######## uart_rx_cfg ########
**uart_rx_cfg: I/O pins on the die edge**

Drawn at 4 px/um. Pins as bars across the die edge, other pins in grey.
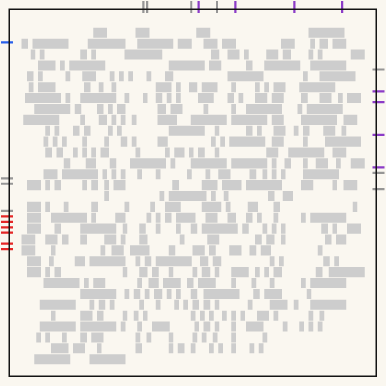
**uart_rx_cfg: metal 3**

Drawn at 4 px/um.
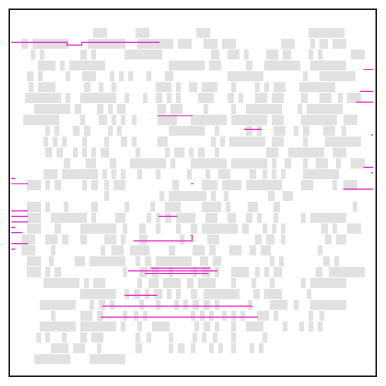
--- config.mk ---
export PLATFORM = sky130hd
export DESIGN_NAME = uart_rx_cfg
export DESIGN_NICKNAME = d
export VERILOG_FILES = /design/src/rtl/uart_rx_cfg.sv
export SDC_FILE = /design/constraint.sdc
export NUM_CORES = 1
export LEC_CHECK = 0
export ABC_AREA = 1
export CAP_MARGIN = 40
export CELL_PAD_IN_SITES_DETAIL_PLACEMENT = 1
export CELL_PAD_IN_SITES_GLOBAL_PLACEMENT = 2
export CORE_MARGIN = 2
export CORE_UTILIZATION = 37
export DETAILED_ROUTE_END_ITERATION = 10
export GPL_ROUTABILITY_DRIVEN = 0
export PLACE_DENSITY_LB_ADDON = 0.1
export SYNTH_ARGS = -nofsm -noshare
export SYNTH_HDL_FRONTEND = slang
export SYNTH_SLANG_ARGS = --single-unit
export TNS_END_PERCENT = 50
--- constraint.sdc ---
create_clock -name CLK -period 3.51 [get_ports CLK]
set_clock_uncertainty 0.05 [all_clocks]
set_input_delay 0.702 -clock CLK [delete_from_list [all_inputs] [get_ports CLK]]
set_output_delay 0.702 -clock CLK [all_outputs]
set_load 0.01 [all_outputs]
--- src/rtl/uart_rx_cfg.sv ---
`default_nettype none
// ============================================================================
// Module   : uart_rx_cfg
// Brief    : Oversampling UART receiver with configurable data width, optional
//            parity, 1/2 stop bits, 3-sample majority voting and error pulses.
// Revision : 1.0 - initial release
// ============================================================================
module uart_rx_cfg #(
    parameter int DATA_W     = 8,
    parameter int PRESCALE_W = 6
) (
    input  logic                  CLK,
    input  logic                  RST,
    input  logic                  RX_IN,
    input  logic                  PAR_EN,
    input  logic                  PAR_TYP,
    input  logic                  STOP2,
    input  logic [PRESCALE_W-1:0] prescale,
    output logic [DATA_W-1:0]     P_DATA,
    output logic                  data_valid,
    output logic                  par_err,
    output logic                  stp_err,
    output logic                  strt_glitch,
    output logic                  busy
);
    localparam int BIT_W = $clog2(DATA_W);

    localparam logic [2:0] c_IDLE   = 3'd0;
    localparam logic [2:0] c_START  = 3'd1;
    localparam logic [2:0] c_DATA   = 3'd2;
    localparam logic [2:0] c_PARITY = 3'd3;
    localparam logic [2:0] c_STOP   = 3'd4;
    localparam logic [2:0] c_DONE   = 3'd5;

    localparam logic [PRESCALE_W-1:0] c_PRE_MIN  = PRESCALE_W'(8);
    localparam logic [PRESCALE_W-1:0] c_ONE      = PRESCALE_W'(1);
    localparam logic [PRESCALE_W-1:0] c_TWO      = PRESCALE_W'(2);
    localparam logic [BIT_W-1:0]      c_LAST_BIT = BIT_W'(DATA_W - 1);

    logic                  sync1_q, rxs_q;
    logic [2:0]            state_q, state_d;
    logic [PRESCALE_W-1:0] edge_q, edge_d;
    logic [BIT_W-1:0]      bit_q, bit_d;
    logic [2:0]            samp_q, samp_d;
    logic [DATA_W-1:0]     shift_q, shift_d;
    logic                  par_en_q, par_en_d;
    logic                  par_typ_q, par_typ_d;
    logic                  stop2_q, stop2_d;
    logic [PRESCALE_W-1:0] pre_q, pre_d;
    logic                  perr_q, perr_d;
    logic                  serr_q, serr_d;
    logic                  stop1_q, stop1_d;
    logic [DATA_W-1:0]     pdata_q, pdata_d;
    logic                  dv_q, dv_d;
    logic                  pe_q, pe_d;
    logic                  se_q, se_d;
    logic                  sg_q, sg_d;

    logic [PRESCALE_W-1:0] w_pre_fix;
    logic [PRESCALE_W-1:0] w_half;
    logic [PRESCALE_W-1:0] w_edge_nxt;
    logic                  w_last;
    logic                  w_dec;
    logic                  w_bit;
    logic                  w_serr;

    // Odd or too-small ratios cannot centre three samples in a bit, so fall back to 8.
    assign w_pre_fix  = (prescale[0] || (prescale < c_PRE_MIN)) ? c_PRE_MIN : prescale;
    assign w_half     = pre_q >> 1;
    assign w_last     = (edge_q == (pre_q - c_ONE));
    assign w_dec      = (edge_q == (w_half + c_TWO));
    assign w_edge_nxt = w_last ? '0 : (edge_q + c_ONE);
    assign w_bit      = (samp_q[0] & samp_q[1]) | (samp_q[0] & samp_q[2]) | (samp_q[1] & samp_q[2]);
    assign w_serr     = serr_q | (w_dec & ~w_bit);

    always_comb begin
        state_d   = state_q;
        edge_d    = edge_q;
        bit_d     = bit_q;
        shift_d   = shift_q;
        par_en_d  = par_en_q;
        par_typ_d = par_typ_q;
        stop2_d   = stop2_q;
        pre_d     = pre_q;
        perr_d    = perr_q;
        serr_d    = serr_q;
        stop1_d   = stop1_q;
        pdata_d   = pdata_q;
        dv_d      = 1'b0;
        pe_d      = 1'b0;
        se_d      = 1'b0;
        sg_d      = 1'b0;

        samp_d    = samp_q;
        if (edge_q == (w_half - c_ONE)) samp_d[0] = rxs_q;
        if (edge_q == w_half)           samp_d[1] = rxs_q;
        if (edge_q == (w_half + c_ONE)) samp_d[2] = rxs_q;

        case (state_q)
            c_IDLE: begin
                edge_d = '0;
                if (!rxs_q) begin
                    state_d   = c_START;
                    bit_d     = '0;
                    perr_d    = 1'b0;
                    serr_d    = 1'b0;
                    stop1_d   = 1'b0;
                    par_en_d  = PAR_EN;
                    par_typ_d = PAR_TYP;
                    stop2_d   = STOP2;
                    pre_d     = w_pre_fix;
                end
            end
            c_START: begin
                edge_d = w_edge_nxt;
                if (w_dec && w_bit) begin
                    state_d = c_IDLE;
                    edge_d  = '0;
                    sg_d    = 1'b1;
                end else if (w_last) begin
                    state_d = c_DATA;
                end
            end
            c_DATA: begin
                edge_d = w_edge_nxt;
                if (w_dec) shift_d = {w_bit, shift_q[DATA_W-1:1]};
                if (w_last) begin
                    if (bit_q == c_LAST_BIT) begin
                        bit_d   = '0;
                        state_d = par_en_q ? c_PARITY : c_STOP;
                    end else begin
                        bit_d = bit_q + BIT_W'(1);
                    end
                end
            end
            c_PARITY: begin
                edge_d = w_edge_nxt;
                if (w_dec)  perr_d  = (((^shift_q) ^ w_bit) != par_typ_q);
                if (w_last) state_d = c_STOP;
            end
            c_STOP: begin
                edge_d = w_edge_nxt;
                serr_d = w_serr;
                if (stop2_q && !stop1_q) begin
                    if (w_last) stop1_d = 1'b1;
                end else if (w_dec) begin
                    // Leave mid-bit so a start edge late in the stop bit is not missed.
                    state_d = c_DONE;
                    edge_d  = '0;
                    if (!perr_q && !w_serr) begin
                        pdata_d = shift_q;
                        dv_d    = 1'b1;
                    end else begin
                        pe_d = perr_q;
                        se_d = w_serr;
                    end
                end
            end
            c_DONE: begin
                state_d = c_IDLE;
                edge_d  = '0;
            end
            default: begin
                state_d = c_IDLE;
                edge_d  = '0;
            end
        endcase
    end

    always_ff @(posedge CLK or posedge RST) begin
        if (RST) begin
            sync1_q   <= 1'b1;
            rxs_q     <= 1'b1;
            state_q   <= c_IDLE;
            edge_q    <= '0;
            bit_q     <= '0;
            samp_q    <= '0;
            shift_q   <= '0;
            par_en_q  <= 1'b0;
            par_typ_q <= 1'b0;
            stop2_q   <= 1'b0;
            pre_q     <= c_PRE_MIN;
            perr_q    <= 1'b0;
            serr_q    <= 1'b0;
            stop1_q   <= 1'b0;
            pdata_q   <= '0;
            dv_q      <= 1'b0;
            pe_q      <= 1'b0;
            se_q      <= 1'b0;
            sg_q      <= 1'b0;
        end else begin
            sync1_q   <= RX_IN;
            rxs_q     <= sync1_q;
            state_q   <= state_d;
            edge_q    <= edge_d;
            bit_q     <= bit_d;
            samp_q    <= samp_d;
            shift_q   <= shift_d;
            par_en_q  <= par_en_d;
            par_typ_q <= par_typ_d;
            stop2_q   <= stop2_d;
            pre_q     <= pre_d;
            perr_q    <= perr_d;
            serr_q    <= serr_d;
            stop1_q   <= stop1_d;
            pdata_q   <= pdata_d;
            dv_q      <= dv_d;
            pe_q      <= pe_d;
            se_q      <= se_d;
            sg_q      <= sg_d;
        end
    end

    assign P_DATA      = pdata_q;
    assign data_valid  = dv_q;
    assign par_err     = pe_q;
    assign stp_err     = se_q;
    assign strt_glitch = sg_q;
    assign busy        = (state_q != c_IDLE);

endmodule
`default_nettype wire

==> impl_metrics.csv <==
group,metric,value,unit
outcome,status,"complete, no violations",
critical_path,cp-startpoint,"pre_q[2]",
hold_path,hold_depth,0,
logic_synthesis,ys.flops,49,
global_route,grt_use_met1,25.3,%
detailed_routing,highest_layer,"met4",
power_and_ir_drop,pg_comb,1.04,mW
floorplanning,fp.coreArea,7330,sq um
logic_synthesis,fp_nets,383,
cells_and_area,clock_buffers,5,
power_and_ir_drop,clkPwrFrac,16.3,%
final_timing,tns,0,ns
critical_path,start_kind,"register",
run,maxCapViolCount,0,
cells_and_area,post-route-util,44.6,%
floorplanning,dieArea,8350,sq um
critical_path,end_kind,"register",
critical_path,crit_required,3.67,ns
detailed_routing,postRouteAntennaNets,0,
detailed_routing,wirelength_met1,3490,um
detailed_routing,wirelength,6870,um
power_and_ir_drop,leakage,1.60,nW
cells_and_area,lay_top_cells,"100 x nand2_1, 46 x dfrtp_1, 46 x inv_1",
placement,pre_cts_slack,1.11,ns
logic_synthesis,compound_area_share,10.2,%
final_timing,slew_headroom,64.7,%
floorplanning,io_pins,25,
cells_and_area,combGateArea,1340,sq um
logic_synthesis,avgSynthCellArea,7.83,sq um
global_route,met2_usage,29.0,%
cells_and_area,final_cells,490,
critical_path,reg2reg_depth,12,
About 'I/O pins on the die edge' of uart_rx_cfg:
prescale: in red, pins 6, direction input, edge left. P_DATA: in purple, pins 8, direction output, edge 4 top, 4 right. CLK: in blue, pins 1, direction input, edge left.

About 'metal 3' of uart_rx_cfg:
The layer carries 251 um of wire. 25 nets have wire on it. The wires run mostly horizontal.


######## dec_op_fz_flat ########
===== config.mk =====
export PLATFORM = sky130hd
export DESIGN_NAME = dec_op_fz_flat
export DESIGN_NICKNAME = d
export VERILOG_FILES = /design/src/rtl/dec_op_fz_if.sv /design/src/rtl/dec_op_fz.sv /design/src/flat_wrapper.sv
export SDC_FILE = /design/constraint.sdc
export NUM_CORES = 1
export LEC_CHECK = 0
export CORE_MARGIN = 2
export CORE_UTILIZATION = 30
export DETAILED_ROUTE_END_ITERATION = 16
export PLACE_DENSITY = 0.75
export SYNTH_ARGS = -nofsm -noshare
export SYNTH_HDL_FRONTEND = slang
export SYNTH_SLANG_ARGS = --single-unit
export TNS_END_PERCENT = 20

===== constraint.sdc =====
create_clock -name clock -period 1.65 [get_ports clock]
set_input_delay 0.4125 -clock clock [delete_from_list [all_inputs] [get_ports clock]]
set_output_delay 0.4125 -clock clock [all_outputs]
set_load 0.01 [all_outputs]

===== src/rtl/dec_op_fz_if.sv =====
// Bus bundle for the Fz instruction decoder: fetched word in, decoded fields out.
interface dec_op_fz_if;
    logic [63:0] istrWord;
    logic [5:0]  idRegN;
    logic [5:0]  idRegM;
    logic [5:0]  idRegO;
    logic [32:0] idImm;
    logic [7:0]  idUCmd;
    logic [7:0]  idUIxt;

    // Fetch side drives the word and observes the decode.
    modport master (
        output istrWord,
        input  idRegN, idRegM, idRegO, idImm, idUCmd, idUIxt
    );

    // Decoder side consumes the word and drives the decode.
    modport slave (
        input  istrWord,
        output idRegN, idRegM, idRegO, idImm, idUCmd, idUIxt
    );
endinterface


===== src/rtl/dec_op_fz.sv =====
// dec_op_fz: decoder for 32-bit F-block (Fz) instruction words, one word per cycle,
// all outputs registered (1-cycle latency).
// Optional feature: define DECOPFZ_FPU_EN to decode block 0x9 as FPU 3R ops;
// otherwise block 0x9 decodes as an invalid op.
module dec_op_fz (
    input  logic         clock,
    input  logic         reset,
    dec_op_fz_if.slave   bus
);
    localparam int unsigned REG_W  = 6;
    localparam int unsigned IMM_W  = 33;
    localparam int unsigned UOP_W  = 8;

    localparam logic [REG_W-1:0] ZZR      = 6'h3F;
    localparam logic [5:0]       UC_NOP   = 6'h00;
    localparam logic [5:0]       UC_LD    = 6'h01;
    localparam logic [5:0]       UC_ST    = 6'h02;
    localparam logic [5:0]       UC_ALU   = 6'h03;
    localparam logic [5:0]       UC_MOVI  = 6'h04;
`ifdef DECOPFZ_FPU_EN
    localparam logic [5:0]       UC_FPU   = 6'h05;
`endif
    localparam logic [5:0]       UC_INVOP = 6'h3F;

    typedef struct packed {
        logic [REG_W-1:0] reg_n;
        logic [REG_W-1:0] reg_m;
        logic [REG_W-1:0] reg_o;
        logic [IMM_W-1:0] imm;
        logic [UOP_W-1:0] ucmd;
        logic [UOP_W-1:0] uixt;
    } dec_t;

    logic [31:0]      word;
    logic [3:0]       blk;
    logic [3:0]       fn;
    logic [8:0]       imm9;
    logic [REG_W-1:0] fld_n;
    logic [REG_W-1:0] fld_m;
    logic [REG_W-1:0] fld_o;
    logic [IMM_W-1:0] imm9_sx;
    dec_t             dec;
    logic             unused_bits;

    // Field extraction; bits [63:32] and [15:12] carry no meaning here.
    always_comb begin
        word    = bus.istrWord[31:0];
        blk     = word[11:8];
        fn      = word[19:16];
        imm9    = word[28:20];
        fld_n   = {1'b0, word[31], word[7:4]};
        fld_m   = {1'b0, word[30], word[3:0]};
        fld_o   = {1'b0, word[29], word[23:20]};
        imm9_sx = {{(IMM_W-9){imm9[8]}}, imm9};
    end

    assign unused_bits = ^{bus.istrWord[63:32], bus.istrWord[15:12]};

    // Block decode; anything not explicitly valid falls through as INVOP.
    always_comb begin
        dec.reg_n = ZZR;
        dec.reg_m = ZZR;
        dec.reg_o = ZZR;
        dec.imm   = '0;
        dec.ucmd  = {2'b00, UC_INVOP};
        dec.uixt  = '0;
        case (blk)
            4'h0: begin
                if (!fn[3]) begin
                    dec.reg_n = fld_n;
                    dec.reg_m = fld_m;
                    dec.reg_o = fld_o;
                    dec.ucmd  = {2'b00, UC_ALU};
                    dec.uixt  = {4'h0, fn};
                end
            end
            4'h1: begin
                dec.reg_n = fld_n;
                dec.reg_m = fld_m;
                dec.imm   = imm9_sx;
                dec.ucmd  = {2'b00, (fn[3] ? UC_ST : UC_LD)};
                dec.uixt  = {5'b0_0000, fn[2:0]};
            end
            4'h2: begin
                if (!fn[3]) begin
                    dec.reg_n = fld_n;
                    dec.reg_m = fld_m;
                    dec.imm   = imm9_sx;
                    dec.ucmd  = {2'b00, UC_ALU};
                    dec.uixt  = {4'h8, fn};
                end
            end
            4'h8: begin
                // word[3] picks zero- vs sign-extension of the 16-bit literal.
                dec.reg_n = {2'b00, word[7:4]};
                dec.imm   = word[3] ? {17'h0_0000, word[31:16]}
                                    : {{17{word[31]}}, word[31:16]};
                dec.ucmd  = {2'b00, UC_MOVI};
                dec.uixt  = '0;
            end
`ifdef DECOPFZ_FPU_EN
            4'h9: begin
                if (!fn[3]) begin
                    dec.reg_n = fld_n;
                    dec.reg_m = fld_m;
                    dec.reg_o = fld_o;
                    dec.ucmd  = {2'b00, UC_FPU};
                    dec.uixt  = {4'h0, fn};
                end
            end
`endif
            default: begin
                dec.ucmd = {2'b00, UC_INVOP};
            end
        endcase
    end

    // Output registers; reset presents a NOP with no registers selected.
    always_ff @(posedge clock or posedge reset) begin
        if (reset) begin
            bus.idRegN <= ZZR;
            bus.idRegM <= ZZR;
            bus.idRegO <= ZZR;
            bus.idImm  <= '0;
            bus.idUCmd <= {2'b00, UC_NOP};
            bus.idUIxt <= '0;
        end else begin
            bus.idRegN <= dec.reg_n;
            bus.idRegM <= dec.reg_m;
            bus.idRegO <= dec.reg_o;
            bus.idImm  <= dec.imm;
            bus.idUCmd <= dec.ucmd;
            bus.idUIxt <= dec.uixt;
        end
    end
endmodule


===== src/flat_wrapper.sv =====
// flat-port wrapper written by rule: the top's interface ports become plain ports
module dec_op_fz_flat 
  (clock, reset, bus_istrWord, bus_idRegN, bus_idRegM, bus_idRegO, bus_idImm, bus_idUCmd, bus_idUIxt);
  dec_op_fz_if bus_i ();
  input  logic clock;
  input  logic reset;
  input wire logic [$bits(bus_i.istrWord)-1:0] bus_istrWord;
  output wire logic [$bits(bus_i.idRegN)-1:0] bus_idRegN;
  output wire logic [$bits(bus_i.idRegM)-1:0] bus_idRegM;
  output wire logic [$bits(bus_i.idRegO)-1:0] bus_idRegO;
  output wire logic [$bits(bus_i.idImm)-1:0] bus_idImm;
  output wire logic [$bits(bus_i.idUCmd)-1:0] bus_idUCmd;
  output wire logic [$bits(bus_i.idUIxt)-1:0] bus_idUIxt;
  assign bus_i.istrWord = bus_istrWord;
  assign bus_idRegN = bus_i.idRegN;
  assign bus_idRegM = bus_i.idRegM;
  assign bus_idRegO = bus_i.idRegO;
  assign bus_idImm = bus_i.idImm;
  assign bus_idUCmd = bus_i.idUCmd;
  assign bus_idUIxt = bus_i.idUIxt;
  dec_op_fz u_core (.clock(clock), .reset(reset), .bus(bus_i));
endmodule

**dec_op_fz_flat: I/O pins on the die edge**

Drawn at 4 px/um. Pins as bars across the die edge, other pins in grey.
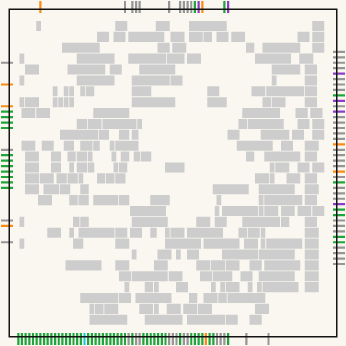
bus_istrWord: in green, pins 64, direction input, edge 45 bottom, 11 left, 6 right, 2 top. bus_idRegM: in purple, pins 6, direction output, edge 4 right, 2 top. clock: in cyan, pins 1, direction input, edge bottom. bus_idUIxt: in orange, pins 8, direction output, edge 3 left, 2 right, 2 top, 1 bottom.
All pins by edge: 60 bottom, 40 right, 18 left, 15 top.

**dec_op_fz_flat: clock nets**

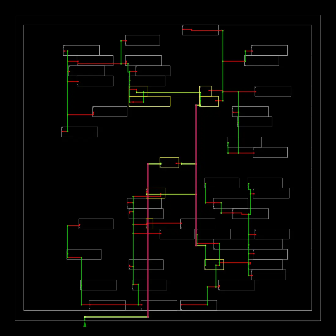
clock buffers: 5
seq_cells: 43
CTS Sinks: 43
Inserted Clock Buffers: 5
P_clk: 0.809 mW

==> impl_metrics.csv <==
group,metric,value,unit
logic_synthesis,postSynthCellCount,153,
final_timing,tns,0,ns
detailed_routing,wl_met3,364,um
logic_synthesis,largest_area_cell,"dfrtp_1",
cts,postCtsSetupBuffers,0,
cells_and_area,largest_register,"u_core.bus.idImm",
cells_and_area,final-clk-cell-share,4.02,%
logic_synthesis,synthesis.area,1800,sq um
outcome,status,"complete, no violations",
logic_synthesis,avgSynthCellArea,11.8,sq um
cells_and_area,buffers,103,
final_timing,holdWs,0.461,ns
global_route,grt_usage,12.6,%
logic_synthesis,yosys.cell_types.count,29,
detailed_routing,initialDrtViolationCount,21,
cts,cts.reportedPaths.clkPinSlew,0.08,ns
final_timing,fin_crit,1.60,ns

######## branch_pht_predictor ########
[src/rtl/branch_pht_predictor.sv]
// ----------------------------------------------------------------------------
// branch_pht_predictor
//   Dynamic branch direction predictor built around a pattern history table
//   of saturating counters. The IF stage looks a prediction up
//   combinationally; the ID stage writes the resolved outcome back one branch
//   at a time. With GHR_BITS > 0 the table index is XOR-hashed with a global
//   history of resolved outcomes (gshare); with GHR_BITS = 0 it is a plain
//   bimodal table. Saturating statistics count resolved branches and
//   mispredictions.
//
//   History is non-speculative: both the table and the global history change
//   only on a resolved update, so squashed lookups leave no trace. A lookup
//   and an update to the same entry in one cycle see the pre-update counter
//   and the pre-update history; the new value is visible the following cycle.
// ----------------------------------------------------------------------------
module branch_pht_predictor #(
    parameter int PC_WIDTH   = 32,
    parameter int INDEX_BITS = 6,
    parameter int CTR_BITS   = 2,
    parameter int GHR_BITS   = 0,
    parameter int STAT_BITS  = 16,
    localparam int GW        = (GHR_BITS > 0) ? GHR_BITS : 1
) (
    input  logic                  clk,
    input  logic                  rst_n,
    input  logic                  lk_valid,
    input  logic [PC_WIDTH-1:0]   lk_pc,
    output logic                  lk_taken,
    output logic [INDEX_BITS-1:0] lk_index,
    input  logic                  up_valid,
    input  logic [INDEX_BITS-1:0] up_index,
    input  logic                  up_taken,
    input  logic                  up_pred,
    output logic                  mispredict,
    input  logic                  stat_clr,
    output logic [STAT_BITS-1:0]  stat_branches,
    output logic [STAT_BITS-1:0]  stat_miss,
    output logic [GW-1:0]         ghr
);

    localparam int ENTRIES = 1 << INDEX_BITS;

    localparam logic [CTR_BITS-1:0]  CTR_MAX  = {CTR_BITS{1'b1}};
    localparam logic [CTR_BITS-1:0]  CTR_ZERO = {CTR_BITS{1'b0}};
    localparam logic [CTR_BITS-1:0]  CTR_ONE  = CTR_BITS'(1);
    localparam logic [STAT_BITS-1:0] STAT_MAX = {STAT_BITS{1'b1}};
    localparam logic [STAT_BITS-1:0] STAT_ONE = STAT_BITS'(1);

    // ------------------------------------------------------------------
    // Saturating step of a direction counter: up on taken, down otherwise,
    // never wrapping past either end.
    // ------------------------------------------------------------------
    function automatic logic [CTR_BITS-1:0] ctr_step(
        input logic [CTR_BITS-1:0] cur,
        input logic                taken
    );
        logic [CTR_BITS-1:0] res;
        res = cur;
        if (taken) begin
            if (cur != CTR_MAX) begin
                res = cur + CTR_ONE;
            end else begin
                res = cur;
            end
        end else begin
            if (cur != CTR_ZERO) begin
                res = cur - CTR_ONE;
            end else begin
                res = cur;
            end
        end
        return res;
    endfunction

    // ------------------------------------------------------------------
    // Saturating increment of a statistics counter (sticks at all-ones).
    // ------------------------------------------------------------------
    function automatic logic [STAT_BITS-1:0] stat_inc(
        input logic [STAT_BITS-1:0] cur
    );
        logic [STAT_BITS-1:0] res;
        if (cur != STAT_MAX) begin
            res = cur + STAT_ONE;
        end else begin
            res = cur;
        end
        return res;
    endfunction

    // State
    logic [ENTRIES-1:0][CTR_BITS-1:0] pht_r;
    logic [GW-1:0]                    ghr_r;
    logic                             mispredict_r;
    logic [STAT_BITS-1:0]             stat_branches_r;
    logic [STAT_BITS-1:0]             stat_miss_r;

    // Combinational helpers
    logic [INDEX_BITS-1:0] ghr_ext_s;
    logic [INDEX_BITS-1:0] idx_s;
    logic [CTR_BITS-1:0]   pht_next_s;
    logic                  miss_s;
    logic                  pc_unused_s;

    // PC bits outside the index field and lk_valid do not influence the
    // prediction; they are folded here so they are visibly consumed.
    assign pc_unused_s = ^{lk_pc[PC_WIDTH-1:INDEX_BITS+2], lk_pc[1:0], lk_valid};

    generate
        if (GHR_BITS > 0) begin : g_gshare
            // History zero-extended to the index width for the gshare hash
            always_comb begin
                ghr_ext_s = INDEX_BITS'(ghr_r);
            end
        end else begin : g_bimodal
            // Bimodal: no history term in the hash
            always_comb begin
                ghr_ext_s = {INDEX_BITS{1'b0}};
            end
        end
    endgenerate

    // Lookup hash and table read; uses the registered (pre-update) state only
    always_comb begin
        idx_s    = lk_pc[INDEX_BITS+1:2] ^ ghr_ext_s;
        lk_index = idx_s;
        lk_taken = pht_r[idx_s][CTR_BITS-1];
    end

    // Next value of the entry addressed by the resolving branch
    always_comb begin
        pht_next_s = ctr_step(pht_r[up_index], up_taken);
        miss_s     = up_pred ^ up_taken;
    end

    // Pattern history table: cleared on reset, one entry stepped per update
    always_ff @(posedge clk or negedge rst_n) begin
        if (!rst_n) begin
            pht_r <= '0;
        end else if (up_valid) begin
            pht_r[up_index] <= pht_next_s;
        end
    end

    generate
        if (GHR_BITS == 0) begin : g_ghr_none
            // No history kept: the register stays at zero
            always_ff @(posedge clk or negedge rst_n) begin
                if (!rst_n) begin
                    ghr_r <= '0;
                end else begin
                    ghr_r <= '0;
                end
            end
        end else if (GHR_BITS == 1) begin : g_ghr_one
            // One-bit history simply remembers the last resolved outcome
            always_ff @(posedge clk or negedge rst_n) begin
                if (!rst_n) begin
                    ghr_r <= '0;
                end else if (up_valid) begin
                    ghr_r <= up_taken;
                end
            end
        end else begin : g_ghr_shift
            // Multi-bit history shifts in the newest outcome at the LSB
            always_ff @(posedge clk or negedge rst_n) begin
                if (!rst_n) begin
                    ghr_r <= '0;
                end else if (up_valid) begin
                    ghr_r <= {ghr_r[GW-2:0], up_taken};
                end
            end
        end
    endgenerate

    // Misprediction flag: reflects only the update of the previous cycle
    always_ff @(posedge clk or negedge rst_n) begin
        if (!rst_n) begin
            mispredict_r <= 1'b0;
        end else begin
            mispredict_r <= up_valid & miss_s;
        end
    end

    // Statistics: clear beats a same-cycle increment; both counters saturate
    always_ff @(posedge clk or negedge rst_n) begin
        if (!rst_n) begin
            stat_branches_r <= '0;
            stat_miss_r     <= '0;
        end else if (stat_clr) begin
            stat_branches_r <= '0;
            stat_miss_r     <= '0;
        end else if (up_valid) begin
            stat_branches_r <= stat_inc(stat_branches_r);
            if (miss_s) begin
                stat_miss_r <= stat_inc(stat_miss_r);
            end
        end
    end

    // Drive the registered outputs
    always_comb begin
        mispredict    = mispredict_r;
        stat_branches = stat_branches_r;
        stat_miss     = stat_miss_r;
        ghr           = ghr_r;
    end

endmodule
[config.mk]
export PLATFORM = sky130hd
export DESIGN_NAME = branch_pht_predictor
export DESIGN_NICKNAME = d
export VERILOG_FILES = /design/src/rtl/branch_pht_predictor.sv
export SDC_FILE = /design/constraint.sdc
export NUM_CORES = 1
export LEC_CHECK = 0
export ABC_AREA = 1
export ABC_CLOCK_PERIOD_IN_PS = 4800
export CAP_MARGIN = 30
export CORE_MARGIN = 5
export CORE_UTILIZATION = 39
export DETAILED_ROUTE_END_ITERATION = 16
export PLACE_DENSITY = 0.69
export SYNTH_ARGS = -nofsm -noshare
export SYNTH_HDL_FRONTEND = slang
export SYNTH_SLANG_ARGS = --single-unit
[constraint.sdc]
create_clock -name clk -period 4.8 [get_ports clk]
set_clock_uncertainty 0.05 [all_clocks]
set_input_delay 1.2 -clock clk [delete_from_list [all_inputs] [get_ports clk]]
set_output_delay 1.2 -clock clk [all_outputs]
set_load 0.05 [all_outputs]
**branch_pht_predictor: a small window of the routed layout**

Region (100, 100) to (150, 150) um. Cells in grey, sequential cells in the stronger grey; small squares are vias.
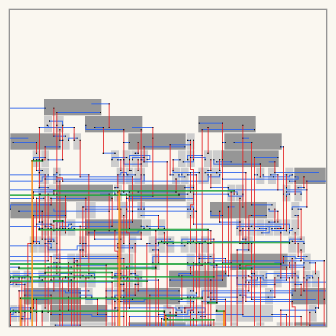
metal 3: in green. metal 4: in orange. metal 1: in blue. metal 2: in red.
131 logic cells have their middle in the window. Sequential cells in the window: 19. Netlist names of flops here include pht_r (19). Most frequent: nand2_1 (81), dfrtp_1 (19).

**branch_pht_predictor: metal 3**

Drawn at 3 px/um.
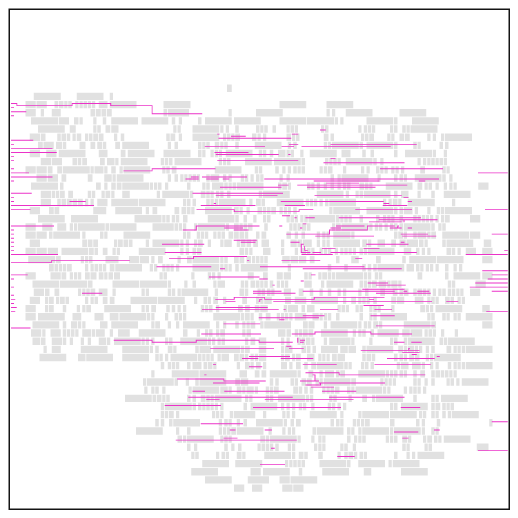
The wires run mostly horizontal. The layer carries 2520 um of wire. The longest straight run is 58.0 um.
Via Count: 9160
grt met3 use: 5.00%

**branch_pht_predictor: I/O pins on the die edge**

Drawn at 2 px/um. Pins as bars across the die edge, other pins in grey.
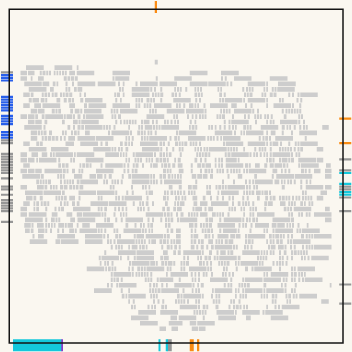
lk_pc: in cyan, pins 32, direction input, edge 28 bottom, 4 right. up_index: in orange, pins 6, direction input, edge 3 bottom, 2 right, 1 top. stat_miss: in blue, pins 16, direction output, edge left. lk_valid: in purple, pins 1, direction input, edge bottom.
All pins by edge: 37 left, 34 bottom, 14 right, 1 top.
chip width: 166 um
die height: 166 um
Port-buffer cells: 57

==> impl_metrics.csv <==
group,metric,value,unit
outcome,status,"complete, no violations",
logic_synthesis,largest_area_cell,"dfrtp_1",
cells_and_area,final-clk-cell-share,5.34,%
cts,htreeDepth,4,
global_route,grt_max_degree,76,
logic_synthesis,yosysSeqAreaShare,42.4,%
critical_path,crit_type,"input port to output pin",
logic_synthesis,edf_count,0,
final_timing,fmax,0.222,GHz
final_timing,setup_viol,0,
cells_and_area,largest_register_ff_count,128,
cells_and_area,lay_top_count,"nand2_1",
cts,hold_buffers,0,
cts,clock_path_buffers,2,
detailed_routing,wirelength_met1,12500,um
final_timing,rsz0062_at_grt,"no",
power_and_ir_drop,p_sw_share,32.7,%
detailed_routing,highest_layer,"met4",
detailed_routing,wl_met3,2520,um
cells_and_area,largest_register,"pht_r",
cells_and_area,num_antenna_cells,0,
cells_and_area,logic_gates,1072,
logic_synthesis,top_area_share,42.4,%
critical_path,start_kind,"input port",
power_and_ir_drop,combPwrFrac,17.0,%
cells_and_area,seq_cells,161,
global_route,grt_pass1_vias,8641,
cells_and_area,combGateArea,4530,sq um
floorplanning,io_pins,86,
cts,cts_resized,0,
power_and_ir_drop,clkPwrFrac,38.7,%
cells_and_area,final_cells,1814,
detailed_routing,initialDrtViolationCount,934,
cts,numCtsBuffers,17,
logic_synthesis,async_reset_ff_share,100,%
critical_path,critical-path-slowest-cell,"clkdlybuf4s50_1",
placement,place_area,10300,sq um
global_route,grt_use_met1,28.0,%
logic_synthesis,top_cells_by_count,"671 x nand2_1, 161 x dfrtp_1, 142 x inv_1, 134 x nor2_1, 93 x nand3_1",
final_timing,slew_headroom,46.1,%
logic_synthesis,yosys.stat.chipArea,9510,sq um
placement,pre_cts_slack,0.353,ns

######## bcd999_timer_ctrl ########
$ cat config.mk
export PLATFORM = sky130hd
export DESIGN_NAME = bcd999_timer_ctrl
export DESIGN_NICKNAME = d
export VERILOG_FILES = /design/src/rtl/bcd999_timer_ctrl.sv
export SDC_FILE = /design/constraint.sdc
export NUM_CORES = 1
export LEC_CHECK = 0
export CORE_AREA = 8 8 83 85
export CTS_CLUSTER_SIZE = 14
export DETAILED_ROUTE_END_ITERATION = 12
export DIE_AREA = 0 0 91 93
export PLACE_DENSITY = 0.84
export SLEW_MARGIN = 20
export SYNTH_ARGS = -nofsm -noshare
export SYNTH_HDL_FRONTEND = slang
export SYNTH_SLANG_ARGS = --single-unit
$ cat constraint.sdc
create_clock -name clk -period 1.82 [get_ports clk]
set_input_delay 0.182 -clock clk [delete_from_list [all_inputs] [get_ports clk]]
set_output_delay 0.182 -clock clk [all_outputs]
set_load 0.1 [all_outputs]
$ cat src/rtl/bcd999_timer_ctrl.sv
// Three-digit BCD up-counter with a prescaled tick, a latched terminal count and
// an IDLE/RUN/HOLD/DONE control FSM. The counter either stops or auto-reloads on a match.

module bcd999_digit (
    input  logic [3:0] d,
    input  logic       cin,
    output logic [3:0] q
);
    always_comb begin
        q = d;
        if (cin) q = (d >= 4'd9) ? 4'd0 : d + 4'd1;
    end
endmodule

module bcd999_timer_ctrl #(
    parameter int unsigned PRESCALE   = 1,
    parameter bit          AUTORELOAD = 1'b0
) (
    input  logic       clk,
    input  logic       rst,
    input  logic       start,
    input  logic       stop,
    input  logic       clr,
    input  logic [3:0] tgt_hun,
    input  logic [3:0] tgt_ten,
    input  logic [3:0] tgt_unit,
    output logic [3:0] hun,
    output logic [3:0] ten,
    output logic [3:0] unit,
    output logic       busy,
    output logic       done,
    output logic       err
);
    localparam int          NUM_DIG = 3;
    localparam logic [15:0] PS_MAX  = 16'(PRESCALE - 1);

    typedef enum logic [1:0] {IDLE, RUN, HOLD, DONE} state_t;

    state_t                  state, state_nxt;
    logic [NUM_DIG-1:0][3:0] dig, dig_nxt, dig_inc, tgt, tgt_nxt, tgt_in;
    logic [NUM_DIG-1:0]      carry, dig_ok;
    logic [15:0]             psc, psc_nxt;
    logic                    done_nxt, err_nxt, tgt_ok, tick, match, go_req;

    assign tgt_in   = {tgt_hun, tgt_ten, tgt_unit};
    assign carry[0] = 1'b1;

    // Index 0 is the unit digit; carry ripples upward only through 9s.
    for (genvar i = 0; i < NUM_DIG; i++) begin : g_dig
        bcd999_digit u_dig (
            .d  (dig[i]),
            .cin(carry[i]),
            .q  (dig_inc[i])
        );
        assign dig_ok[i] = (tgt_in[i] <= 4'd9);
        if (i < NUM_DIG - 1) begin : g_carry
            assign carry[i+1] = carry[i] && (dig[i] == 4'd9);
        end
    end

    assign tgt_ok = &dig_ok;
    assign tick   = (psc == PS_MAX);
    assign match  = (dig == tgt);
    assign go_req = start && !stop;

    always_comb begin
        state_nxt = state;
        dig_nxt   = dig;
        tgt_nxt   = tgt;
        psc_nxt   = psc;
        done_nxt  = 1'b0;
        err_nxt   = 1'b0;
        if (clr) begin
            state_nxt = IDLE;
            dig_nxt   = '0;
            psc_nxt   = '0;
        end else begin
            case (state)
                IDLE, DONE: begin
                    if (go_req) begin
                        if (tgt_ok) begin
                            tgt_nxt   = tgt_in;
                            dig_nxt   = '0;
                            psc_nxt   = '0;
                            state_nxt = RUN;
                        end else begin
                            err_nxt = 1'b1;
                        end
                    end
                end
                RUN: begin
                    // A tick landing on the stop cycle is dropped, prescaler frozen.
                    if (stop) begin
                        state_nxt = HOLD;
                    end else if (tick) begin
                        psc_nxt = '0;
                        if (match) begin
                            done_nxt = 1'b1;
                            if (AUTORELOAD) dig_nxt = '0;
                            else            state_nxt = DONE;
                        end else begin
                            dig_nxt = dig_inc;
                        end
                    end else begin
                        psc_nxt = psc + 16'd1;
                    end
                end
                HOLD: begin
                    if (go_req) state_nxt = RUN;
                end
                default: state_nxt = IDLE;
            endcase
        end
    end

    always_ff @(posedge clk or posedge rst) begin
        if (rst) begin
            state <= IDLE;
            dig   <= '0;
            tgt   <= '0;
            psc   <= '0;
            done  <= 1'b0;
            err   <= 1'b0;
        end else begin
            state <= state_nxt;
            dig   <= dig_nxt;
            tgt   <= tgt_nxt;
            psc   <= psc_nxt;
            done  <= done_nxt;
            err   <= err_nxt;
        end
    end

    assign hun  = dig[2];
    assign ten  = dig[1];
    assign unit = dig[0];
    assign busy = (state == RUN) || (state == HOLD);
endmodule

**bcd999_timer_ctrl: I/O pins on the die edge**

Drawn at 4 px/um. Pins as bars across the die edge, other pins in grey.
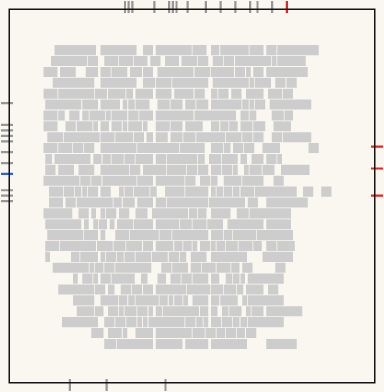
clr: in blue, pins 1, direction input, edge left. ten: in red, pins 4, direction output, edge 3 right, 1 top.

**bcd999_timer_ctrl: clock nets**

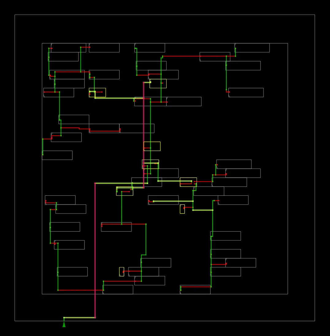
Inserted Clock Buffers: 5
clk latency late pin: 0.30 ns
Clock Skew: 0.00391 ns
P_clk: 0.648 mW

==> impl_metrics.csv <==
group,metric,value,unit
final_timing,final_hold_viol_count,0,
placement,dp.cells,437,
placement,dp_hpwl,5620,um
logic_synthesis,synthesis.area,2750,sq um
detailed_routing,postRouteAntennaNets,0,
hold_path,hold_path_class,"input port to asynchronous set/reset pin",
cts,ctsRootBufferMaster,"clkbuf_8",
logic_synthesis,top_cells_by_count,"44 x dfrtp_1, 23 x nand2_1, 18 x o21ai_0, 17 x inv_1",
critical_path,path_buffers,1,
detailed_routing,post_drt_via_cell_ratio,6.31,
global_route,grt_max_degree,29,
detailed_routing,initialDrtViolationCount,275,
logic_synthesis,compound_area_share,16.6,%
logic_synthesis,edf_count,0,
detailed_routing,wirelength_met1,3740,um
cells_and_area,seq_area,1140,sq um
critical_path,crit_required,2.01,ns
logic_synthesis,synth-main-ff-cell,"dfrtp_1",
logic_synthesis,synthAdderAreaFrac,5.91,%
detailed_routing,drt_pass1_iterations,5,
cells_and_area,layout-drive-gt1-share,51.3,%
critical_path,r2r-start,"state[0]",
logic_synthesis,top_area_share,40.0,%
final_timing,worstMarginPinSlew,0.442,ns
critical_path,end_kind,"register",
outcome,status,"finished with violations",
cells_and_area,final-clk-cell-share,2.10,%
power_and_ir_drop,seq-power,1.34,mW
floorplanning,die_w,91,um
cells_and_area,final_cells,461,
final_timing,setup_viol,27,
detailed_routing,highest_layer,"met4",
cells_and_area,num-nonclk-inverters,17,
outcome,violations,"setup timing",
placement,gp_routability_congestion,0.830,
global_route,grt_pass1_wl,13600,um
power_and_ir_drop,intPower,2.43,mW
power_and_ir_drop,pg_comb,2.12,mW
power_and_ir_drop,combPwrFrac,51.6,%
critical_path,start_kind,"register",
final_timing,worst_slack,-0.209,ns
critical_path,crit_arrival,2.22,ns
critical_path,crit_end,"ten[0]",
logic_synthesis,ys_cells,276,

######## register_file_flat ########
**register_file_flat: metal 3**

Drawn at 4 px/um.
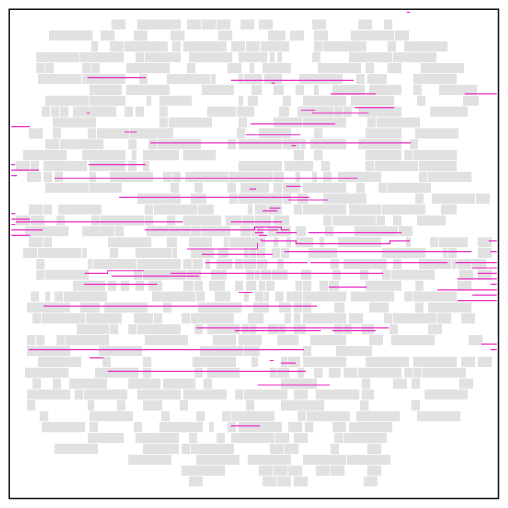
File: src/rtl/register_file_pkg.sv
`default_nettype none
// ============================================================================
// Module      : register_file_pkg
// Description : Shared constants for the UART-side register file. These are
//               the reserved entry addresses, their reset values, and the
//               bit-field positions inside UART_config.
// Revision    : 1.0 - initial release
// ============================================================================
package register_file_pkg;

    // Reserved low addresses that are mirrored onto dedicated outputs
    localparam int OPERAND_A_ADDRESS      = 0;
    localparam int OPERAND_B_ADDRESS      = 1;
    localparam int UART_CONFIG_ADDRESS    = 2;
    localparam int DIVISION_RATIO_ADDRESS = 3;

    // Reset contents of the configuration entries
    // UART_config reset: prescale 32, even parity, parity enabled
    localparam logic [7:0] UART_CONFIG_RESET    = 8'b1000_0001;
    localparam logic [7:0] DIVISION_RATIO_RESET = 8'h20;

    // UART_config bit fields
    localparam int UART_PARITY_ENABLE_BIT = 0;
    localparam int UART_PARITY_TYPE_BIT   = 1;   // 0 = even, 1 = odd
    localparam int UART_PRESCALE_LSB      = 2;
    localparam int UART_PRESCALE_MSB      = 7;

endpackage : register_file_pkg
`default_nettype wire

File: src/rtl/register_file_if.sv
`default_nettype none
// ============================================================================
// Module      : register_file_if
// Description : Bus between the UART receive controller (master) and the
//               register file (slave). It carries the access strobes, the
//               registered read return, and the always-valid configuration
//               outputs. access_collision exists only when
//               REGISTER_FILE_COLLISION_FLAG_EN is defined.
// Revision    : 1.0 - initial release
// ============================================================================
interface register_file_if #(
    parameter int DATA_WIDTH = 8,
    parameter int ADDR_WIDTH = 4
);
    import register_file_pkg::*;

    logic [ADDR_WIDTH-1:0] address;
    logic                  write_enable;
    logic [DATA_WIDTH-1:0] write_data;
    logic                  read_enable;
    logic [DATA_WIDTH-1:0] read_data;
    logic                  read_data_valid;
    logic [DATA_WIDTH-1:0] operand_A;
    logic [DATA_WIDTH-1:0] operand_B;
    logic [DATA_WIDTH-1:0] UART_config;
    logic [DATA_WIDTH-1:0] division_ratio;
`ifdef REGISTER_FILE_COLLISION_FLAG_EN
    logic                  access_collision;
`endif

    modport master (
        output address, write_enable, write_data, read_enable,
        input  read_data, read_data_valid,
        input  operand_A, operand_B, UART_config, division_ratio
`ifdef REGISTER_FILE_COLLISION_FLAG_EN
        , input access_collision
`endif
    );

    modport slave (
        input  address, write_enable, write_data, read_enable,
        output read_data, read_data_valid,
        output operand_A, operand_B, UART_config, division_ratio
`ifdef REGISTER_FILE_COLLISION_FLAG_EN
        , output access_collision
`endif
    );

endinterface : register_file_if
`default_nettype wire

File: src/rtl/register_file.sv
`default_nettype none
// ============================================================================
// Module      : register_file
// Description : Register file downstream of the UART receive controller.
//               Writes land on the clock edge. Reads return registered data
//               with a one-cycle valid pulse. Entries 0..3 are mirrored
//               continuously as operand_A, operand_B, UART_config and
//               division_ratio. When a write and a read are strobed in the
//               same cycle, the write wins and the read is dropped.
//               Optional: REGISTER_FILE_COLLISION_FLAG_EN adds
//               access_collision, which pulses after a same-cycle write/read
//               or after a strobe to an out-of-range address.
// Revision    : 1.0 - initial release
// ============================================================================
module register_file
    import register_file_pkg::*;
#(
    parameter int DATA_WIDTH          = 8,
    parameter int REGISTER_FILE_DEPTH = 16
) (
    input  wire logic         clk,
    input  wire logic         reset,
    register_file_if.slave    bus
);

    localparam int ADDR_WIDTH = $clog2(REGISTER_FILE_DEPTH);

    localparam logic [DATA_WIDTH-1:0] c_UART_CONFIG_RESET    = DATA_WIDTH'(UART_CONFIG_RESET);
    localparam logic [DATA_WIDTH-1:0] c_DIVISION_RATIO_RESET = DATA_WIDTH'(DIVISION_RATIO_RESET);

    logic [DATA_WIDTH-1:0] r_mem [REGISTER_FILE_DEPTH];
    logic [DATA_WIDTH-1:0] r_read_data;
    logic                  r_read_data_valid;

    logic [ADDR_WIDTH-1:0] w_address;
    logic                  w_addr_in_range;
    logic                  w_do_write;
    logic                  w_do_read;

    assign w_address       = bus.address;
    // With a non-power-of-2 depth, upper codes select no entry at all
    assign w_addr_in_range = (int'(w_address) < REGISTER_FILE_DEPTH);
    assign w_do_write      = bus.write_enable && w_addr_in_range;
    // A read strobed together with a write is dropped, not deferred
    assign w_do_read       = bus.read_enable && !bus.write_enable && w_addr_in_range;

    // Storage: reset loads the configuration defaults, otherwise accept the write
    always_ff @(posedge clk) begin
        if (reset) begin
            for (int i = 0; i < REGISTER_FILE_DEPTH; i++) begin
                r_mem[i] <= '0;
            end
            r_mem[UART_CONFIG_ADDRESS]    <= c_UART_CONFIG_RESET;
            r_mem[DIVISION_RATIO_ADDRESS] <= c_DIVISION_RATIO_RESET;
        end else if (w_do_write) begin
            r_mem[w_address] <= bus.write_data;
        end
    end

    // Read return: data holds between reads, valid pulses once per accepted read
    always_ff @(posedge clk) begin
        if (reset) begin
            r_read_data       <= '0;
            r_read_data_valid <= 1'b0;
        end else begin
            r_read_data_valid <= w_do_read;
            if (w_do_read) begin
                r_read_data <= r_mem[w_address];
            end
        end
    end

    assign bus.read_data       = r_read_data;
    assign bus.read_data_valid = r_read_data_valid;

    // Reserved entries are always visible to the ALU and UART/clock divider
    assign bus.operand_A      = r_mem[OPERAND_A_ADDRESS];
    assign bus.operand_B      = r_mem[OPERAND_B_ADDRESS];
    assign bus.UART_config    = r_mem[UART_CONFIG_ADDRESS];
    assign bus.division_ratio = r_mem[DIVISION_RATIO_ADDRESS];

`ifdef REGISTER_FILE_COLLISION_FLAG_EN
    logic r_access_collision;

    // Flag a conflicting or out-of-range strobe for one cycle
    always_ff @(posedge clk) begin
        if (reset) begin
            r_access_collision <= 1'b0;
        end else begin
            r_access_collision <= (bus.write_enable && bus.read_enable) ||
                                  ((bus.write_enable || bus.read_enable) && !w_addr_in_range);
        end
    end

    assign bus.access_collision = r_access_collision;
`endif

endmodule : register_file
`default_nettype wire

File: src/flat_wrapper.sv
// flat-port wrapper written by rule: the top's interface ports become plain ports
module register_file_flat import register_file_pkg::*;
#(
    parameter int DATA_WIDTH          = 8,
    parameter int REGISTER_FILE_DEPTH = 16
)
  (clk, reset, bus_address, bus_write_enable, bus_write_data, bus_read_enable, bus_read_data, bus_read_data_valid, bus_operand_A, bus_operand_B, bus_UART_config, bus_division_ratio);
  register_file_if #(.DATA_WIDTH(DATA_WIDTH), .ADDR_WIDTH(($clog2((16))))) bus_i ();
  input  wire logic clk;
  input  wire logic reset;
  input wire logic [$bits(bus_i.address)-1:0] bus_address;
  input wire logic [$bits(bus_i.write_enable)-1:0] bus_write_enable;
  input wire logic [$bits(bus_i.write_data)-1:0] bus_write_data;
  input wire logic [$bits(bus_i.read_enable)-1:0] bus_read_enable;
  output wire logic [$bits(bus_i.read_data)-1:0] bus_read_data;
  output wire logic [$bits(bus_i.read_data_valid)-1:0] bus_read_data_valid;
  output wire logic [$bits(bus_i.operand_A)-1:0] bus_operand_A;
  output wire logic [$bits(bus_i.operand_B)-1:0] bus_operand_B;
  output wire logic [$bits(bus_i.UART_config)-1:0] bus_UART_config;
  output wire logic [$bits(bus_i.division_ratio)-1:0] bus_division_ratio;
  assign bus_i.address = bus_address;
  assign bus_i.write_enable = bus_write_enable;
  assign bus_i.write_data = bus_write_data;
  assign bus_i.read_enable = bus_read_enable;
  assign bus_read_data = bus_i.read_data;
  assign bus_read_data_valid = bus_i.read_data_valid;
  assign bus_operand_A = bus_i.operand_A;
  assign bus_operand_B = bus_i.operand_B;
  assign bus_UART_config = bus_i.UART_config;
  assign bus_division_ratio = bus_i.division_ratio;
  register_file #(.DATA_WIDTH(DATA_WIDTH), .REGISTER_FILE_DEPTH(REGISTER_FILE_DEPTH)) u_core (.clk(clk), .reset(reset), .bus(bus_i));
endmodule
File: config.mk
export PLATFORM = sky130hd
export DESIGN_NAME = register_file_flat
export DESIGN_NICKNAME = d
export VERILOG_FILES = /design/src/rtl/register_file_pkg.sv /design/src/rtl/register_file_if.sv /design/src/rtl/register_file.sv /design/src/flat_wrapper.sv
export SDC_FILE = /design/constraint.sdc
export NUM_CORES = 1
export LEC_CHECK = 0
export CORE_UTILIZATION = 44
export CTS_CLUSTER_DIAMETER = 30
export DETAILED_ROUTE_END_ITERATION = 7
export GPL_TIMING_DRIVEN = 0
export SYNTH_ARGS = -nofsm -noshare
export SYNTH_HDL_FRONTEND = slang
export SYNTH_SLANG_ARGS = --single-unit
File: constraint.sdc
create_clock -name clk -period 2.1 [get_ports clk]
set_input_delay 0.42 -clock clk [delete_from_list [all_inputs] [get_ports clk]]
set_output_delay 0.42 -clock clk [all_outputs]
set_load 0.005 [all_outputs]
==> impl_metrics.csv <==
group,metric,value,unit
outcome,status,"finished with violations",
outcome,violations,"setup timing",
final_timing,rsz0062_at_grt,"yes",
power_and_ir_drop,clkPwrFrac,44.0,%
floorplanning,placementRows,43,
final_timing,fin_crit,2.12,ns
logic_synthesis,compound_area_share,4.41,%
cells_and_area,final_cells,700,
cts,cts.sinks,137,
cells_and_area,largestClassByArea,"sequential cells",
logic_synthesis,yosys.stat.chipArea,6330,sq um
final_timing,setup_viol,17,
power_and_ir_drop,pg_comb,0.597,mW
placement,dp.cells,659,
detailed_routing,drt_pass1_iterations,6,
final_timing,worst_slack,-0.0190,ns
critical_path,crit_end,"u_core.r_mem[0][5]",
power_and_ir_drop,p_sw,1.47,mW
global_route,grt_overflow,0,
critical_path,r2r-start,"u_core.r_mem[13][4]",
global_route,grt_usage,23.8,%
logic_synthesis,synth_top_cell_by_count,"edfxtp_1",
hold_path,holdPathEnd,"u_core.bus.read_data_valid",
critical_path,crit_type,"input port to register",
logic_synthesis,top_cells_by_area,"edfxtp_1 61%, and2_1 12%, mux4_2 6.4%",
run,tool_warnings,28,
detailed_routing,initialDrtViolationCount,277,
Notes on 'metal 3' of register_file_flat above:
The longest straight run is 75.4 um. 59 nets have wire on it. The layer carries 1180 um of wire. The layer holds 7.2% of the routed length.
Via Count: 3809
grt met3 use: 4.78%
WL final: 16400 um


######## conv_kernel_loader ########
**src/rtl/conv_ctrl_pkg.sv**
```systemverilog
// Purpose: shared types and helpers for the convolution-array control blocks.
// Latency: n/a (types, constants and a constant function only).
// Backpressure: n/a.
package conv_ctrl_pkg;

    typedef enum logic [1:0] {
        IDLE = 2'd0,
        LOAD = 2'd1,
        SWAP = 2'd2
    } kl_state_t;

    // Kernel bank select encoding carried on cmd_bank.
    localparam logic BANK1 = 1'b0;
    localparam logic BANK2 = 1'b1;

    // Number of weight words in one kernel: edge * edge * depth.
    function automatic int kern_words(input int kern_sz, input int img_d);
        return kern_sz * kern_sz * img_d;
    endfunction

endpackage

```
**src/rtl/unit_sel_dec.sv**
```systemverilog
// Purpose: decode a unit index (or broadcast) into a per-unit select vector.
// Latency: combinational.
// Backpressure: none; output follows inputs.
// Ports: unit/bcast/en in, sel[Y] out (one-hot on unit, all-ones on bcast, zero when en=0).
module unit_sel_dec #(
    parameter int Y   = 480,
    parameter int U_W = $clog2(Y)
) (
    input  logic [U_W-1:0] unit,
    input  logic           bcast,
    input  logic           en,
    output logic [Y-1:0]   sel
);

    // Per-bit compare rather than a shift so an out-of-range unit yields all zeros.
    always_comb begin
        sel = '0;
        for (int i = 0; i < Y; i++) begin
            sel[i] = en & (bcast | (unit == U_W'(i)));
        end
    end

endmodule

```
**src/rtl/conv_kernel_loader.sv**
```systemverilog
// Purpose: load one kernel (KERN_SZ*KERN_SZ*IMG_D words) into a unit's kernel BRAM bank, then pulse the swap.
// Latency: command->wr_ready 1 cycle; word->BRAM write 1 cycle; last word->ld_new_kernel/done 2 cycles.
// Backpressure: cmd_ready only in IDLE, wr_ready only in LOAD; wr_valid stalls hold the counter; ce=0 freezes all.
// Ports: clk/rst/ce; cmd_valid/cmd_ready/cmd_unit/cmd_bcast/cmd_bank command in; wr_valid/wr_ready/wr_data
//        weight stream in; krnl_wraddr/krnl_wrdata/krnl_bram1_wren/krnl_bram2_wren BRAM write out;
//        ld_new_kernel/done/cmd_err pulses and busy status out.
module conv_kernel_loader
    import conv_ctrl_pkg::*;
#(
    parameter int KERN_SZ = 3,
    parameter int IMG_D   = 6,
    parameter int A_W     = 14,
    parameter int M_W     = 18,
    parameter int Y       = 480,
    parameter int U_W     = $clog2(Y)
) (
    input  logic           clk,
    input  logic           rst,
    input  logic           ce,
    input  logic           cmd_valid,
    output logic           cmd_ready,
    input  logic [U_W-1:0] cmd_unit,
    input  logic           cmd_bcast,
    input  logic           cmd_bank,
    input  logic           wr_valid,
    output logic           wr_ready,
    input  logic [M_W-1:0] wr_data,
    output logic [A_W-1:0] krnl_wraddr,
    output logic [M_W-1:0] krnl_wrdata,
    output logic [Y-1:0]   krnl_bram1_wren,
    output logic [Y-1:0]   krnl_bram2_wren,
    output logic [Y-1:0]   ld_new_kernel,
    output logic           busy,
    output logic           done,
    output logic           cmd_err
);

    localparam int NW = kern_words(KERN_SZ, IMG_D);
    localparam int CW = $clog2(NW + 1);
    localparam logic [CW-1:0] LAST = CW'(NW - 1);

    if (NW > (2 ** A_W)) begin : g_nw_chk
        $error("conv_kernel_loader: kernel does not fit the BRAM address space");
    end

    kl_state_t      state;
    logic [CW-1:0]  count;
    logic [U_W-1:0] lat_unit;
    logic           lat_bcast;
    logic           lat_bank;

    logic [A_W-1:0] wraddr_q;
    logic [M_W-1:0] wrdata_q;
    logic [Y-1:0]   wren1_q;
    logic [Y-1:0]   wren2_q;
    logic [Y-1:0]   ld_q;
    logic           done_q;
    logic           err_q;

    logic [Y-1:0]   sel;
    logic           unit_ok;

    assign unit_ok = {1'b0, cmd_unit} < (U_W + 1)'(Y);

    unit_sel_dec #(
        .Y   (Y),
        .U_W (U_W)
    ) u_sel (
        .unit  (lat_unit),
        .bcast (lat_bcast),
        .en    (state != IDLE),
        .sel   (sel)
    );

    always_ff @(posedge clk) begin
        if (rst) begin
            state     <= IDLE;
            count     <= '0;
            lat_unit  <= '0;
            lat_bcast <= 1'b0;
            lat_bank  <= BANK1;
            wraddr_q  <= '0;
            wrdata_q  <= '0;
            wren1_q   <= '0;
            wren2_q   <= '0;
            ld_q      <= '0;
            done_q    <= 1'b0;
            err_q     <= 1'b0;
        end else if (ce) begin
            // Pulses clear on every enabled edge; with ce low they hold and
            // are masked at the port, so each one is seen exactly once.
            wren1_q <= '0;
            wren2_q <= '0;
            ld_q    <= '0;
            done_q  <= 1'b0;
            err_q   <= 1'b0;
            case (state)
                IDLE: begin
                    if (cmd_valid) begin
                        if (!cmd_bcast && !unit_ok) begin
                            err_q <= 1'b1;
                        end else begin
                            lat_unit  <= cmd_unit;
                            lat_bcast <= cmd_bcast;
                            lat_bank  <= cmd_bank;
                            count     <= '0;
                            state     <= LOAD;
                        end
                    end
                end
                LOAD: begin
                    if (wr_valid) begin
                        wraddr_q <= A_W'(count);
                        wrdata_q <= wr_data;
                        wren1_q  <= (lat_bank == BANK1) ? sel : '0;
                        wren2_q  <= (lat_bank == BANK2) ? sel : '0;
                        count    <= count + 1'b1;
                        if (count == LAST) begin
                            state <= SWAP;
                        end
                    end
                end
                SWAP: begin
                    ld_q   <= sel;
                    done_q <= 1'b1;
                    state  <= IDLE;
                end
                default: state <= IDLE;
            endcase
        end
    end

    assign cmd_ready       = ce & ~rst & (state == IDLE);
    assign wr_ready        = ce & ~rst & (state == LOAD);
    assign busy            = (state != IDLE);
    assign krnl_wraddr     = wraddr_q;
    assign krnl_wrdata     = wrdata_q;
    assign krnl_bram1_wren = ce ? wren1_q : '0;
    assign krnl_bram2_wren = ce ? wren2_q : '0;
    assign ld_new_kernel   = ce ? ld_q : '0;
    assign done            = ce & done_q;
    assign cmd_err         = ce & err_q;

endmodule
```
**config.mk**
```make
export PLATFORM = sky130hd
export DESIGN_NAME = conv_kernel_loader
export DESIGN_NICKNAME = d
export VERILOG_FILES = /design/src/rtl/conv_ctrl_pkg.sv /design/src/rtl/unit_sel_dec.sv /design/src/rtl/conv_kernel_loader.sv
export SDC_FILE = /design/constraint.sdc
export NUM_CORES = 2
export LEC_CHECK = 0
export ABC_AREA = 0
export ABC_CLOCK_PERIOD_IN_PS = 1850
export CORE_AREA = 2 2 585 587
export DETAILED_ROUTE_END_ITERATION = 10
export DIE_AREA = 0 0 587 589
export PLACE_DENSITY = 0.48
export SETUP_SLACK_MARGIN = 0.05
export SYNTH_ARGS = -nofsm -noshare
export SYNTH_HDL_FRONTEND = slang
export SYNTH_SLANG_ARGS = --single-unit
```
**constraint.sdc**
```tcl
create_clock -name clk -period 1.85 [get_ports clk]
set_clock_uncertainty 0.1 [all_clocks]
set_input_delay 0.37 -clock clk [delete_from_list [all_inputs] [get_ports clk]]
set_output_delay 0.37 -clock clk [all_outputs]
set_load 0.1 [all_outputs]
```
**conv_kernel_loader: signal wires on met4**

Drawn at 1 px/um. Supply wires on this layer in grey.
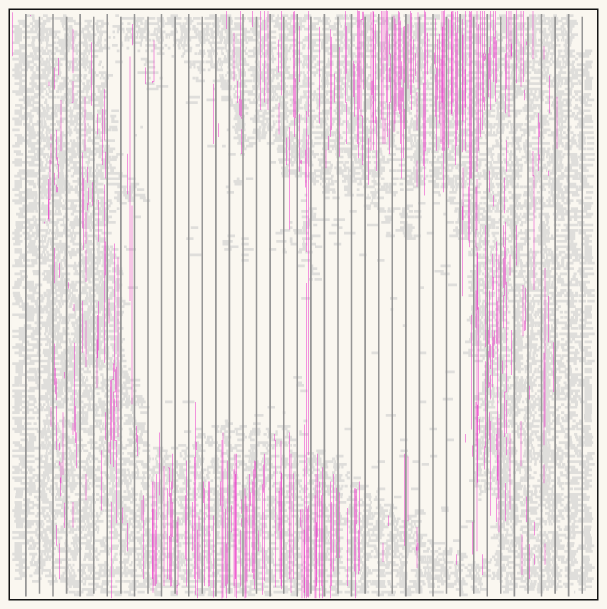
The wires run mostly vertical. 306 nets have wire on it.
Via Count: 88508
WL final: 442000 um

==> impl_metrics.csv <==
group,metric,value,unit
final_timing,fin_crit,2.31,ns
floorplanning,die-height,589,um
cts,numCtsBuffers,183,
cells_and_area,seq_cells,1485,
global_route,grt_pass1_wl,614000,um
power_and_ir_drop,leakage,49.0,nW
cells_and_area,logic_gates,6929,
outcome,status,"finished with violations",
cells_and_area,post-route-util,41.0,%
final_timing,setup_viol,2872,
cells_and_area,sh_seq_area,22.8,%
logic_synthesis,avgSynthCellArea,7.98,sq um
logic_synthesis,ys_sh_mux,0.102,%
logic_synthesis,synth-main-ff-cell,"dfxtp_1",
critical_path,crit_end,"wr_ready",
final_timing,worst_slack,-0.464,ns
cts,clock_path_buffers,4,
logic_synthesis,synthAdderAreaFrac,0.0319,%
global_route,grt_usage,23.3,%
logic_synthesis,postSynthCellCount,9834,
critical_path,r2r_setup_slack,-0.39,ns
cells_and_area,seq_area,31600,sq um
global_route,grt.busiest_layer,"met2",
outcome,violations,"setup timing",
cells_and_area,sh_comb_area,34.7,%
**conv_kernel_loader: metal 3**

Drawn at 1 px/um.
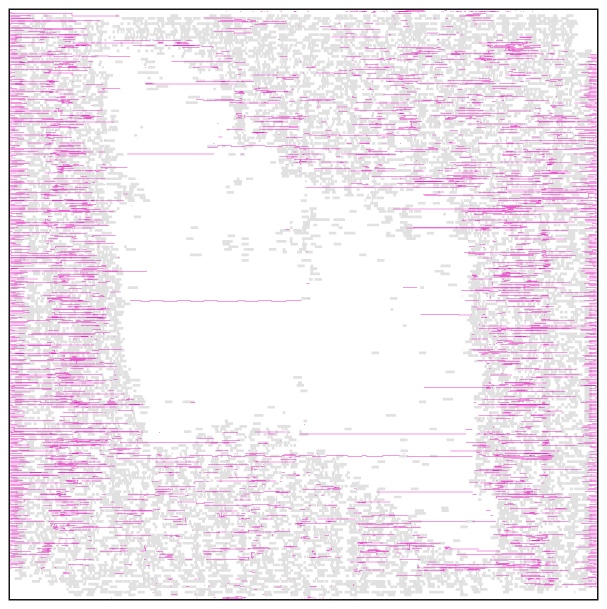
The wires run mostly horizontal. The longest straight run is 166 um. 2104 nets have wire on it.
grt met3 use: 5.06%


######## operand_reader ########
**operand_reader: I/O pins on the die edge**

Drawn at 4 px/um. Pins as bars across the die edge, other pins in grey.
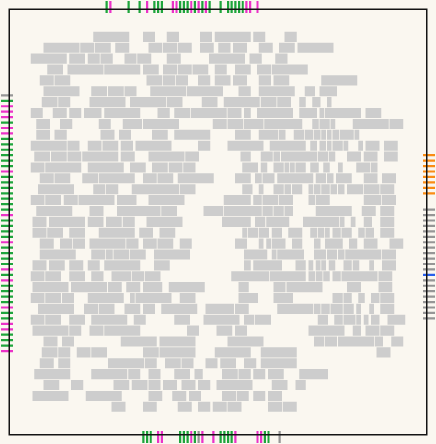
**operand_reader: signal wires on met4**

Drawn at 4 px/um. Supply wires on this layer in grey.
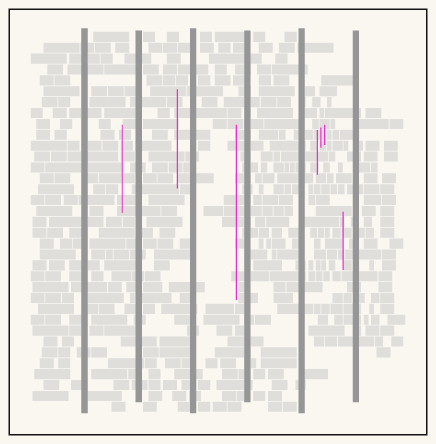
`src/rtl/calculator_pkg.sv`:
```
// Shared width parameters for the calculator datapath blocks.
package calculator_pkg;
  localparam int unsigned DATA_W        = 32;
  localparam int unsigned MEM_WORD_SIZE = 2 * DATA_W;
  localparam int unsigned ADDR_W        = 8;
endpackage

```
`src/rtl/operand_reader.sv`:
```
// Reads a run of 64-bit memory words and hands each one to the ALU as two
// 32-bit operands, lower half first, with a valid/ready handshake.
module operand_reader
  import calculator_pkg::*;
(
  input  logic                     clk_i,
  input  logic                     rst_i,
  input  logic                     start_i,
  input  logic [ADDR_W-1:0]        base_addr_i,
  input  logic [ADDR_W-1:0]        num_words_i,
  output logic                     read_en_o,
  output logic [ADDR_W-1:0]        read_addr_o,
  input  logic [MEM_WORD_SIZE-1:0] read_data_i,
  output logic [DATA_W-1:0]        operand_o,
  output logic                     operand_valid_o,
  input  logic                     operand_ready_i,
  output logic                     busy_o,
  output logic                     done_o
);

  typedef enum logic [2:0] {
    IDLE,
    FETCH,
    LOAD,
    EMIT_LO,
    EMIT_HI,
    DONE
  } state_t;

  state_t                   state;
  state_t                   next_state;
  logic [ADDR_W-1:0]        addr;
  logic [ADDR_W-1:0]        remaining;
  logic [MEM_WORD_SIZE-1:0] word;

  always_ff @(posedge clk_i or posedge rst_i) begin
    if (rst_i) begin
      state     <= IDLE;
      addr      <= '0;
      remaining <= '0;
      word      <= '0;
    end else begin
      state <= next_state;
      if (state == IDLE && start_i && num_words_i != '0) begin
        addr      <= base_addr_i;
        remaining <= num_words_i;
      end
      if (state == LOAD) begin
        word <= read_data_i;
      end
      // Address wraps naturally at 2^ADDR_W.
      if (state == EMIT_HI && operand_ready_i) begin
        addr      <= addr + ADDR_W'(1);
        remaining <= remaining - ADDR_W'(1);
      end
    end
  end

  // Outputs decode from state alone so an asynchronous reset clears them
  // immediately without waiting for an edge.
  always_comb begin
    next_state      = state;
    read_en_o       = 1'b0;
    read_addr_o     = '0;
    operand_o       = '0;
    operand_valid_o = 1'b0;
    busy_o          = 1'b1;
    done_o          = 1'b0;
    unique case (state)
      IDLE: begin
        busy_o = 1'b0;
        if (start_i) begin
          next_state = (num_words_i != '0) ? FETCH : DONE;
        end
      end
      FETCH: begin
        read_en_o   = 1'b1;
        read_addr_o = addr;
        next_state  = LOAD;
      end
      LOAD: begin
        next_state = EMIT_LO;
      end
      EMIT_LO: begin
        operand_o       = word[DATA_W-1:0];
        operand_valid_o = 1'b1;
        if (operand_ready_i) begin
          next_state = EMIT_HI;
        end
      end
      EMIT_HI: begin
        operand_o       = word[MEM_WORD_SIZE-1:DATA_W];
        operand_valid_o = 1'b1;
        if (operand_ready_i) begin
          next_state = (remaining == ADDR_W'(1)) ? DONE : FETCH;
        end
      end
      DONE: begin
        done_o     = 1'b1;
        next_state = IDLE;
      end
      default: begin
        next_state = IDLE;
      end
    endcase
  end

endmodule
```
`config.mk`:
```
export PLATFORM = sky130hd
export DESIGN_NAME = operand_reader
export DESIGN_NICKNAME = d
export VERILOG_FILES = /design/src/rtl/calculator_pkg.sv /design/src/rtl/operand_reader.sv
export SDC_FILE = /design/constraint.sdc
export NUM_CORES = 1
export LEC_CHECK = 0
export CAP_MARGIN = 20
export CORE_AREA = 5 5 99 101
export DETAILED_ROUTE_END_ITERATION = 8
export DIE_AREA = 0 0 104 106
export GPL_ROUTABILITY_DRIVEN = 0
export PLACE_DENSITY = 0.78
export SETUP_SLACK_MARGIN = 0.5
export SLEW_MARGIN = 15
export SYNTH_ARGS = -nofsm -noshare
export SYNTH_HDL_FRONTEND = slang
export SYNTH_SLANG_ARGS = --single-unit
```
`constraint.sdc`:
```
create_clock -name clk_i -period 2.9 [get_ports clk_i]
set_input_delay 0.435 -clock clk_i [delete_from_list [all_inputs] [get_ports clk_i]]
set_output_delay 0.435 -clock clk_i [all_outputs]
set_load 0.01 [all_outputs]
```
==> impl_metrics.csv <==
group,metric,value,unit
global_route,grt_pass1_wl,16800,um
outcome,status,"complete, no violations",
detailed_routing,postRouteAntennaNets,0,
run,maxCapViolCount,0,
cells_and_area,buffer_area_share,26.5,%
power_and_ir_drop,seqPwrFrac,38.1,%
cts,htreeDepth,3,
logic_synthesis,avgSynthCellArea,12.3,sq um
detailed_routing,post_drt_via_cell_ratio,5.54,
critical_path,crit_arrival,1.96,ns
cells_and_area,sh_seq_area,36.6,%
placement,port_buffers,127,
cts,numCtsBuffers,9,
power_and_ir_drop,total_power,5.66,mW
floorplanning,io_pins,128,
critical_path,timing.rr.end,"remaining[1]",
logic_synthesis,synth_xor_xnor_area_share,0,%
final_timing,setup_viol,0,
cells_and_area,final-clk-cell-share,3.39,%
logic_synthesis,yosysSeqAreaShare,53.3,%
detailed_routing,initialDrtViolationCount,91,
cells_and_area,lay_top_cells,"92 x clkdlybuf4s50_1, 80 x dfrtp_1, 65 x mux2_2",
cts,clock_path_buffers,2,
critical_path,crit_required,2.47,ns
logic_synthesis,simple_gate_share,10.5,%
cells_and_area,seq_area,2080,sq um
placement,pre_cts_slack,0.328,ns
critical_path,cp-startpoint,"state[2]",
floorplanning,n_tap_cell,111,
critical_path,cpMostUsedCell,"buf_4",
critical_path,path_cells,"buf_4 > nor3b_4 > buf_4 > and2_1 > clkdlybuf4s50_1",
global_route,grt_usage,18.6,%
Notes on 'I/O pins on the die edge' of operand_reader above:
operand_o: in magenta, pins 32, direction output, edge 14 left, 10 top, 8 bottom. num_words_i: in orange, pins 8, direction input, edge right. read_en_o: in blue, pins 1, direction output, edge right. read_data_i: in green, pins 64, direction input, edge 33 left, 18 top, 13 bottom.

Notes on 'signal wires on met4' of operand_reader above:
The wires run mostly vertical. The layer carries 124 um of wire.


######## mips_fetch_unit ########
**mips_fetch_unit: metal 3**

Drawn at 3 px/um.
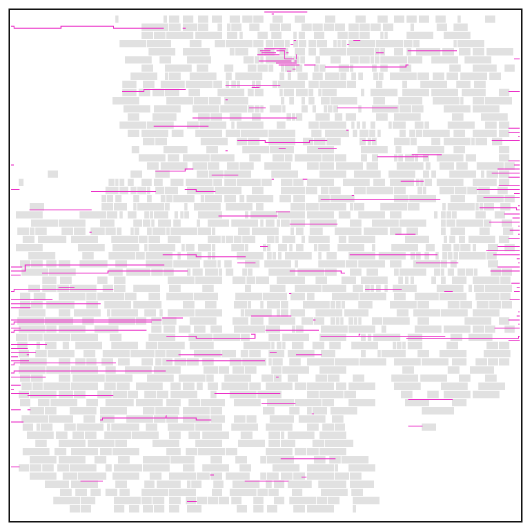
**mips_fetch_unit: I/O pins on the die edge**

Drawn at 2 px/um. Pins as bars across the die edge, other pins in grey.
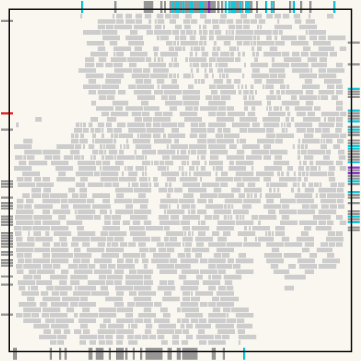
File: src/rtl/mips_fetch_pkg.sv
// Shared constants, slot record and pointer arithmetic for the MIPS fetch front end.
// Slot fields are sized for the widest supported core (ADDR_W, INSTR_W <= 32).
package mips_fetch_pkg;

  localparam int unsigned       SLOT_W     = 32;
  localparam logic [SLOT_W-1:0] INSTR_HALT = 32'h0;
  localparam int unsigned       PC_STEP    = 4;

  typedef struct packed {
    logic [SLOT_W-1:0] pc;
    logic [SLOT_W-1:0] data;
    logic              filled;
  } fetch_slot_t;

  // Difference of two wrap-bit pointers, reduced modulo 2^ptr_w.
  function automatic int unsigned ptr_diff(input int unsigned a,
                                           input int unsigned b,
                                           input int unsigned ptr_w);
    int unsigned mask;
    mask = (32'd1 << ptr_w) - 32'd1;
    return (a - b) & mask;
  endfunction

endpackage

File: src/rtl/fetch_slot_queue.sv
// In-order slot storage with tail (allocate), fill (response) and head (dequeue)
// pointers; each pointer carries a wrap bit so full and empty are distinct.
module fetch_slot_queue #(
  parameter int unsigned ADDR_W  = 32,
  parameter int unsigned INSTR_W = 32,
  parameter int unsigned DEPTH   = 4
) (
  input  logic                       clk,
  input  logic                       rst,
  input  logic                       flush,
  input  logic                       alloc,
  input  logic [ADDR_W-1:0]          alloc_pc,
  input  logic                       fill,
  input  logic [INSTR_W-1:0]         fill_data,
  input  logic                       deq,
  output logic                       head_filled,
  output logic [ADDR_W-1:0]          head_pc,
  output logic [INSTR_W-1:0]         head_data,
  output logic                       credit,
  output logic [$clog2(DEPTH):0]     pending,
  output logic [$clog2(DEPTH+1)-1:0] occupancy
);
  import mips_fetch_pkg::*;

  localparam int unsigned IDX_W = $clog2(DEPTH);
  localparam int unsigned PTR_W = IDX_W + 1;
  localparam int unsigned OCC_W = $clog2(DEPTH + 1);

  logic [PTR_W-1:0] tail, fill_ptr, head;
  logic [IDX_W-1:0] tail_idx, fill_idx, head_idx;
  fetch_slot_t      slots [DEPTH];

  assign tail_idx = tail[IDX_W-1:0];
  assign fill_idx = fill_ptr[IDX_W-1:0];
  assign head_idx = head[IDX_W-1:0];

  always_ff @(posedge clk or posedge rst) begin
    if (rst) begin
      tail     <= '0;
      fill_ptr <= '0;
      head     <= '0;
      for (int unsigned i = 0; i < DEPTH; i++) slots[IDX_W'(i)] <= '0;
    end else if (flush) begin
      tail     <= '0;
      fill_ptr <= '0;
      head     <= '0;
      for (int unsigned i = 0; i < DEPTH; i++) slots[IDX_W'(i)].filled <= 1'b0;
    end else begin
      // alloc, fill and deq never address the same slot in one cycle
      if (alloc) begin
        slots[tail_idx].pc     <= SLOT_W'(alloc_pc);
        slots[tail_idx].filled <= 1'b0;
        tail                   <= tail + PTR_W'(1);
      end
      if (fill) begin
        slots[fill_idx].data   <= SLOT_W'(fill_data);
        slots[fill_idx].filled <= 1'b1;
        fill_ptr               <= fill_ptr + PTR_W'(1);
      end
      if (deq) begin
        slots[head_idx].filled <= 1'b0;
        head                   <= head + PTR_W'(1);
      end
    end
  end

  assign head_filled = slots[head_idx].filled;
  assign head_pc     = slots[head_idx].pc[ADDR_W-1:0];
  assign head_data   = slots[head_idx].data[INSTR_W-1:0];
  assign occupancy   = OCC_W'(ptr_diff(32'(tail), 32'(head), PTR_W));
  assign pending     = PTR_W'(ptr_diff(32'(tail), 32'(fill_ptr), PTR_W));
  assign credit      = occupancy < OCC_W'(DEPTH);

endmodule

File: src/rtl/mips_fetch_unit.sv
// Decoupled instruction fetcher: pipelined requests to a variable-latency imem,
// in-order buffering with PCs, redirect flush with stale-response discard, halt.
module mips_fetch_unit #(
  parameter int unsigned       ADDR_W   = 32,
  parameter int unsigned       INSTR_W  = 32,
  parameter int unsigned       DEPTH    = 4,
  parameter logic [ADDR_W-1:0] RESET_PC = '0
) (
  input  logic                       clk,
  input  logic                       rst,
  output logic                       imem_req_valid,
  input  logic                       imem_req_ready,
  output logic [ADDR_W-1:0]          imem_req_addr,
  input  logic                       imem_rsp_valid,
  input  logic [INSTR_W-1:0]         imem_rsp_data,
  input  logic                       redirect_valid,
  input  logic [ADDR_W-1:0]          redirect_pc,
  output logic                       inst_valid,
  input  logic                       inst_ready,
  output logic [INSTR_W-1:0]         inst_data,
  output logic [ADDR_W-1:0]          inst_pc,
  output logic                       halt,
  output logic [$clog2(DEPTH+1)-1:0] occupancy
);
  import mips_fetch_pkg::*;

  localparam int unsigned       PTR_W     = $clog2(DEPTH) + 1;
  localparam int unsigned       DISC_W    = PTR_W + 2;
  localparam logic [ADDR_W-1:0] WORD_MASK = ~ADDR_W'(3);

  logic [ADDR_W-1:0]  fetch_pc;
  logic [DISC_W-1:0]  discard;
  logic [DISC_W-1:0]  owed;
  logic [PTR_W-1:0]   pending;
  logic [ADDR_W-1:0]  head_pc;
  logic [INSTR_W-1:0] head_data;
  logic               head_filled, head_is_halt, credit;
  logic               req_fire, rsp_fill, rsp_drop, deq, discard_idle;

  assign head_is_halt   = head_data == INSTR_HALT[INSTR_W-1:0];
  assign discard_idle   = discard == '0;
  assign imem_req_valid = credit && !halt && !redirect_valid && !rst;
  assign imem_req_addr  = fetch_pc;
  assign req_fire       = imem_req_valid && imem_req_ready;
  assign rsp_fill       = imem_rsp_valid && !redirect_valid && discard_idle && (pending != '0);
  assign rsp_drop       = imem_rsp_valid && !redirect_valid && !discard_idle;
  assign inst_valid     = head_filled && !halt && !head_is_halt;
  assign deq            = inst_valid && inst_ready && !redirect_valid;
  assign inst_data      = head_data;
  assign inst_pc        = head_pc;
  // Everything still owed by memory; folding in the old discard keeps back-to-back redirects safe.
  assign owed           = discard + DISC_W'(pending);

  always_ff @(posedge clk or posedge rst) begin
    if (rst) begin
      fetch_pc <= RESET_PC;
      halt     <= 1'b0;
      discard  <= '0;
    end else if (redirect_valid) begin
      fetch_pc <= redirect_pc & WORD_MASK;
      halt     <= 1'b0;
      discard  <= (imem_rsp_valid && owed != '0) ? owed - DISC_W'(1) : owed;
    end else begin
      if (req_fire) fetch_pc <= fetch_pc + ADDR_W'(PC_STEP);
      if (head_filled && head_is_halt) halt <= 1'b1;
      if (rsp_drop) discard <= discard - DISC_W'(1);
    end
  end

  fetch_slot_queue #(
    .ADDR_W  (ADDR_W),
    .INSTR_W (INSTR_W),
    .DEPTH   (DEPTH)
  ) u_queue (
    .clk         (clk),
    .rst         (rst),
    .flush       (redirect_valid),
    .alloc       (req_fire),
    .alloc_pc    (fetch_pc),
    .fill        (rsp_fill),
    .fill_data   (imem_rsp_data),
    .deq         (deq),
    .head_filled (head_filled),
    .head_pc     (head_pc),
    .head_data   (head_data),
    .credit      (credit),
    .pending     (pending),
    .occupancy   (occupancy)
  );

  // A response with nothing pending and nothing to discard breaks the memory protocol.
  rsp_expected: assert property (@(posedge clk) disable iff (rst)
    !(imem_rsp_valid && discard_idle && pending == '0));

endmodule
File: config.mk
export PLATFORM = sky130hd
export DESIGN_NAME = mips_fetch_unit
export DESIGN_NICKNAME = d
export VERILOG_FILES = /design/src/rtl/mips_fetch_pkg.sv /design/src/rtl/fetch_slot_queue.sv /design/src/rtl/mips_fetch_unit.sv
export SDC_FILE = /design/constraint.sdc
export NUM_CORES = 1
export LEC_CHECK = 0
export ABC_AREA = 0
export CAP_MARGIN = 30
export CORE_MARGIN = 1.5
export CORE_UTILIZATION = 50
export CTS_BUF_LIST = sky130_fd_sc_hd__clkbuf_8
export DETAILED_ROUTE_END_ITERATION = 12
export PLACE_DENSITY = 0.73
export SYNTH_ARGS = -nofsm -noshare
export SYNTH_HDL_FRONTEND = slang
export SYNTH_SLANG_ARGS = --single-unit
File: constraint.sdc
create_clock -name clk -period 24 [get_ports clk]
set_input_delay 7.2 -clock clk [delete_from_list [all_inputs] [get_ports clk]]
set_output_delay 7.2 -clock clk [all_outputs]
set_load 0.05 [all_outputs]
==> impl_metrics.csv <==
group,metric,value,unit
placement,dp.cells,1490,
cts,cts.sinks,297,
critical_path,end_kind,"output pin",
cells_and_area,nFillCells,2180,
detailed_routing,postRouteAntennaNets,0,
cts,clock_path_buffers,3,
cells_and_area,num_antenna_cells,1,
power_and_ir_drop,ir_worst_vdd,0.0000681,V
power_and_ir_drop,top_power_group,"registers",
final_timing,worstMarginPinSlew,0.998,ns
cts,cts_resized,0,
logic_synthesis,largest_area_cell,"dfrtp_1",
floorplanning,fp-utilization,50.7,%
power_and_ir_drop,leakage,7.87,nW
outcome,status,"complete, no violations",
cells_and_area,combGateArea,6170,sq um
floorplanning,die-height,170,um
logic_synthesis,top_cells_by_area,"dfrtp_1 53%, mux2_2 19%, mux4_2 8.4%",
critical_path,crit_end,"imem_req_valid",
power_and_ir_drop,seq-power,0.604,mW
final_timing,fmax,0.0619,GHz
power_and_ir_drop,p_sw_share,32.5,%
detailed_routing,routedWlPerCell,20.5,um
cells_and_area,nNetsFinal,1258,
final_timing,setup_viol,0,
detailed_routing,initialDrtViolationCount,510,
global_route,grt_pass1_wl,52000,um
critical_path,cp-startpoint,"rst",
global_route,met2_usage,37.7,%
## Picture notes: 'metal 3' of mips_fetch_unit
The layer carries 1700 um of wire. The longest straight run is 50.4 um.

## Picture notes: 'I/O pins on the die edge' of mips_fetch_unit
imem_rsp_valid: in red, pins 1, direction input, edge left. occupancy: in purple, pins 3, direction output, edge 2 right, 1 top. imem_req_addr: in cyan, pins 32, direction output, edge 20 top, 11 right, 1 bottom.
All pins by edge: 58 top, 44 bottom, 42 right, 28 left.


######## controle_somador_display ########
**controle_somador_display: clock nets**

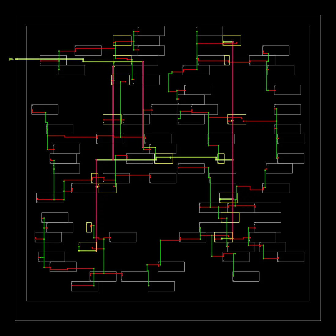
**controle_somador_display: metal 3**

Drawn at 6 px/um.
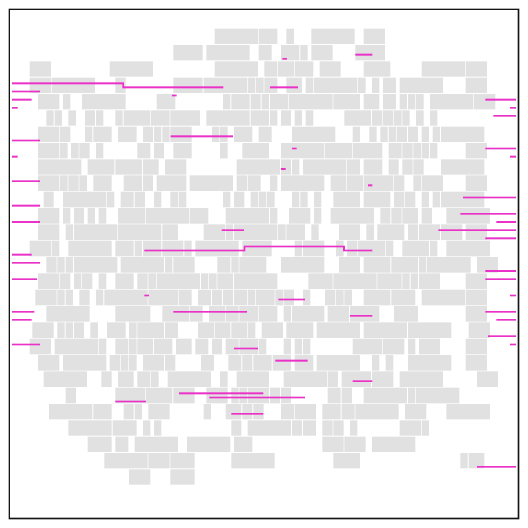
--- src/rtl/somador_pkg.sv ---
// Shared types and constants for the add/subtract + seven-segment display controller.
package somador_pkg;

    localparam int unsigned W_DADO  = 6;
    localparam int unsigned W_BCD   = 4;
    localparam int unsigned W_SEG   = 7;
    localparam int unsigned W_AN    = 3;

    localparam logic [W_BCD-1:0]  BCD_TRACO   = 4'hF;
    localparam logic [W_SEG-1:0]  SEG_APAGADO = 7'b1111111;
    localparam logic [W_SEG-1:0]  SEG_TRACO   = 7'b0111111;
    localparam logic [W_DADO-1:0] TEN         = 6'd10;

    typedef enum logic [2:0] {
        OCIOSO  = 3'd0,
        CAPTURA = 3'd1,
        SOMA    = 3'd2,
        MODULO  = 3'd3,
        BCD     = 3'd4,
        FIM     = 3'd5
    } estado_t;

endpackage

--- src/rtl/decodificador_7seg.sv ---
// BCD digit (plus the dash code) to active-low segments, bit 0 = a ... bit 6 = g.
module decodificador_7seg
    import somador_pkg::*;
(
    input  logic [3:0] digito,
    output logic [6:0] seg
);

    // Codes 4'hA..4'hE are not produced by the controller and show blank.
    always_comb begin
        seg = SEG_APAGADO;
        case (digito)
            4'd0:      seg = 7'b1000000;
            4'd1:      seg = 7'b1111001;
            4'd2:      seg = 7'b0100100;
            4'd3:      seg = 7'b0110000;
            4'd4:      seg = 7'b0011001;
            4'd5:      seg = 7'b0010010;
            4'd6:      seg = 7'b0000010;
            4'd7:      seg = 7'b1111000;
            4'd8:      seg = 7'b0000000;
            4'd9:      seg = 7'b0010000;
            BCD_TRACO: seg = SEG_TRACO;
            default:   seg = SEG_APAGADO;
        endcase
    end

endmodule

--- src/rtl/somador6bits.sv ---
// 6-bit ripple adder with carry in; the caller supplies the already-inverted B for subtraction.
module somador6bits
    import somador_pkg::*;
(
    input  logic [5:0] a,
    input  logic [5:0] b,
    input  logic       cin,
    output logic [5:0] s
);

    // Plain modulo-64 sum; overflow is judged by the caller from operand/result signs.
    always_comb begin
        s = a + b + 6'(cin);
    end

endmodule

--- src/rtl/controle_somador_display.sv ---
// Sequenced signed 6-bit add/subtract, sign/magnitude + BCD conversion, and a
// free-running 3-digit multiplexed display scan.
// Optional feature: define OVERFLOW_DET_EN to detect overflow and show " --".
module controle_somador_display
    import somador_pkg::*;
#(
    parameter int unsigned SCAN_DIV = 1000
) (
    input  logic       clk,
    input  logic       rst,
    input  logic       start,
    input  logic [5:0] a,
    input  logic [5:0] b,
    input  logic       sub,
    output logic       busy,
    output logic       done,
    output logic       negativo,
    output logic       overflow,
    output logic [3:0] dezena,
    output logic [3:0] unidade,
    output logic [2:0] an,
    output logic [6:0] seg
);

    localparam int unsigned CNT_W = (SCAN_DIV > 1) ? $clog2(SCAN_DIV) : 1;

    estado_t estado, prox_estado;

    logic [5:0] op_a, op_b;
    logic       op_sub;
    logic [5:0] b_efetivo_c;
    logic [5:0] soma_c;
    logic [5:0] soma;
    logic [5:0] resto;
    logic [3:0] dezenas_cont;
    logic       sinal;

    assign b_efetivo_c = op_b ^ {6{op_sub}};

    somador6bits u_somador (
        .a   (op_a),
        .b   (b_efetivo_c),
        .cin (op_sub),
        .s   (soma_c)
    );

`ifdef OVERFLOW_DET_EN
    logic ovf_c;
    logic overflow_r;

    assign ovf_c    = (op_a[5] == b_efetivo_c[5]) && (soma_c[5] != op_a[5]);
    assign overflow = overflow_r;
`else
    assign overflow = 1'b0;
`endif

    // State register.
    always_ff @(posedge clk) begin
        if (rst) estado <= OCIOSO;
        else     estado <= prox_estado;
    end

    // Next-state logic.
    always_comb begin
        prox_estado = estado;
        case (estado)
            OCIOSO:  if (start) prox_estado = CAPTURA;
            CAPTURA: prox_estado = SOMA;
`ifdef OVERFLOW_DET_EN
            SOMA:    prox_estado = ovf_c ? FIM : MODULO;
`else
            SOMA:    prox_estado = MODULO;
`endif
            MODULO:  prox_estado = BCD;
            BCD:     if (resto < TEN) prox_estado = FIM;
            FIM:     prox_estado = OCIOSO;
            default: prox_estado = OCIOSO;
        endcase
    end

    // Operand capture, sum, magnitude and tens extraction by repeated subtraction.
    always_ff @(posedge clk) begin
        if (rst) begin
            op_a         <= '0;
            op_b         <= '0;
            op_sub       <= 1'b0;
            soma         <= '0;
            resto        <= '0;
            dezenas_cont <= '0;
            sinal        <= 1'b0;
        end else begin
            case (estado)
                CAPTURA: begin
                    op_a   <= a;
                    op_b   <= b;
                    op_sub <= sub;
                end
                SOMA: soma <= soma_c;
                MODULO: begin
                    resto        <= (soma ^ {6{soma[5]}}) + 6'(soma[5]);
                    sinal        <= soma[5];
                    dezenas_cont <= '0;
                end
                BCD: begin
                    if (resto >= TEN) begin
                        resto        <= resto - TEN;
                        dezenas_cont <= dezenas_cont + 4'd1;
                    end
                end
                default: ;
            endcase
        end
    end

    // Status flags and result registers, loaded on the edge that enters FIM.
    always_ff @(posedge clk) begin
        if (rst) begin
            busy     <= 1'b0;
            done     <= 1'b0;
            negativo <= 1'b0;
            dezena   <= '0;
            unidade  <= '0;
`ifdef OVERFLOW_DET_EN
            overflow_r <= 1'b0;
`endif
        end else begin
            busy <= (prox_estado != OCIOSO);
            done <= (prox_estado == FIM);
            if (prox_estado == FIM) begin
`ifdef OVERFLOW_DET_EN
                if (estado == SOMA) begin
                    overflow_r <= 1'b1;
                    negativo   <= 1'b0;
                    dezena     <= BCD_TRACO;
                    unidade    <= BCD_TRACO;
                end else begin
                    overflow_r <= 1'b0;
                    negativo   <= sinal;
                    dezena     <= dezenas_cont;
                    unidade    <= 4'(resto);
                end
`else
                negativo <= sinal;
                dezena   <= dezenas_cont;
                unidade  <= 4'(resto);
`endif
            end
        end
    end

    // Display scan: dwell counter and digit index.
    logic [CNT_W-1:0] scan_cnt;
    logic [1:0]       digito_idx;

    always_ff @(posedge clk) begin
        if (rst) begin
            scan_cnt   <= '0;
            digito_idx <= '0;
        end else if (scan_cnt == CNT_W'(SCAN_DIV - 1)) begin
            scan_cnt   <= '0;
            digito_idx <= (digito_idx == 2'd2) ? 2'd0 : digito_idx + 2'd1;
        end else begin
            scan_cnt <= scan_cnt + CNT_W'(1);
        end
    end

    logic [3:0] digito_c;
    logic [6:0] seg_dec_c;
    logic [2:0] an_prox_c;
    logic [6:0] seg_prox_c;

    assign digito_c = (digito_idx == 2'd1) ? dezena : unidade;

    decodificador_7seg u_decod (
        .digito (digito_c),
        .seg    (seg_dec_c)
    );

    // Select enable and segment pattern for the current digit.
    always_comb begin
        an_prox_c  = 3'b111;
        seg_prox_c = SEG_APAGADO;
        case (digito_idx)
            2'd0: begin
                an_prox_c  = 3'b110;
                seg_prox_c = negativo ? SEG_TRACO : SEG_APAGADO;
            end
            2'd1: begin
                an_prox_c  = 3'b101;
                seg_prox_c = seg_dec_c;
            end
            2'd2: begin
                an_prox_c  = 3'b011;
                seg_prox_c = seg_dec_c;
            end
            default: ;
        endcase
    end

    // Registered display pins.
    always_ff @(posedge clk) begin
        if (rst) begin
            an  <= 3'b110;
            seg <= SEG_APAGADO;
        end else begin
            an  <= an_prox_c;
            seg <= seg_prox_c;
        end
    end

endmodule

--- config.mk ---
export PLATFORM = sky130hd
export DESIGN_NAME = controle_somador_display
export DESIGN_NICKNAME = d
export VERILOG_FILES = /design/src/rtl/somador_pkg.sv /design/src/rtl/decodificador_7seg.sv /design/src/rtl/somador6bits.sv /design/src/rtl/controle_somador_display.sv
export SDC_FILE = /design/constraint.sdc
export NUM_CORES = 1
export LEC_CHECK = 0
export CORE_MARGIN = 3
export CORE_UTILIZATION = 55
export DETAILED_ROUTE_END_ITERATION = 7
export GPL_TIMING_DRIVEN = 0
export HOLD_SLACK_MARGIN = 0.12
export MAX_ROUTING_LAYER = met4
export PLACE_DENSITY = 0.88
export SETUP_SLACK_MARGIN = 0.15
export SYNTH_ARGS = -nofsm -noshare
export SYNTH_HDL_FRONTEND = slang
export SYNTH_HIERARCHICAL = 1
export SYNTH_SLANG_ARGS = --single-unit
--- constraint.sdc ---
create_clock -name clk -period 2.9 [get_ports clk]
set_input_delay 0.29 -clock clk [delete_from_list [all_inputs] [get_ports clk]]
set_output_delay 0.29 -clock clk [all_outputs]
set_load 0.1 [all_outputs]
==> impl_metrics.csv <==
group,metric,value,unit
outcome,status,"complete, no violations",
final_timing,tns,0,ns
logic_synthesis,top_area_share,38.9,%
global_route,grt_max_degree,11,
logic_synthesis,yosys_warnings,6,
cells_and_area,final-clk-cell-share,4.52,%
power_and_ir_drop,p_clk,0.714,mW
final_timing,fin_skew,0.00885,ns
detailed_routing,wl_met2,3460,um
cts,tritoncts,"yes",
cells_and_area,largestClassByArea,"multi-input combinational cells",
global_route,met3_usage,3.63,%
cts,hold_buffers,0,
global_route,grt_pass1_wl,11800,um
run,maxCapViolCount,0,
detailed_routing,wirelength,6870,um
detailed_routing,wl_met3,297,um
critical_path,crit_end,"soma[5]",
power_and_ir_drop,top_power_group,"registers",
cts,ctsRootBufferMaster,"clkbuf_8",
detailed_routing,wirelength_met1,2960,um
hold_path,hold_depth,1,
global_route,grt_use_met1,23.9,%
detailed_routing,postRouteAntennaNets,0,
global_route,grt_usage,21.0,%
power_and_ir_drop,clkPwrFrac,36.3,%
final_timing,fmax,0.423,GHz
logic_synthesis,top_cells_by_area,"dfxtp_1 39%, ha_1 7.7%, nand2_1 6.4%",
power_and_ir_drop,pg_comb,0.293,mW
global_route,grt_pass1_vias,2649,
hold_path,hold_start,"scan_cnt[0]",
global_route,antenna_found_initial,0,
cts,cts.reportedPaths.clkPinSlew,0.07,ns
detailed_routing,highest_layer,"met4",
logic_synthesis,ys.flops,66,
placement,place_area,3850,sq um
cells_and_area,lay_top_cells,"66 x dfxtp_1, 58 x nand2_1, 36 x nor2_1, 36 x clkdlybuf4s50_1, 22 x a21oi_1",
detailed_routing,drc,0,
cells_and_area,num-nonclk-inverters,19,
## Picture notes: 'clock nets' of controle_somador_display
seq_cells: 66
clk latency late pin: 0.34 ns
CTS Sinks: 66
clock buffers: 14
Inserted Clock Buffers: 9

## Picture notes: 'metal 3' of controle_somador_display
The layer holds 4.3% of the routed length. The longest straight run is 18.4 um. The wires run mostly horizontal.


######## axis_join ########
**axis_join: clock nets**

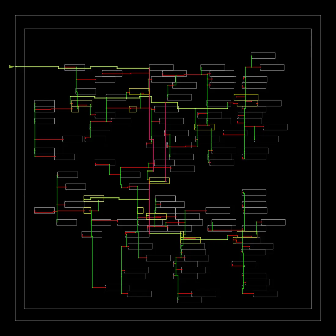
==> config.mk <==
export PLATFORM = sky130hd
export DESIGN_NAME = axis_join
export DESIGN_NICKNAME = d
export VERILOG_FILES = /design/src/rtl/axis_join.sv
export SDC_FILE = /design/constraint.sdc
export NUM_CORES = 1
export LEC_CHECK = 0
export CAP_MARGIN = 20
export CORE_MARGIN = 4
export CORE_UTILIZATION = 25
export DETAILED_ROUTE_END_ITERATION = 12
export PLACE_DENSITY_LB_ADDON = 0.15
export SYNTH_ARGS = -nofsm -noshare
export SYNTH_HDL_FRONTEND = slang
export SYNTH_SLANG_ARGS = --single-unit
==> constraint.sdc <==
create_clock -name clk -period 4.91 [get_ports clk]
set_input_delay 0.7365 -clock clk [delete_from_list [all_inputs] [get_ports clk]]
set_output_delay 0.7365 -clock clk [all_outputs]
set_load 0.01 [all_outputs]
==> src/rtl/axis_join.sv <==
`default_nettype none
// ============================================================================
//  Module   : axis_join
//  Brief    : Joins N AXI-Stream channels into one wide beat. Each channel is
//             buffered by its own first-word-fall-through FIFO; the output
//             fires only when every FIFO holds a beat and pops them all at
//             once. Flags last-flag disagreement and counts joined packets.
//  Revision : 1.0 - initial release
// ============================================================================
module axis_join #(
  parameter int N     = 2,
  parameter int W     = 8,
  parameter int DEPTH = 4,
  parameter int CW    = 16
) (
  input  logic           clk,
  input  logic           rstn,
  input  logic [N-1:0]   s_valid,
  output logic [N-1:0]   s_ready,
  input  logic [N*W-1:0] s_data,
  input  logic [N-1:0]   s_last,
  output logic           m_valid,
  input  logic           m_ready,
  output logic [N*W-1:0] m_data,
  output logic           m_last,
  output logic           err_last,
  input  logic           clr_err,
  output logic [CW-1:0]  pkt_count
);

  localparam int              c_AW   = $clog2(DEPTH);
  localparam logic [c_AW:0]   c_FULL = (c_AW+1)'(DEPTH);

  logic [N-1:0]        w_not_empty;
  logic [N-1:0]        w_full;
  logic [N-1:0]        w_head_last;
  logic [N-1:0][W-1:0] w_head_data;
  logic                w_xfer;
  logic                w_last_all;
  logic                w_last_mismatch;

  // One transfer pops every FIFO together
  assign w_xfer          = m_valid & m_ready;
  assign w_last_all      = &w_head_last;
  assign w_last_mismatch = (|w_head_last) & ~w_last_all;

  assign m_valid = &w_not_empty;
  assign m_last  = m_valid & w_last_all;

  for (genvar i = 0; i < N; i++) begin : g_ch
    logic [W:0]      r_mem [DEPTH];
    logic [c_AW-1:0] r_wr_ptr;
    logic [c_AW-1:0] r_rd_ptr;
    logic [c_AW:0]   r_count;
    logic            w_wr;

    assign w_wr           = s_valid[i] & s_ready[i];
    assign w_full[i]      = (r_count == c_FULL);
    assign w_not_empty[i] = (r_count != '0);
    // Ready comes from registered occupancy only; gating with rstn keeps it
    // low while reset is held and high right after it is released.
    assign s_ready[i]     = ~w_full[i] & rstn;

    assign w_head_data[i] = r_mem[r_rd_ptr][W-1:0];
    assign w_head_last[i] = r_mem[r_rd_ptr][W];
    // Output data is forced to zero whenever no joined beat is presented
    assign m_data[i*W +: W] = m_valid ? w_head_data[i] : '0;

    // Storage array; contents are only meaningful where occupancy says so
    always_ff @(posedge clk) begin
      if (w_wr) begin
        r_mem[r_wr_ptr] <= {s_last[i], s_data[i*W +: W]};
      end
    end

    // Pointers wrap naturally modulo DEPTH; occupancy tracks write minus pop
    always_ff @(posedge clk or negedge rstn) begin
      if (!rstn) begin
        r_wr_ptr <= '0;
        r_rd_ptr <= '0;
        r_count  <= '0;
      end else begin
        if (w_wr) begin
          r_wr_ptr <= r_wr_ptr + c_AW'(1);
        end
        if (w_xfer) begin
          r_rd_ptr <= r_rd_ptr + c_AW'(1);
        end
        if (w_wr && !w_xfer) begin
          r_count <= r_count + (c_AW+1)'(1);
        end else if (!w_wr && w_xfer) begin
          r_count <= r_count - (c_AW+1)'(1);
        end
      end
    end
  end

  // Sticky last-mismatch flag; a new mismatch beats a simultaneous clear
  always_ff @(posedge clk or negedge rstn) begin
    if (!rstn) begin
      err_last <= 1'b0;
    end else if (w_xfer && w_last_mismatch) begin
      err_last <= 1'b1;
    end else if (clr_err) begin
      err_last <= 1'b0;
    end
  end

  // Count every joined beat that closes a packet, wrapping at 2^CW
  always_ff @(posedge clk or negedge rstn) begin
    if (!rstn) begin
      pkt_count <= '0;
    end else if (w_xfer && w_last_all) begin
      pkt_count <= pkt_count + CW'(1);
    end
  end

endmodule
`default_nettype wire

==> impl_metrics.csv <==
group,metric,value,unit
logic_synthesis,yosysSeqAreaShare,68.0,%
logic_synthesis,postSynthCellCount,252,
floorplanning,die-height,139,um
critical_path,reg2reg_depth,6,
detailed_routing,postRouteAntennaNets,0,
power_and_ir_drop,p_sw,0.895,mW
cells_and_area,logic_gates,132,
cells_and_area,nNetsFinal,357,
critical_path,crit_type,"register to output pin",
logic_synthesis,ys.flops,103,
logic_synthesis,top_cells_by_area,"edfxtp_1 50%, dfrtp_1 18%, mux4_2 9.4%",
cells_and_area,seq_cells,103,
run,tool_warnings,32,
critical_path,path_cells,"mux4_2 > ha_1 > and2_1 > clkdlybuf4s50_1",
run,maxCapViolCount,0,
final_timing,worst_slack,1.59,ns
logic_synthesis,synthAdderAreaFrac,4.40,%
floorplanning,io_pins,61,
cts,tritoncts,"yes",
power_and_ir_drop,seqPwrFrac,42.8,%
logic_synthesis,avgSynthCellArea,17.1,sq um
cells_and_area,largest_register,"g_ch.r_mem",
power_and_ir_drop,p_sw_share,30.2,%
logic_synthesis,top_cells_by_count,"72 x edfxtp_1, 31 x dfrtp_1, 18 x mux4_2, 17 x and2_1, 16 x xnor2_1",
power_and_ir_drop,combPwrFrac,33.2,%
cells_and_area,final_cells,544,
critical_path,crit_required,4.17,ns
detailed_routing,wl_met3,418,um
outcome,status,"complete, no violations",
detailed_routing,routedWlPerCell,15.9,um
About 'clock nets' of axis_join:
CTS Sinks: 103
Clock Skew: 0.00686 ns


######## fifo_drain ########
**fifo_drain: signal wires on met4**

Drawn at 3 px/um. Supply wires on this layer in grey.
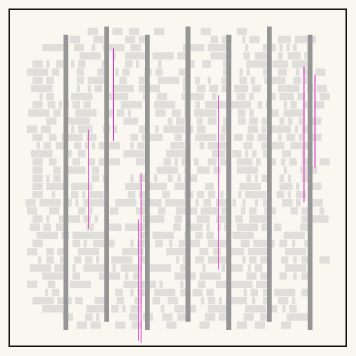
**fifo_drain: metal 3**

Drawn at 4 px/um.
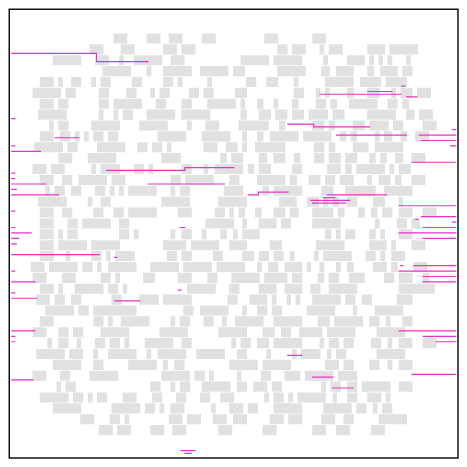
==> src/rtl/fifo_drain.sv <==
// rtl/fifo_drain.sv - drains xfer_len words from a FIFO RAM port into a 2-entry valid/ready output buffer
module fifo_drain #(
    parameter int DATA_WIDTH = 32,
    parameter int CNT_WIDTH  = 10
) (
    input  logic                  clk,
    input  logic                  reset,
    input  logic                  enable,
    input  logic                  start,
    input  logic [CNT_WIDTH-1:0]  xfer_len,
    input  logic                  fifo_empty,
    input  logic [DATA_WIDTH-1:0] fifo_rd_data,
    output logic                  rd_a_strb,
    output logic [DATA_WIDTH-1:0] out_data,
    output logic                  out_valid,
    input  logic                  out_ready,
    output logic                  busy,
    output logic                  done
);

    typedef enum logic [1:0] {IDLE, RUN, DRAIN, DONE} state_t;

    localparam logic [CNT_WIDTH-1:0] CNT_ONE = 1;

    state_t                  state, state_next;
    logic [CNT_WIDTH-1:0]    issue_cnt, deliv_cnt;
    logic                    strb_q;
    logic [DATA_WIDTH-1:0]   buf0, buf1;
    logic [1:0]              occ;
    logic                    strb, pop, capture;

    // fifo_empty lags the FIFO count by a cycle, so a read is never issued right after another
    assign strb    = !reset && (state == RUN) && enable && !fifo_empty && !strb_q &&
                     (issue_cnt != '0) && ((occ + {1'b0, strb_q}) < 2'd2);
    assign capture = strb_q;
    assign pop     = out_valid && out_ready;

    assign rd_a_strb = strb;
    assign out_valid = (occ != 2'd0);
    assign out_data  = buf0;
    assign busy      = (state != IDLE);
    assign done      = (state == DONE);

    always_comb begin
        state_next = state;
        case (state)
            IDLE:    if (start) state_next = (xfer_len == '0) ? DONE : RUN;
            RUN:     if (issue_cnt == '0) state_next = DRAIN;
            DRAIN:   if ((deliv_cnt == '0) || ((deliv_cnt == CNT_ONE) && pop)) state_next = DONE;
            DONE:    state_next = IDLE;
            default: state_next = IDLE;
        endcase
    end

    always_ff @(posedge clk) begin
        if (reset) begin
            state     <= IDLE;
            issue_cnt <= '0;
            deliv_cnt <= '0;
            strb_q    <= 1'b0;
            buf0      <= '0;
            buf1      <= '0;
            occ       <= 2'd0;
        end else begin
            state  <= state_next;
            strb_q <= strb;

            if ((state == IDLE) && start) begin
                issue_cnt <= xfer_len;
                deliv_cnt <= xfer_len;
            end else begin
                if (strb) issue_cnt <= issue_cnt - CNT_ONE;
                if (pop)  deliv_cnt <= deliv_cnt - CNT_ONE;
            end

            // buf0 is always the oldest entry; a pop shifts buf1 down
            case ({capture, pop})
                2'b10: begin
                    if (occ == 2'd0) buf0 <= fifo_rd_data;
                    else             buf1 <= fifo_rd_data;
                    occ <= occ + 2'd1;
                end
                2'b01: begin
                    buf0 <= buf1;
                    buf1 <= '0;
                    occ  <= occ - 2'd1;
                end
                2'b11: begin
                    buf0 <= (occ == 2'd1) ? fifo_rd_data : buf1;
                    buf1 <= (occ == 2'd1) ? '0 : fifo_rd_data;
                end
                default: ;
            endcase
        end
    end

endmodule

==> config.mk <==
export PLATFORM = sky130hd
export DESIGN_NAME = fifo_drain
export DESIGN_NICKNAME = d
export VERILOG_FILES = /design/src/rtl/fifo_drain.sv
export SDC_FILE = /design/constraint.sdc
export NUM_CORES = 1
export LEC_CHECK = 0
export ABC_CLOCK_PERIOD_IN_PS = 2500
export CAP_MARGIN = 20
export CELL_PAD_IN_SITES_DETAIL_PLACEMENT = 1
export CELL_PAD_IN_SITES_GLOBAL_PLACEMENT = 1
export CORE_MARGIN = 5
export CORE_UTILIZATION = 38
export DETAILED_ROUTE_END_ITERATION = 10
export PLACE_DENSITY_LB_ADDON = 0.12
export SLEW_MARGIN = 15
export SYNTH_ARGS = -nofsm -noshare
export SYNTH_HDL_FRONTEND = slang
export SYNTH_SLANG_ARGS = --single-unit
==> constraint.sdc <==
create_clock -name clk -period 2.5 [get_ports clk]
set_input_delay 0.5 -clock clk [delete_from_list [all_inputs] [get_ports clk]]
set_output_delay 0.5 -clock clk [all_outputs]
set_load 0.02 [all_outputs]
==> impl_metrics.csv <==
group,metric,value,unit
logic_synthesis,top_cells_by_area,"dfxtp_1 45%, a22oi_1 12%, nor2_1 7.4%",
placement,gp_routability_congestion,0.844,
detailed_routing,wirelength_met1,5120,um
hold_path,holdPathEnd,"occ[1]",
power_and_ir_drop,pg_comb,3.56,mW
logic_synthesis,compound_area_share,25.7,%
detailed_routing,wirelength,11300,um
outcome,status,"complete, no violations",
final_timing,worst_slack,0.102,ns
floorplanning,die-height,112,um
cells_and_area,clock_buffers,9,
detailed_routing,post_drt_via_cell_ratio,5.41,
cells_and_area,layout-drive-gt1-share,10.2,%
detailed_routing,drt_pass1_iterations,4,
global_route,grt_pass1_wl,18900,um
cts,ctsRootBufferMaster,"clkbuf_8",
cells_and_area,logic_gates,294,
final_timing,holdWs,0.501,ns
power_and_ir_drop,intPower,4.00,mW
cells_and_area,combGateArea,2030,sq um
hold_path,hold_depth,2,
cells_and_area,final-clk-cell-share,3.97,%
detailed_routing,drc,0,
cells_and_area,buffers,103,
hold_path,hold_path_class,"register to register",
logic_synthesis,fp_nets,493,
power_and_ir_drop,ir_worst_vdd,0.000541,V
logic_synthesis,largest_area_cell,"dfxtp_1",
global_route,grt_overflow,0,
floorplanning,n_tap_cell,136,
cells_and_area,final_cells,656,
floorplanning,placementRows,37,
floorplanning,fp-utilization,38.5,%
logic_synthesis,async_reset_ff_share,0,%
logic_synthesis,avgSynthCellArea,9.14,sq um
power_and_ir_drop,p_clk,1.06,mW
floorplanning,fp.coreArea,10200,sq um
power_and_ir_drop,combPwrFrac,51.5,%
final_timing,setup_viol,0,
logic_synthesis,ys_cells,431,
logic_synthesis,top_area_share,45.2,%
About 'signal wires on met4' of fifo_drain:
The wires run mostly vertical. The longest straight run is 57.8 um.

About 'metal 3' of fifo_drain:
The layer holds 4.3% of the routed length. The wires run mostly horizontal. 55 nets have wire on it. The layer carries 487 um of wire.



## Gallery

Signal wires on met4.
(a)
Drawn at 3 px/um. Supply wires on this layer in grey.
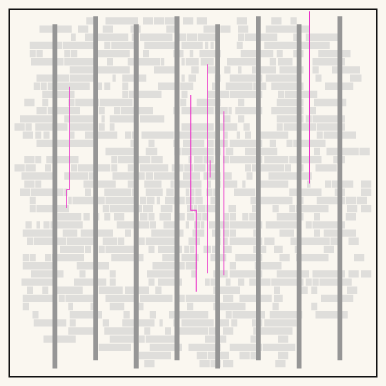
(b)
Drawn at 4 px/um. Supply wires on this layer in grey.
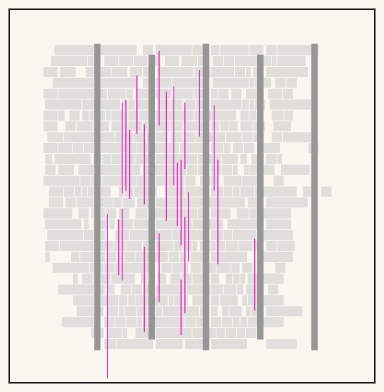
(c)
Drawn at 4 px/um. Supply wires on this layer in grey.
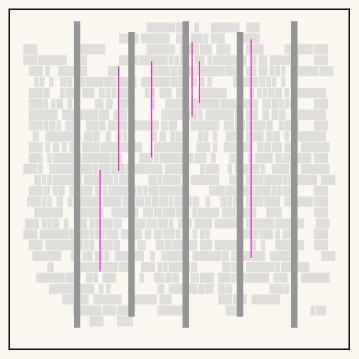
(d)
Drawn at 2 px/um. Supply wires on this layer in grey.
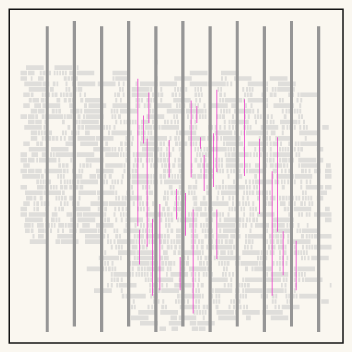
(e)
Drawn at 4 px/um. Supply wires on this layer in grey.
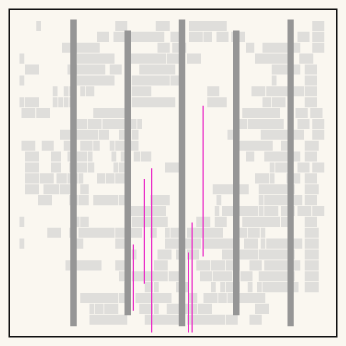
(f)
Drawn at 2 px/um. Supply wires on this layer in grey.
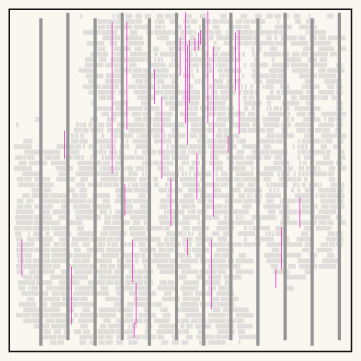
- (c) = controle_somador_display
- (e) = dec_op_fz_flat
- (d) = branch_pht_predictor
- (a) = register_file_flat
- (f) = mips_fetch_unit
- (b) = bcd999_timer_ctrl


==> gallery <==
A small window of the routed layout.
picture 1
Region (41, 43) to (91, 93) um. Cells in grey, sequential cells in the stronger grey; small squares are vias.
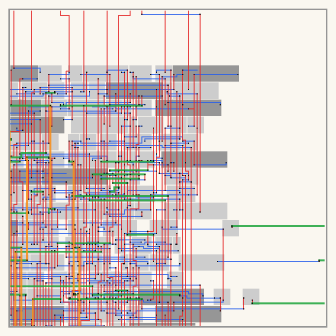
picture 2
Region (35, 35) to (85, 85) um. Cells in grey, sequential cells in the stronger grey; small squares are vias.
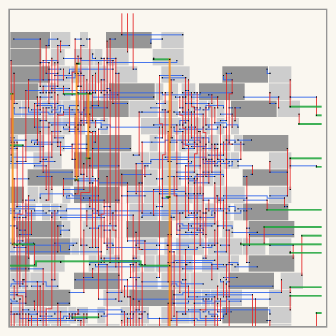
picture 3
Region (59, 59) to (109, 109) um. Cells in grey, sequential cells in the stronger grey; small squares are vias.
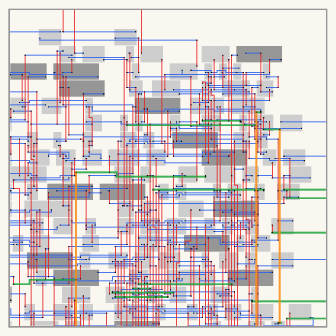
picture 4
Region (103, 103) to (153, 153) um. Cells in grey, sequential cells in the stronger grey; small squares are vias.
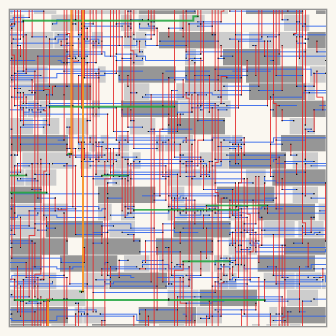
picture 5
Region (80, 80) to (130, 130) um. Cells in grey, sequential cells in the stronger grey; small squares are vias.
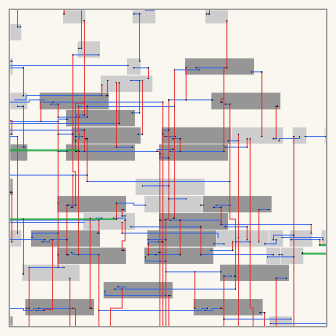
picture 6
Region (53, 54) to (103, 104) um. Cells in grey, sequential cells in the stronger grey; small squares are vias.
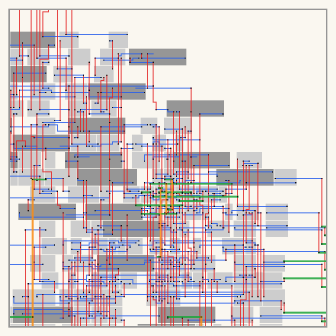
For controle_somador_display, see picture 2.
For fifo_drain, see picture 3.
For mips_fetch_unit, see picture 4.
For axis_join, see picture 5.
For bcd999_timer_ctrl, see picture 1.
For operand_reader, see picture 6.

No activity file was given, so power comes from the tool's default toggle rates.
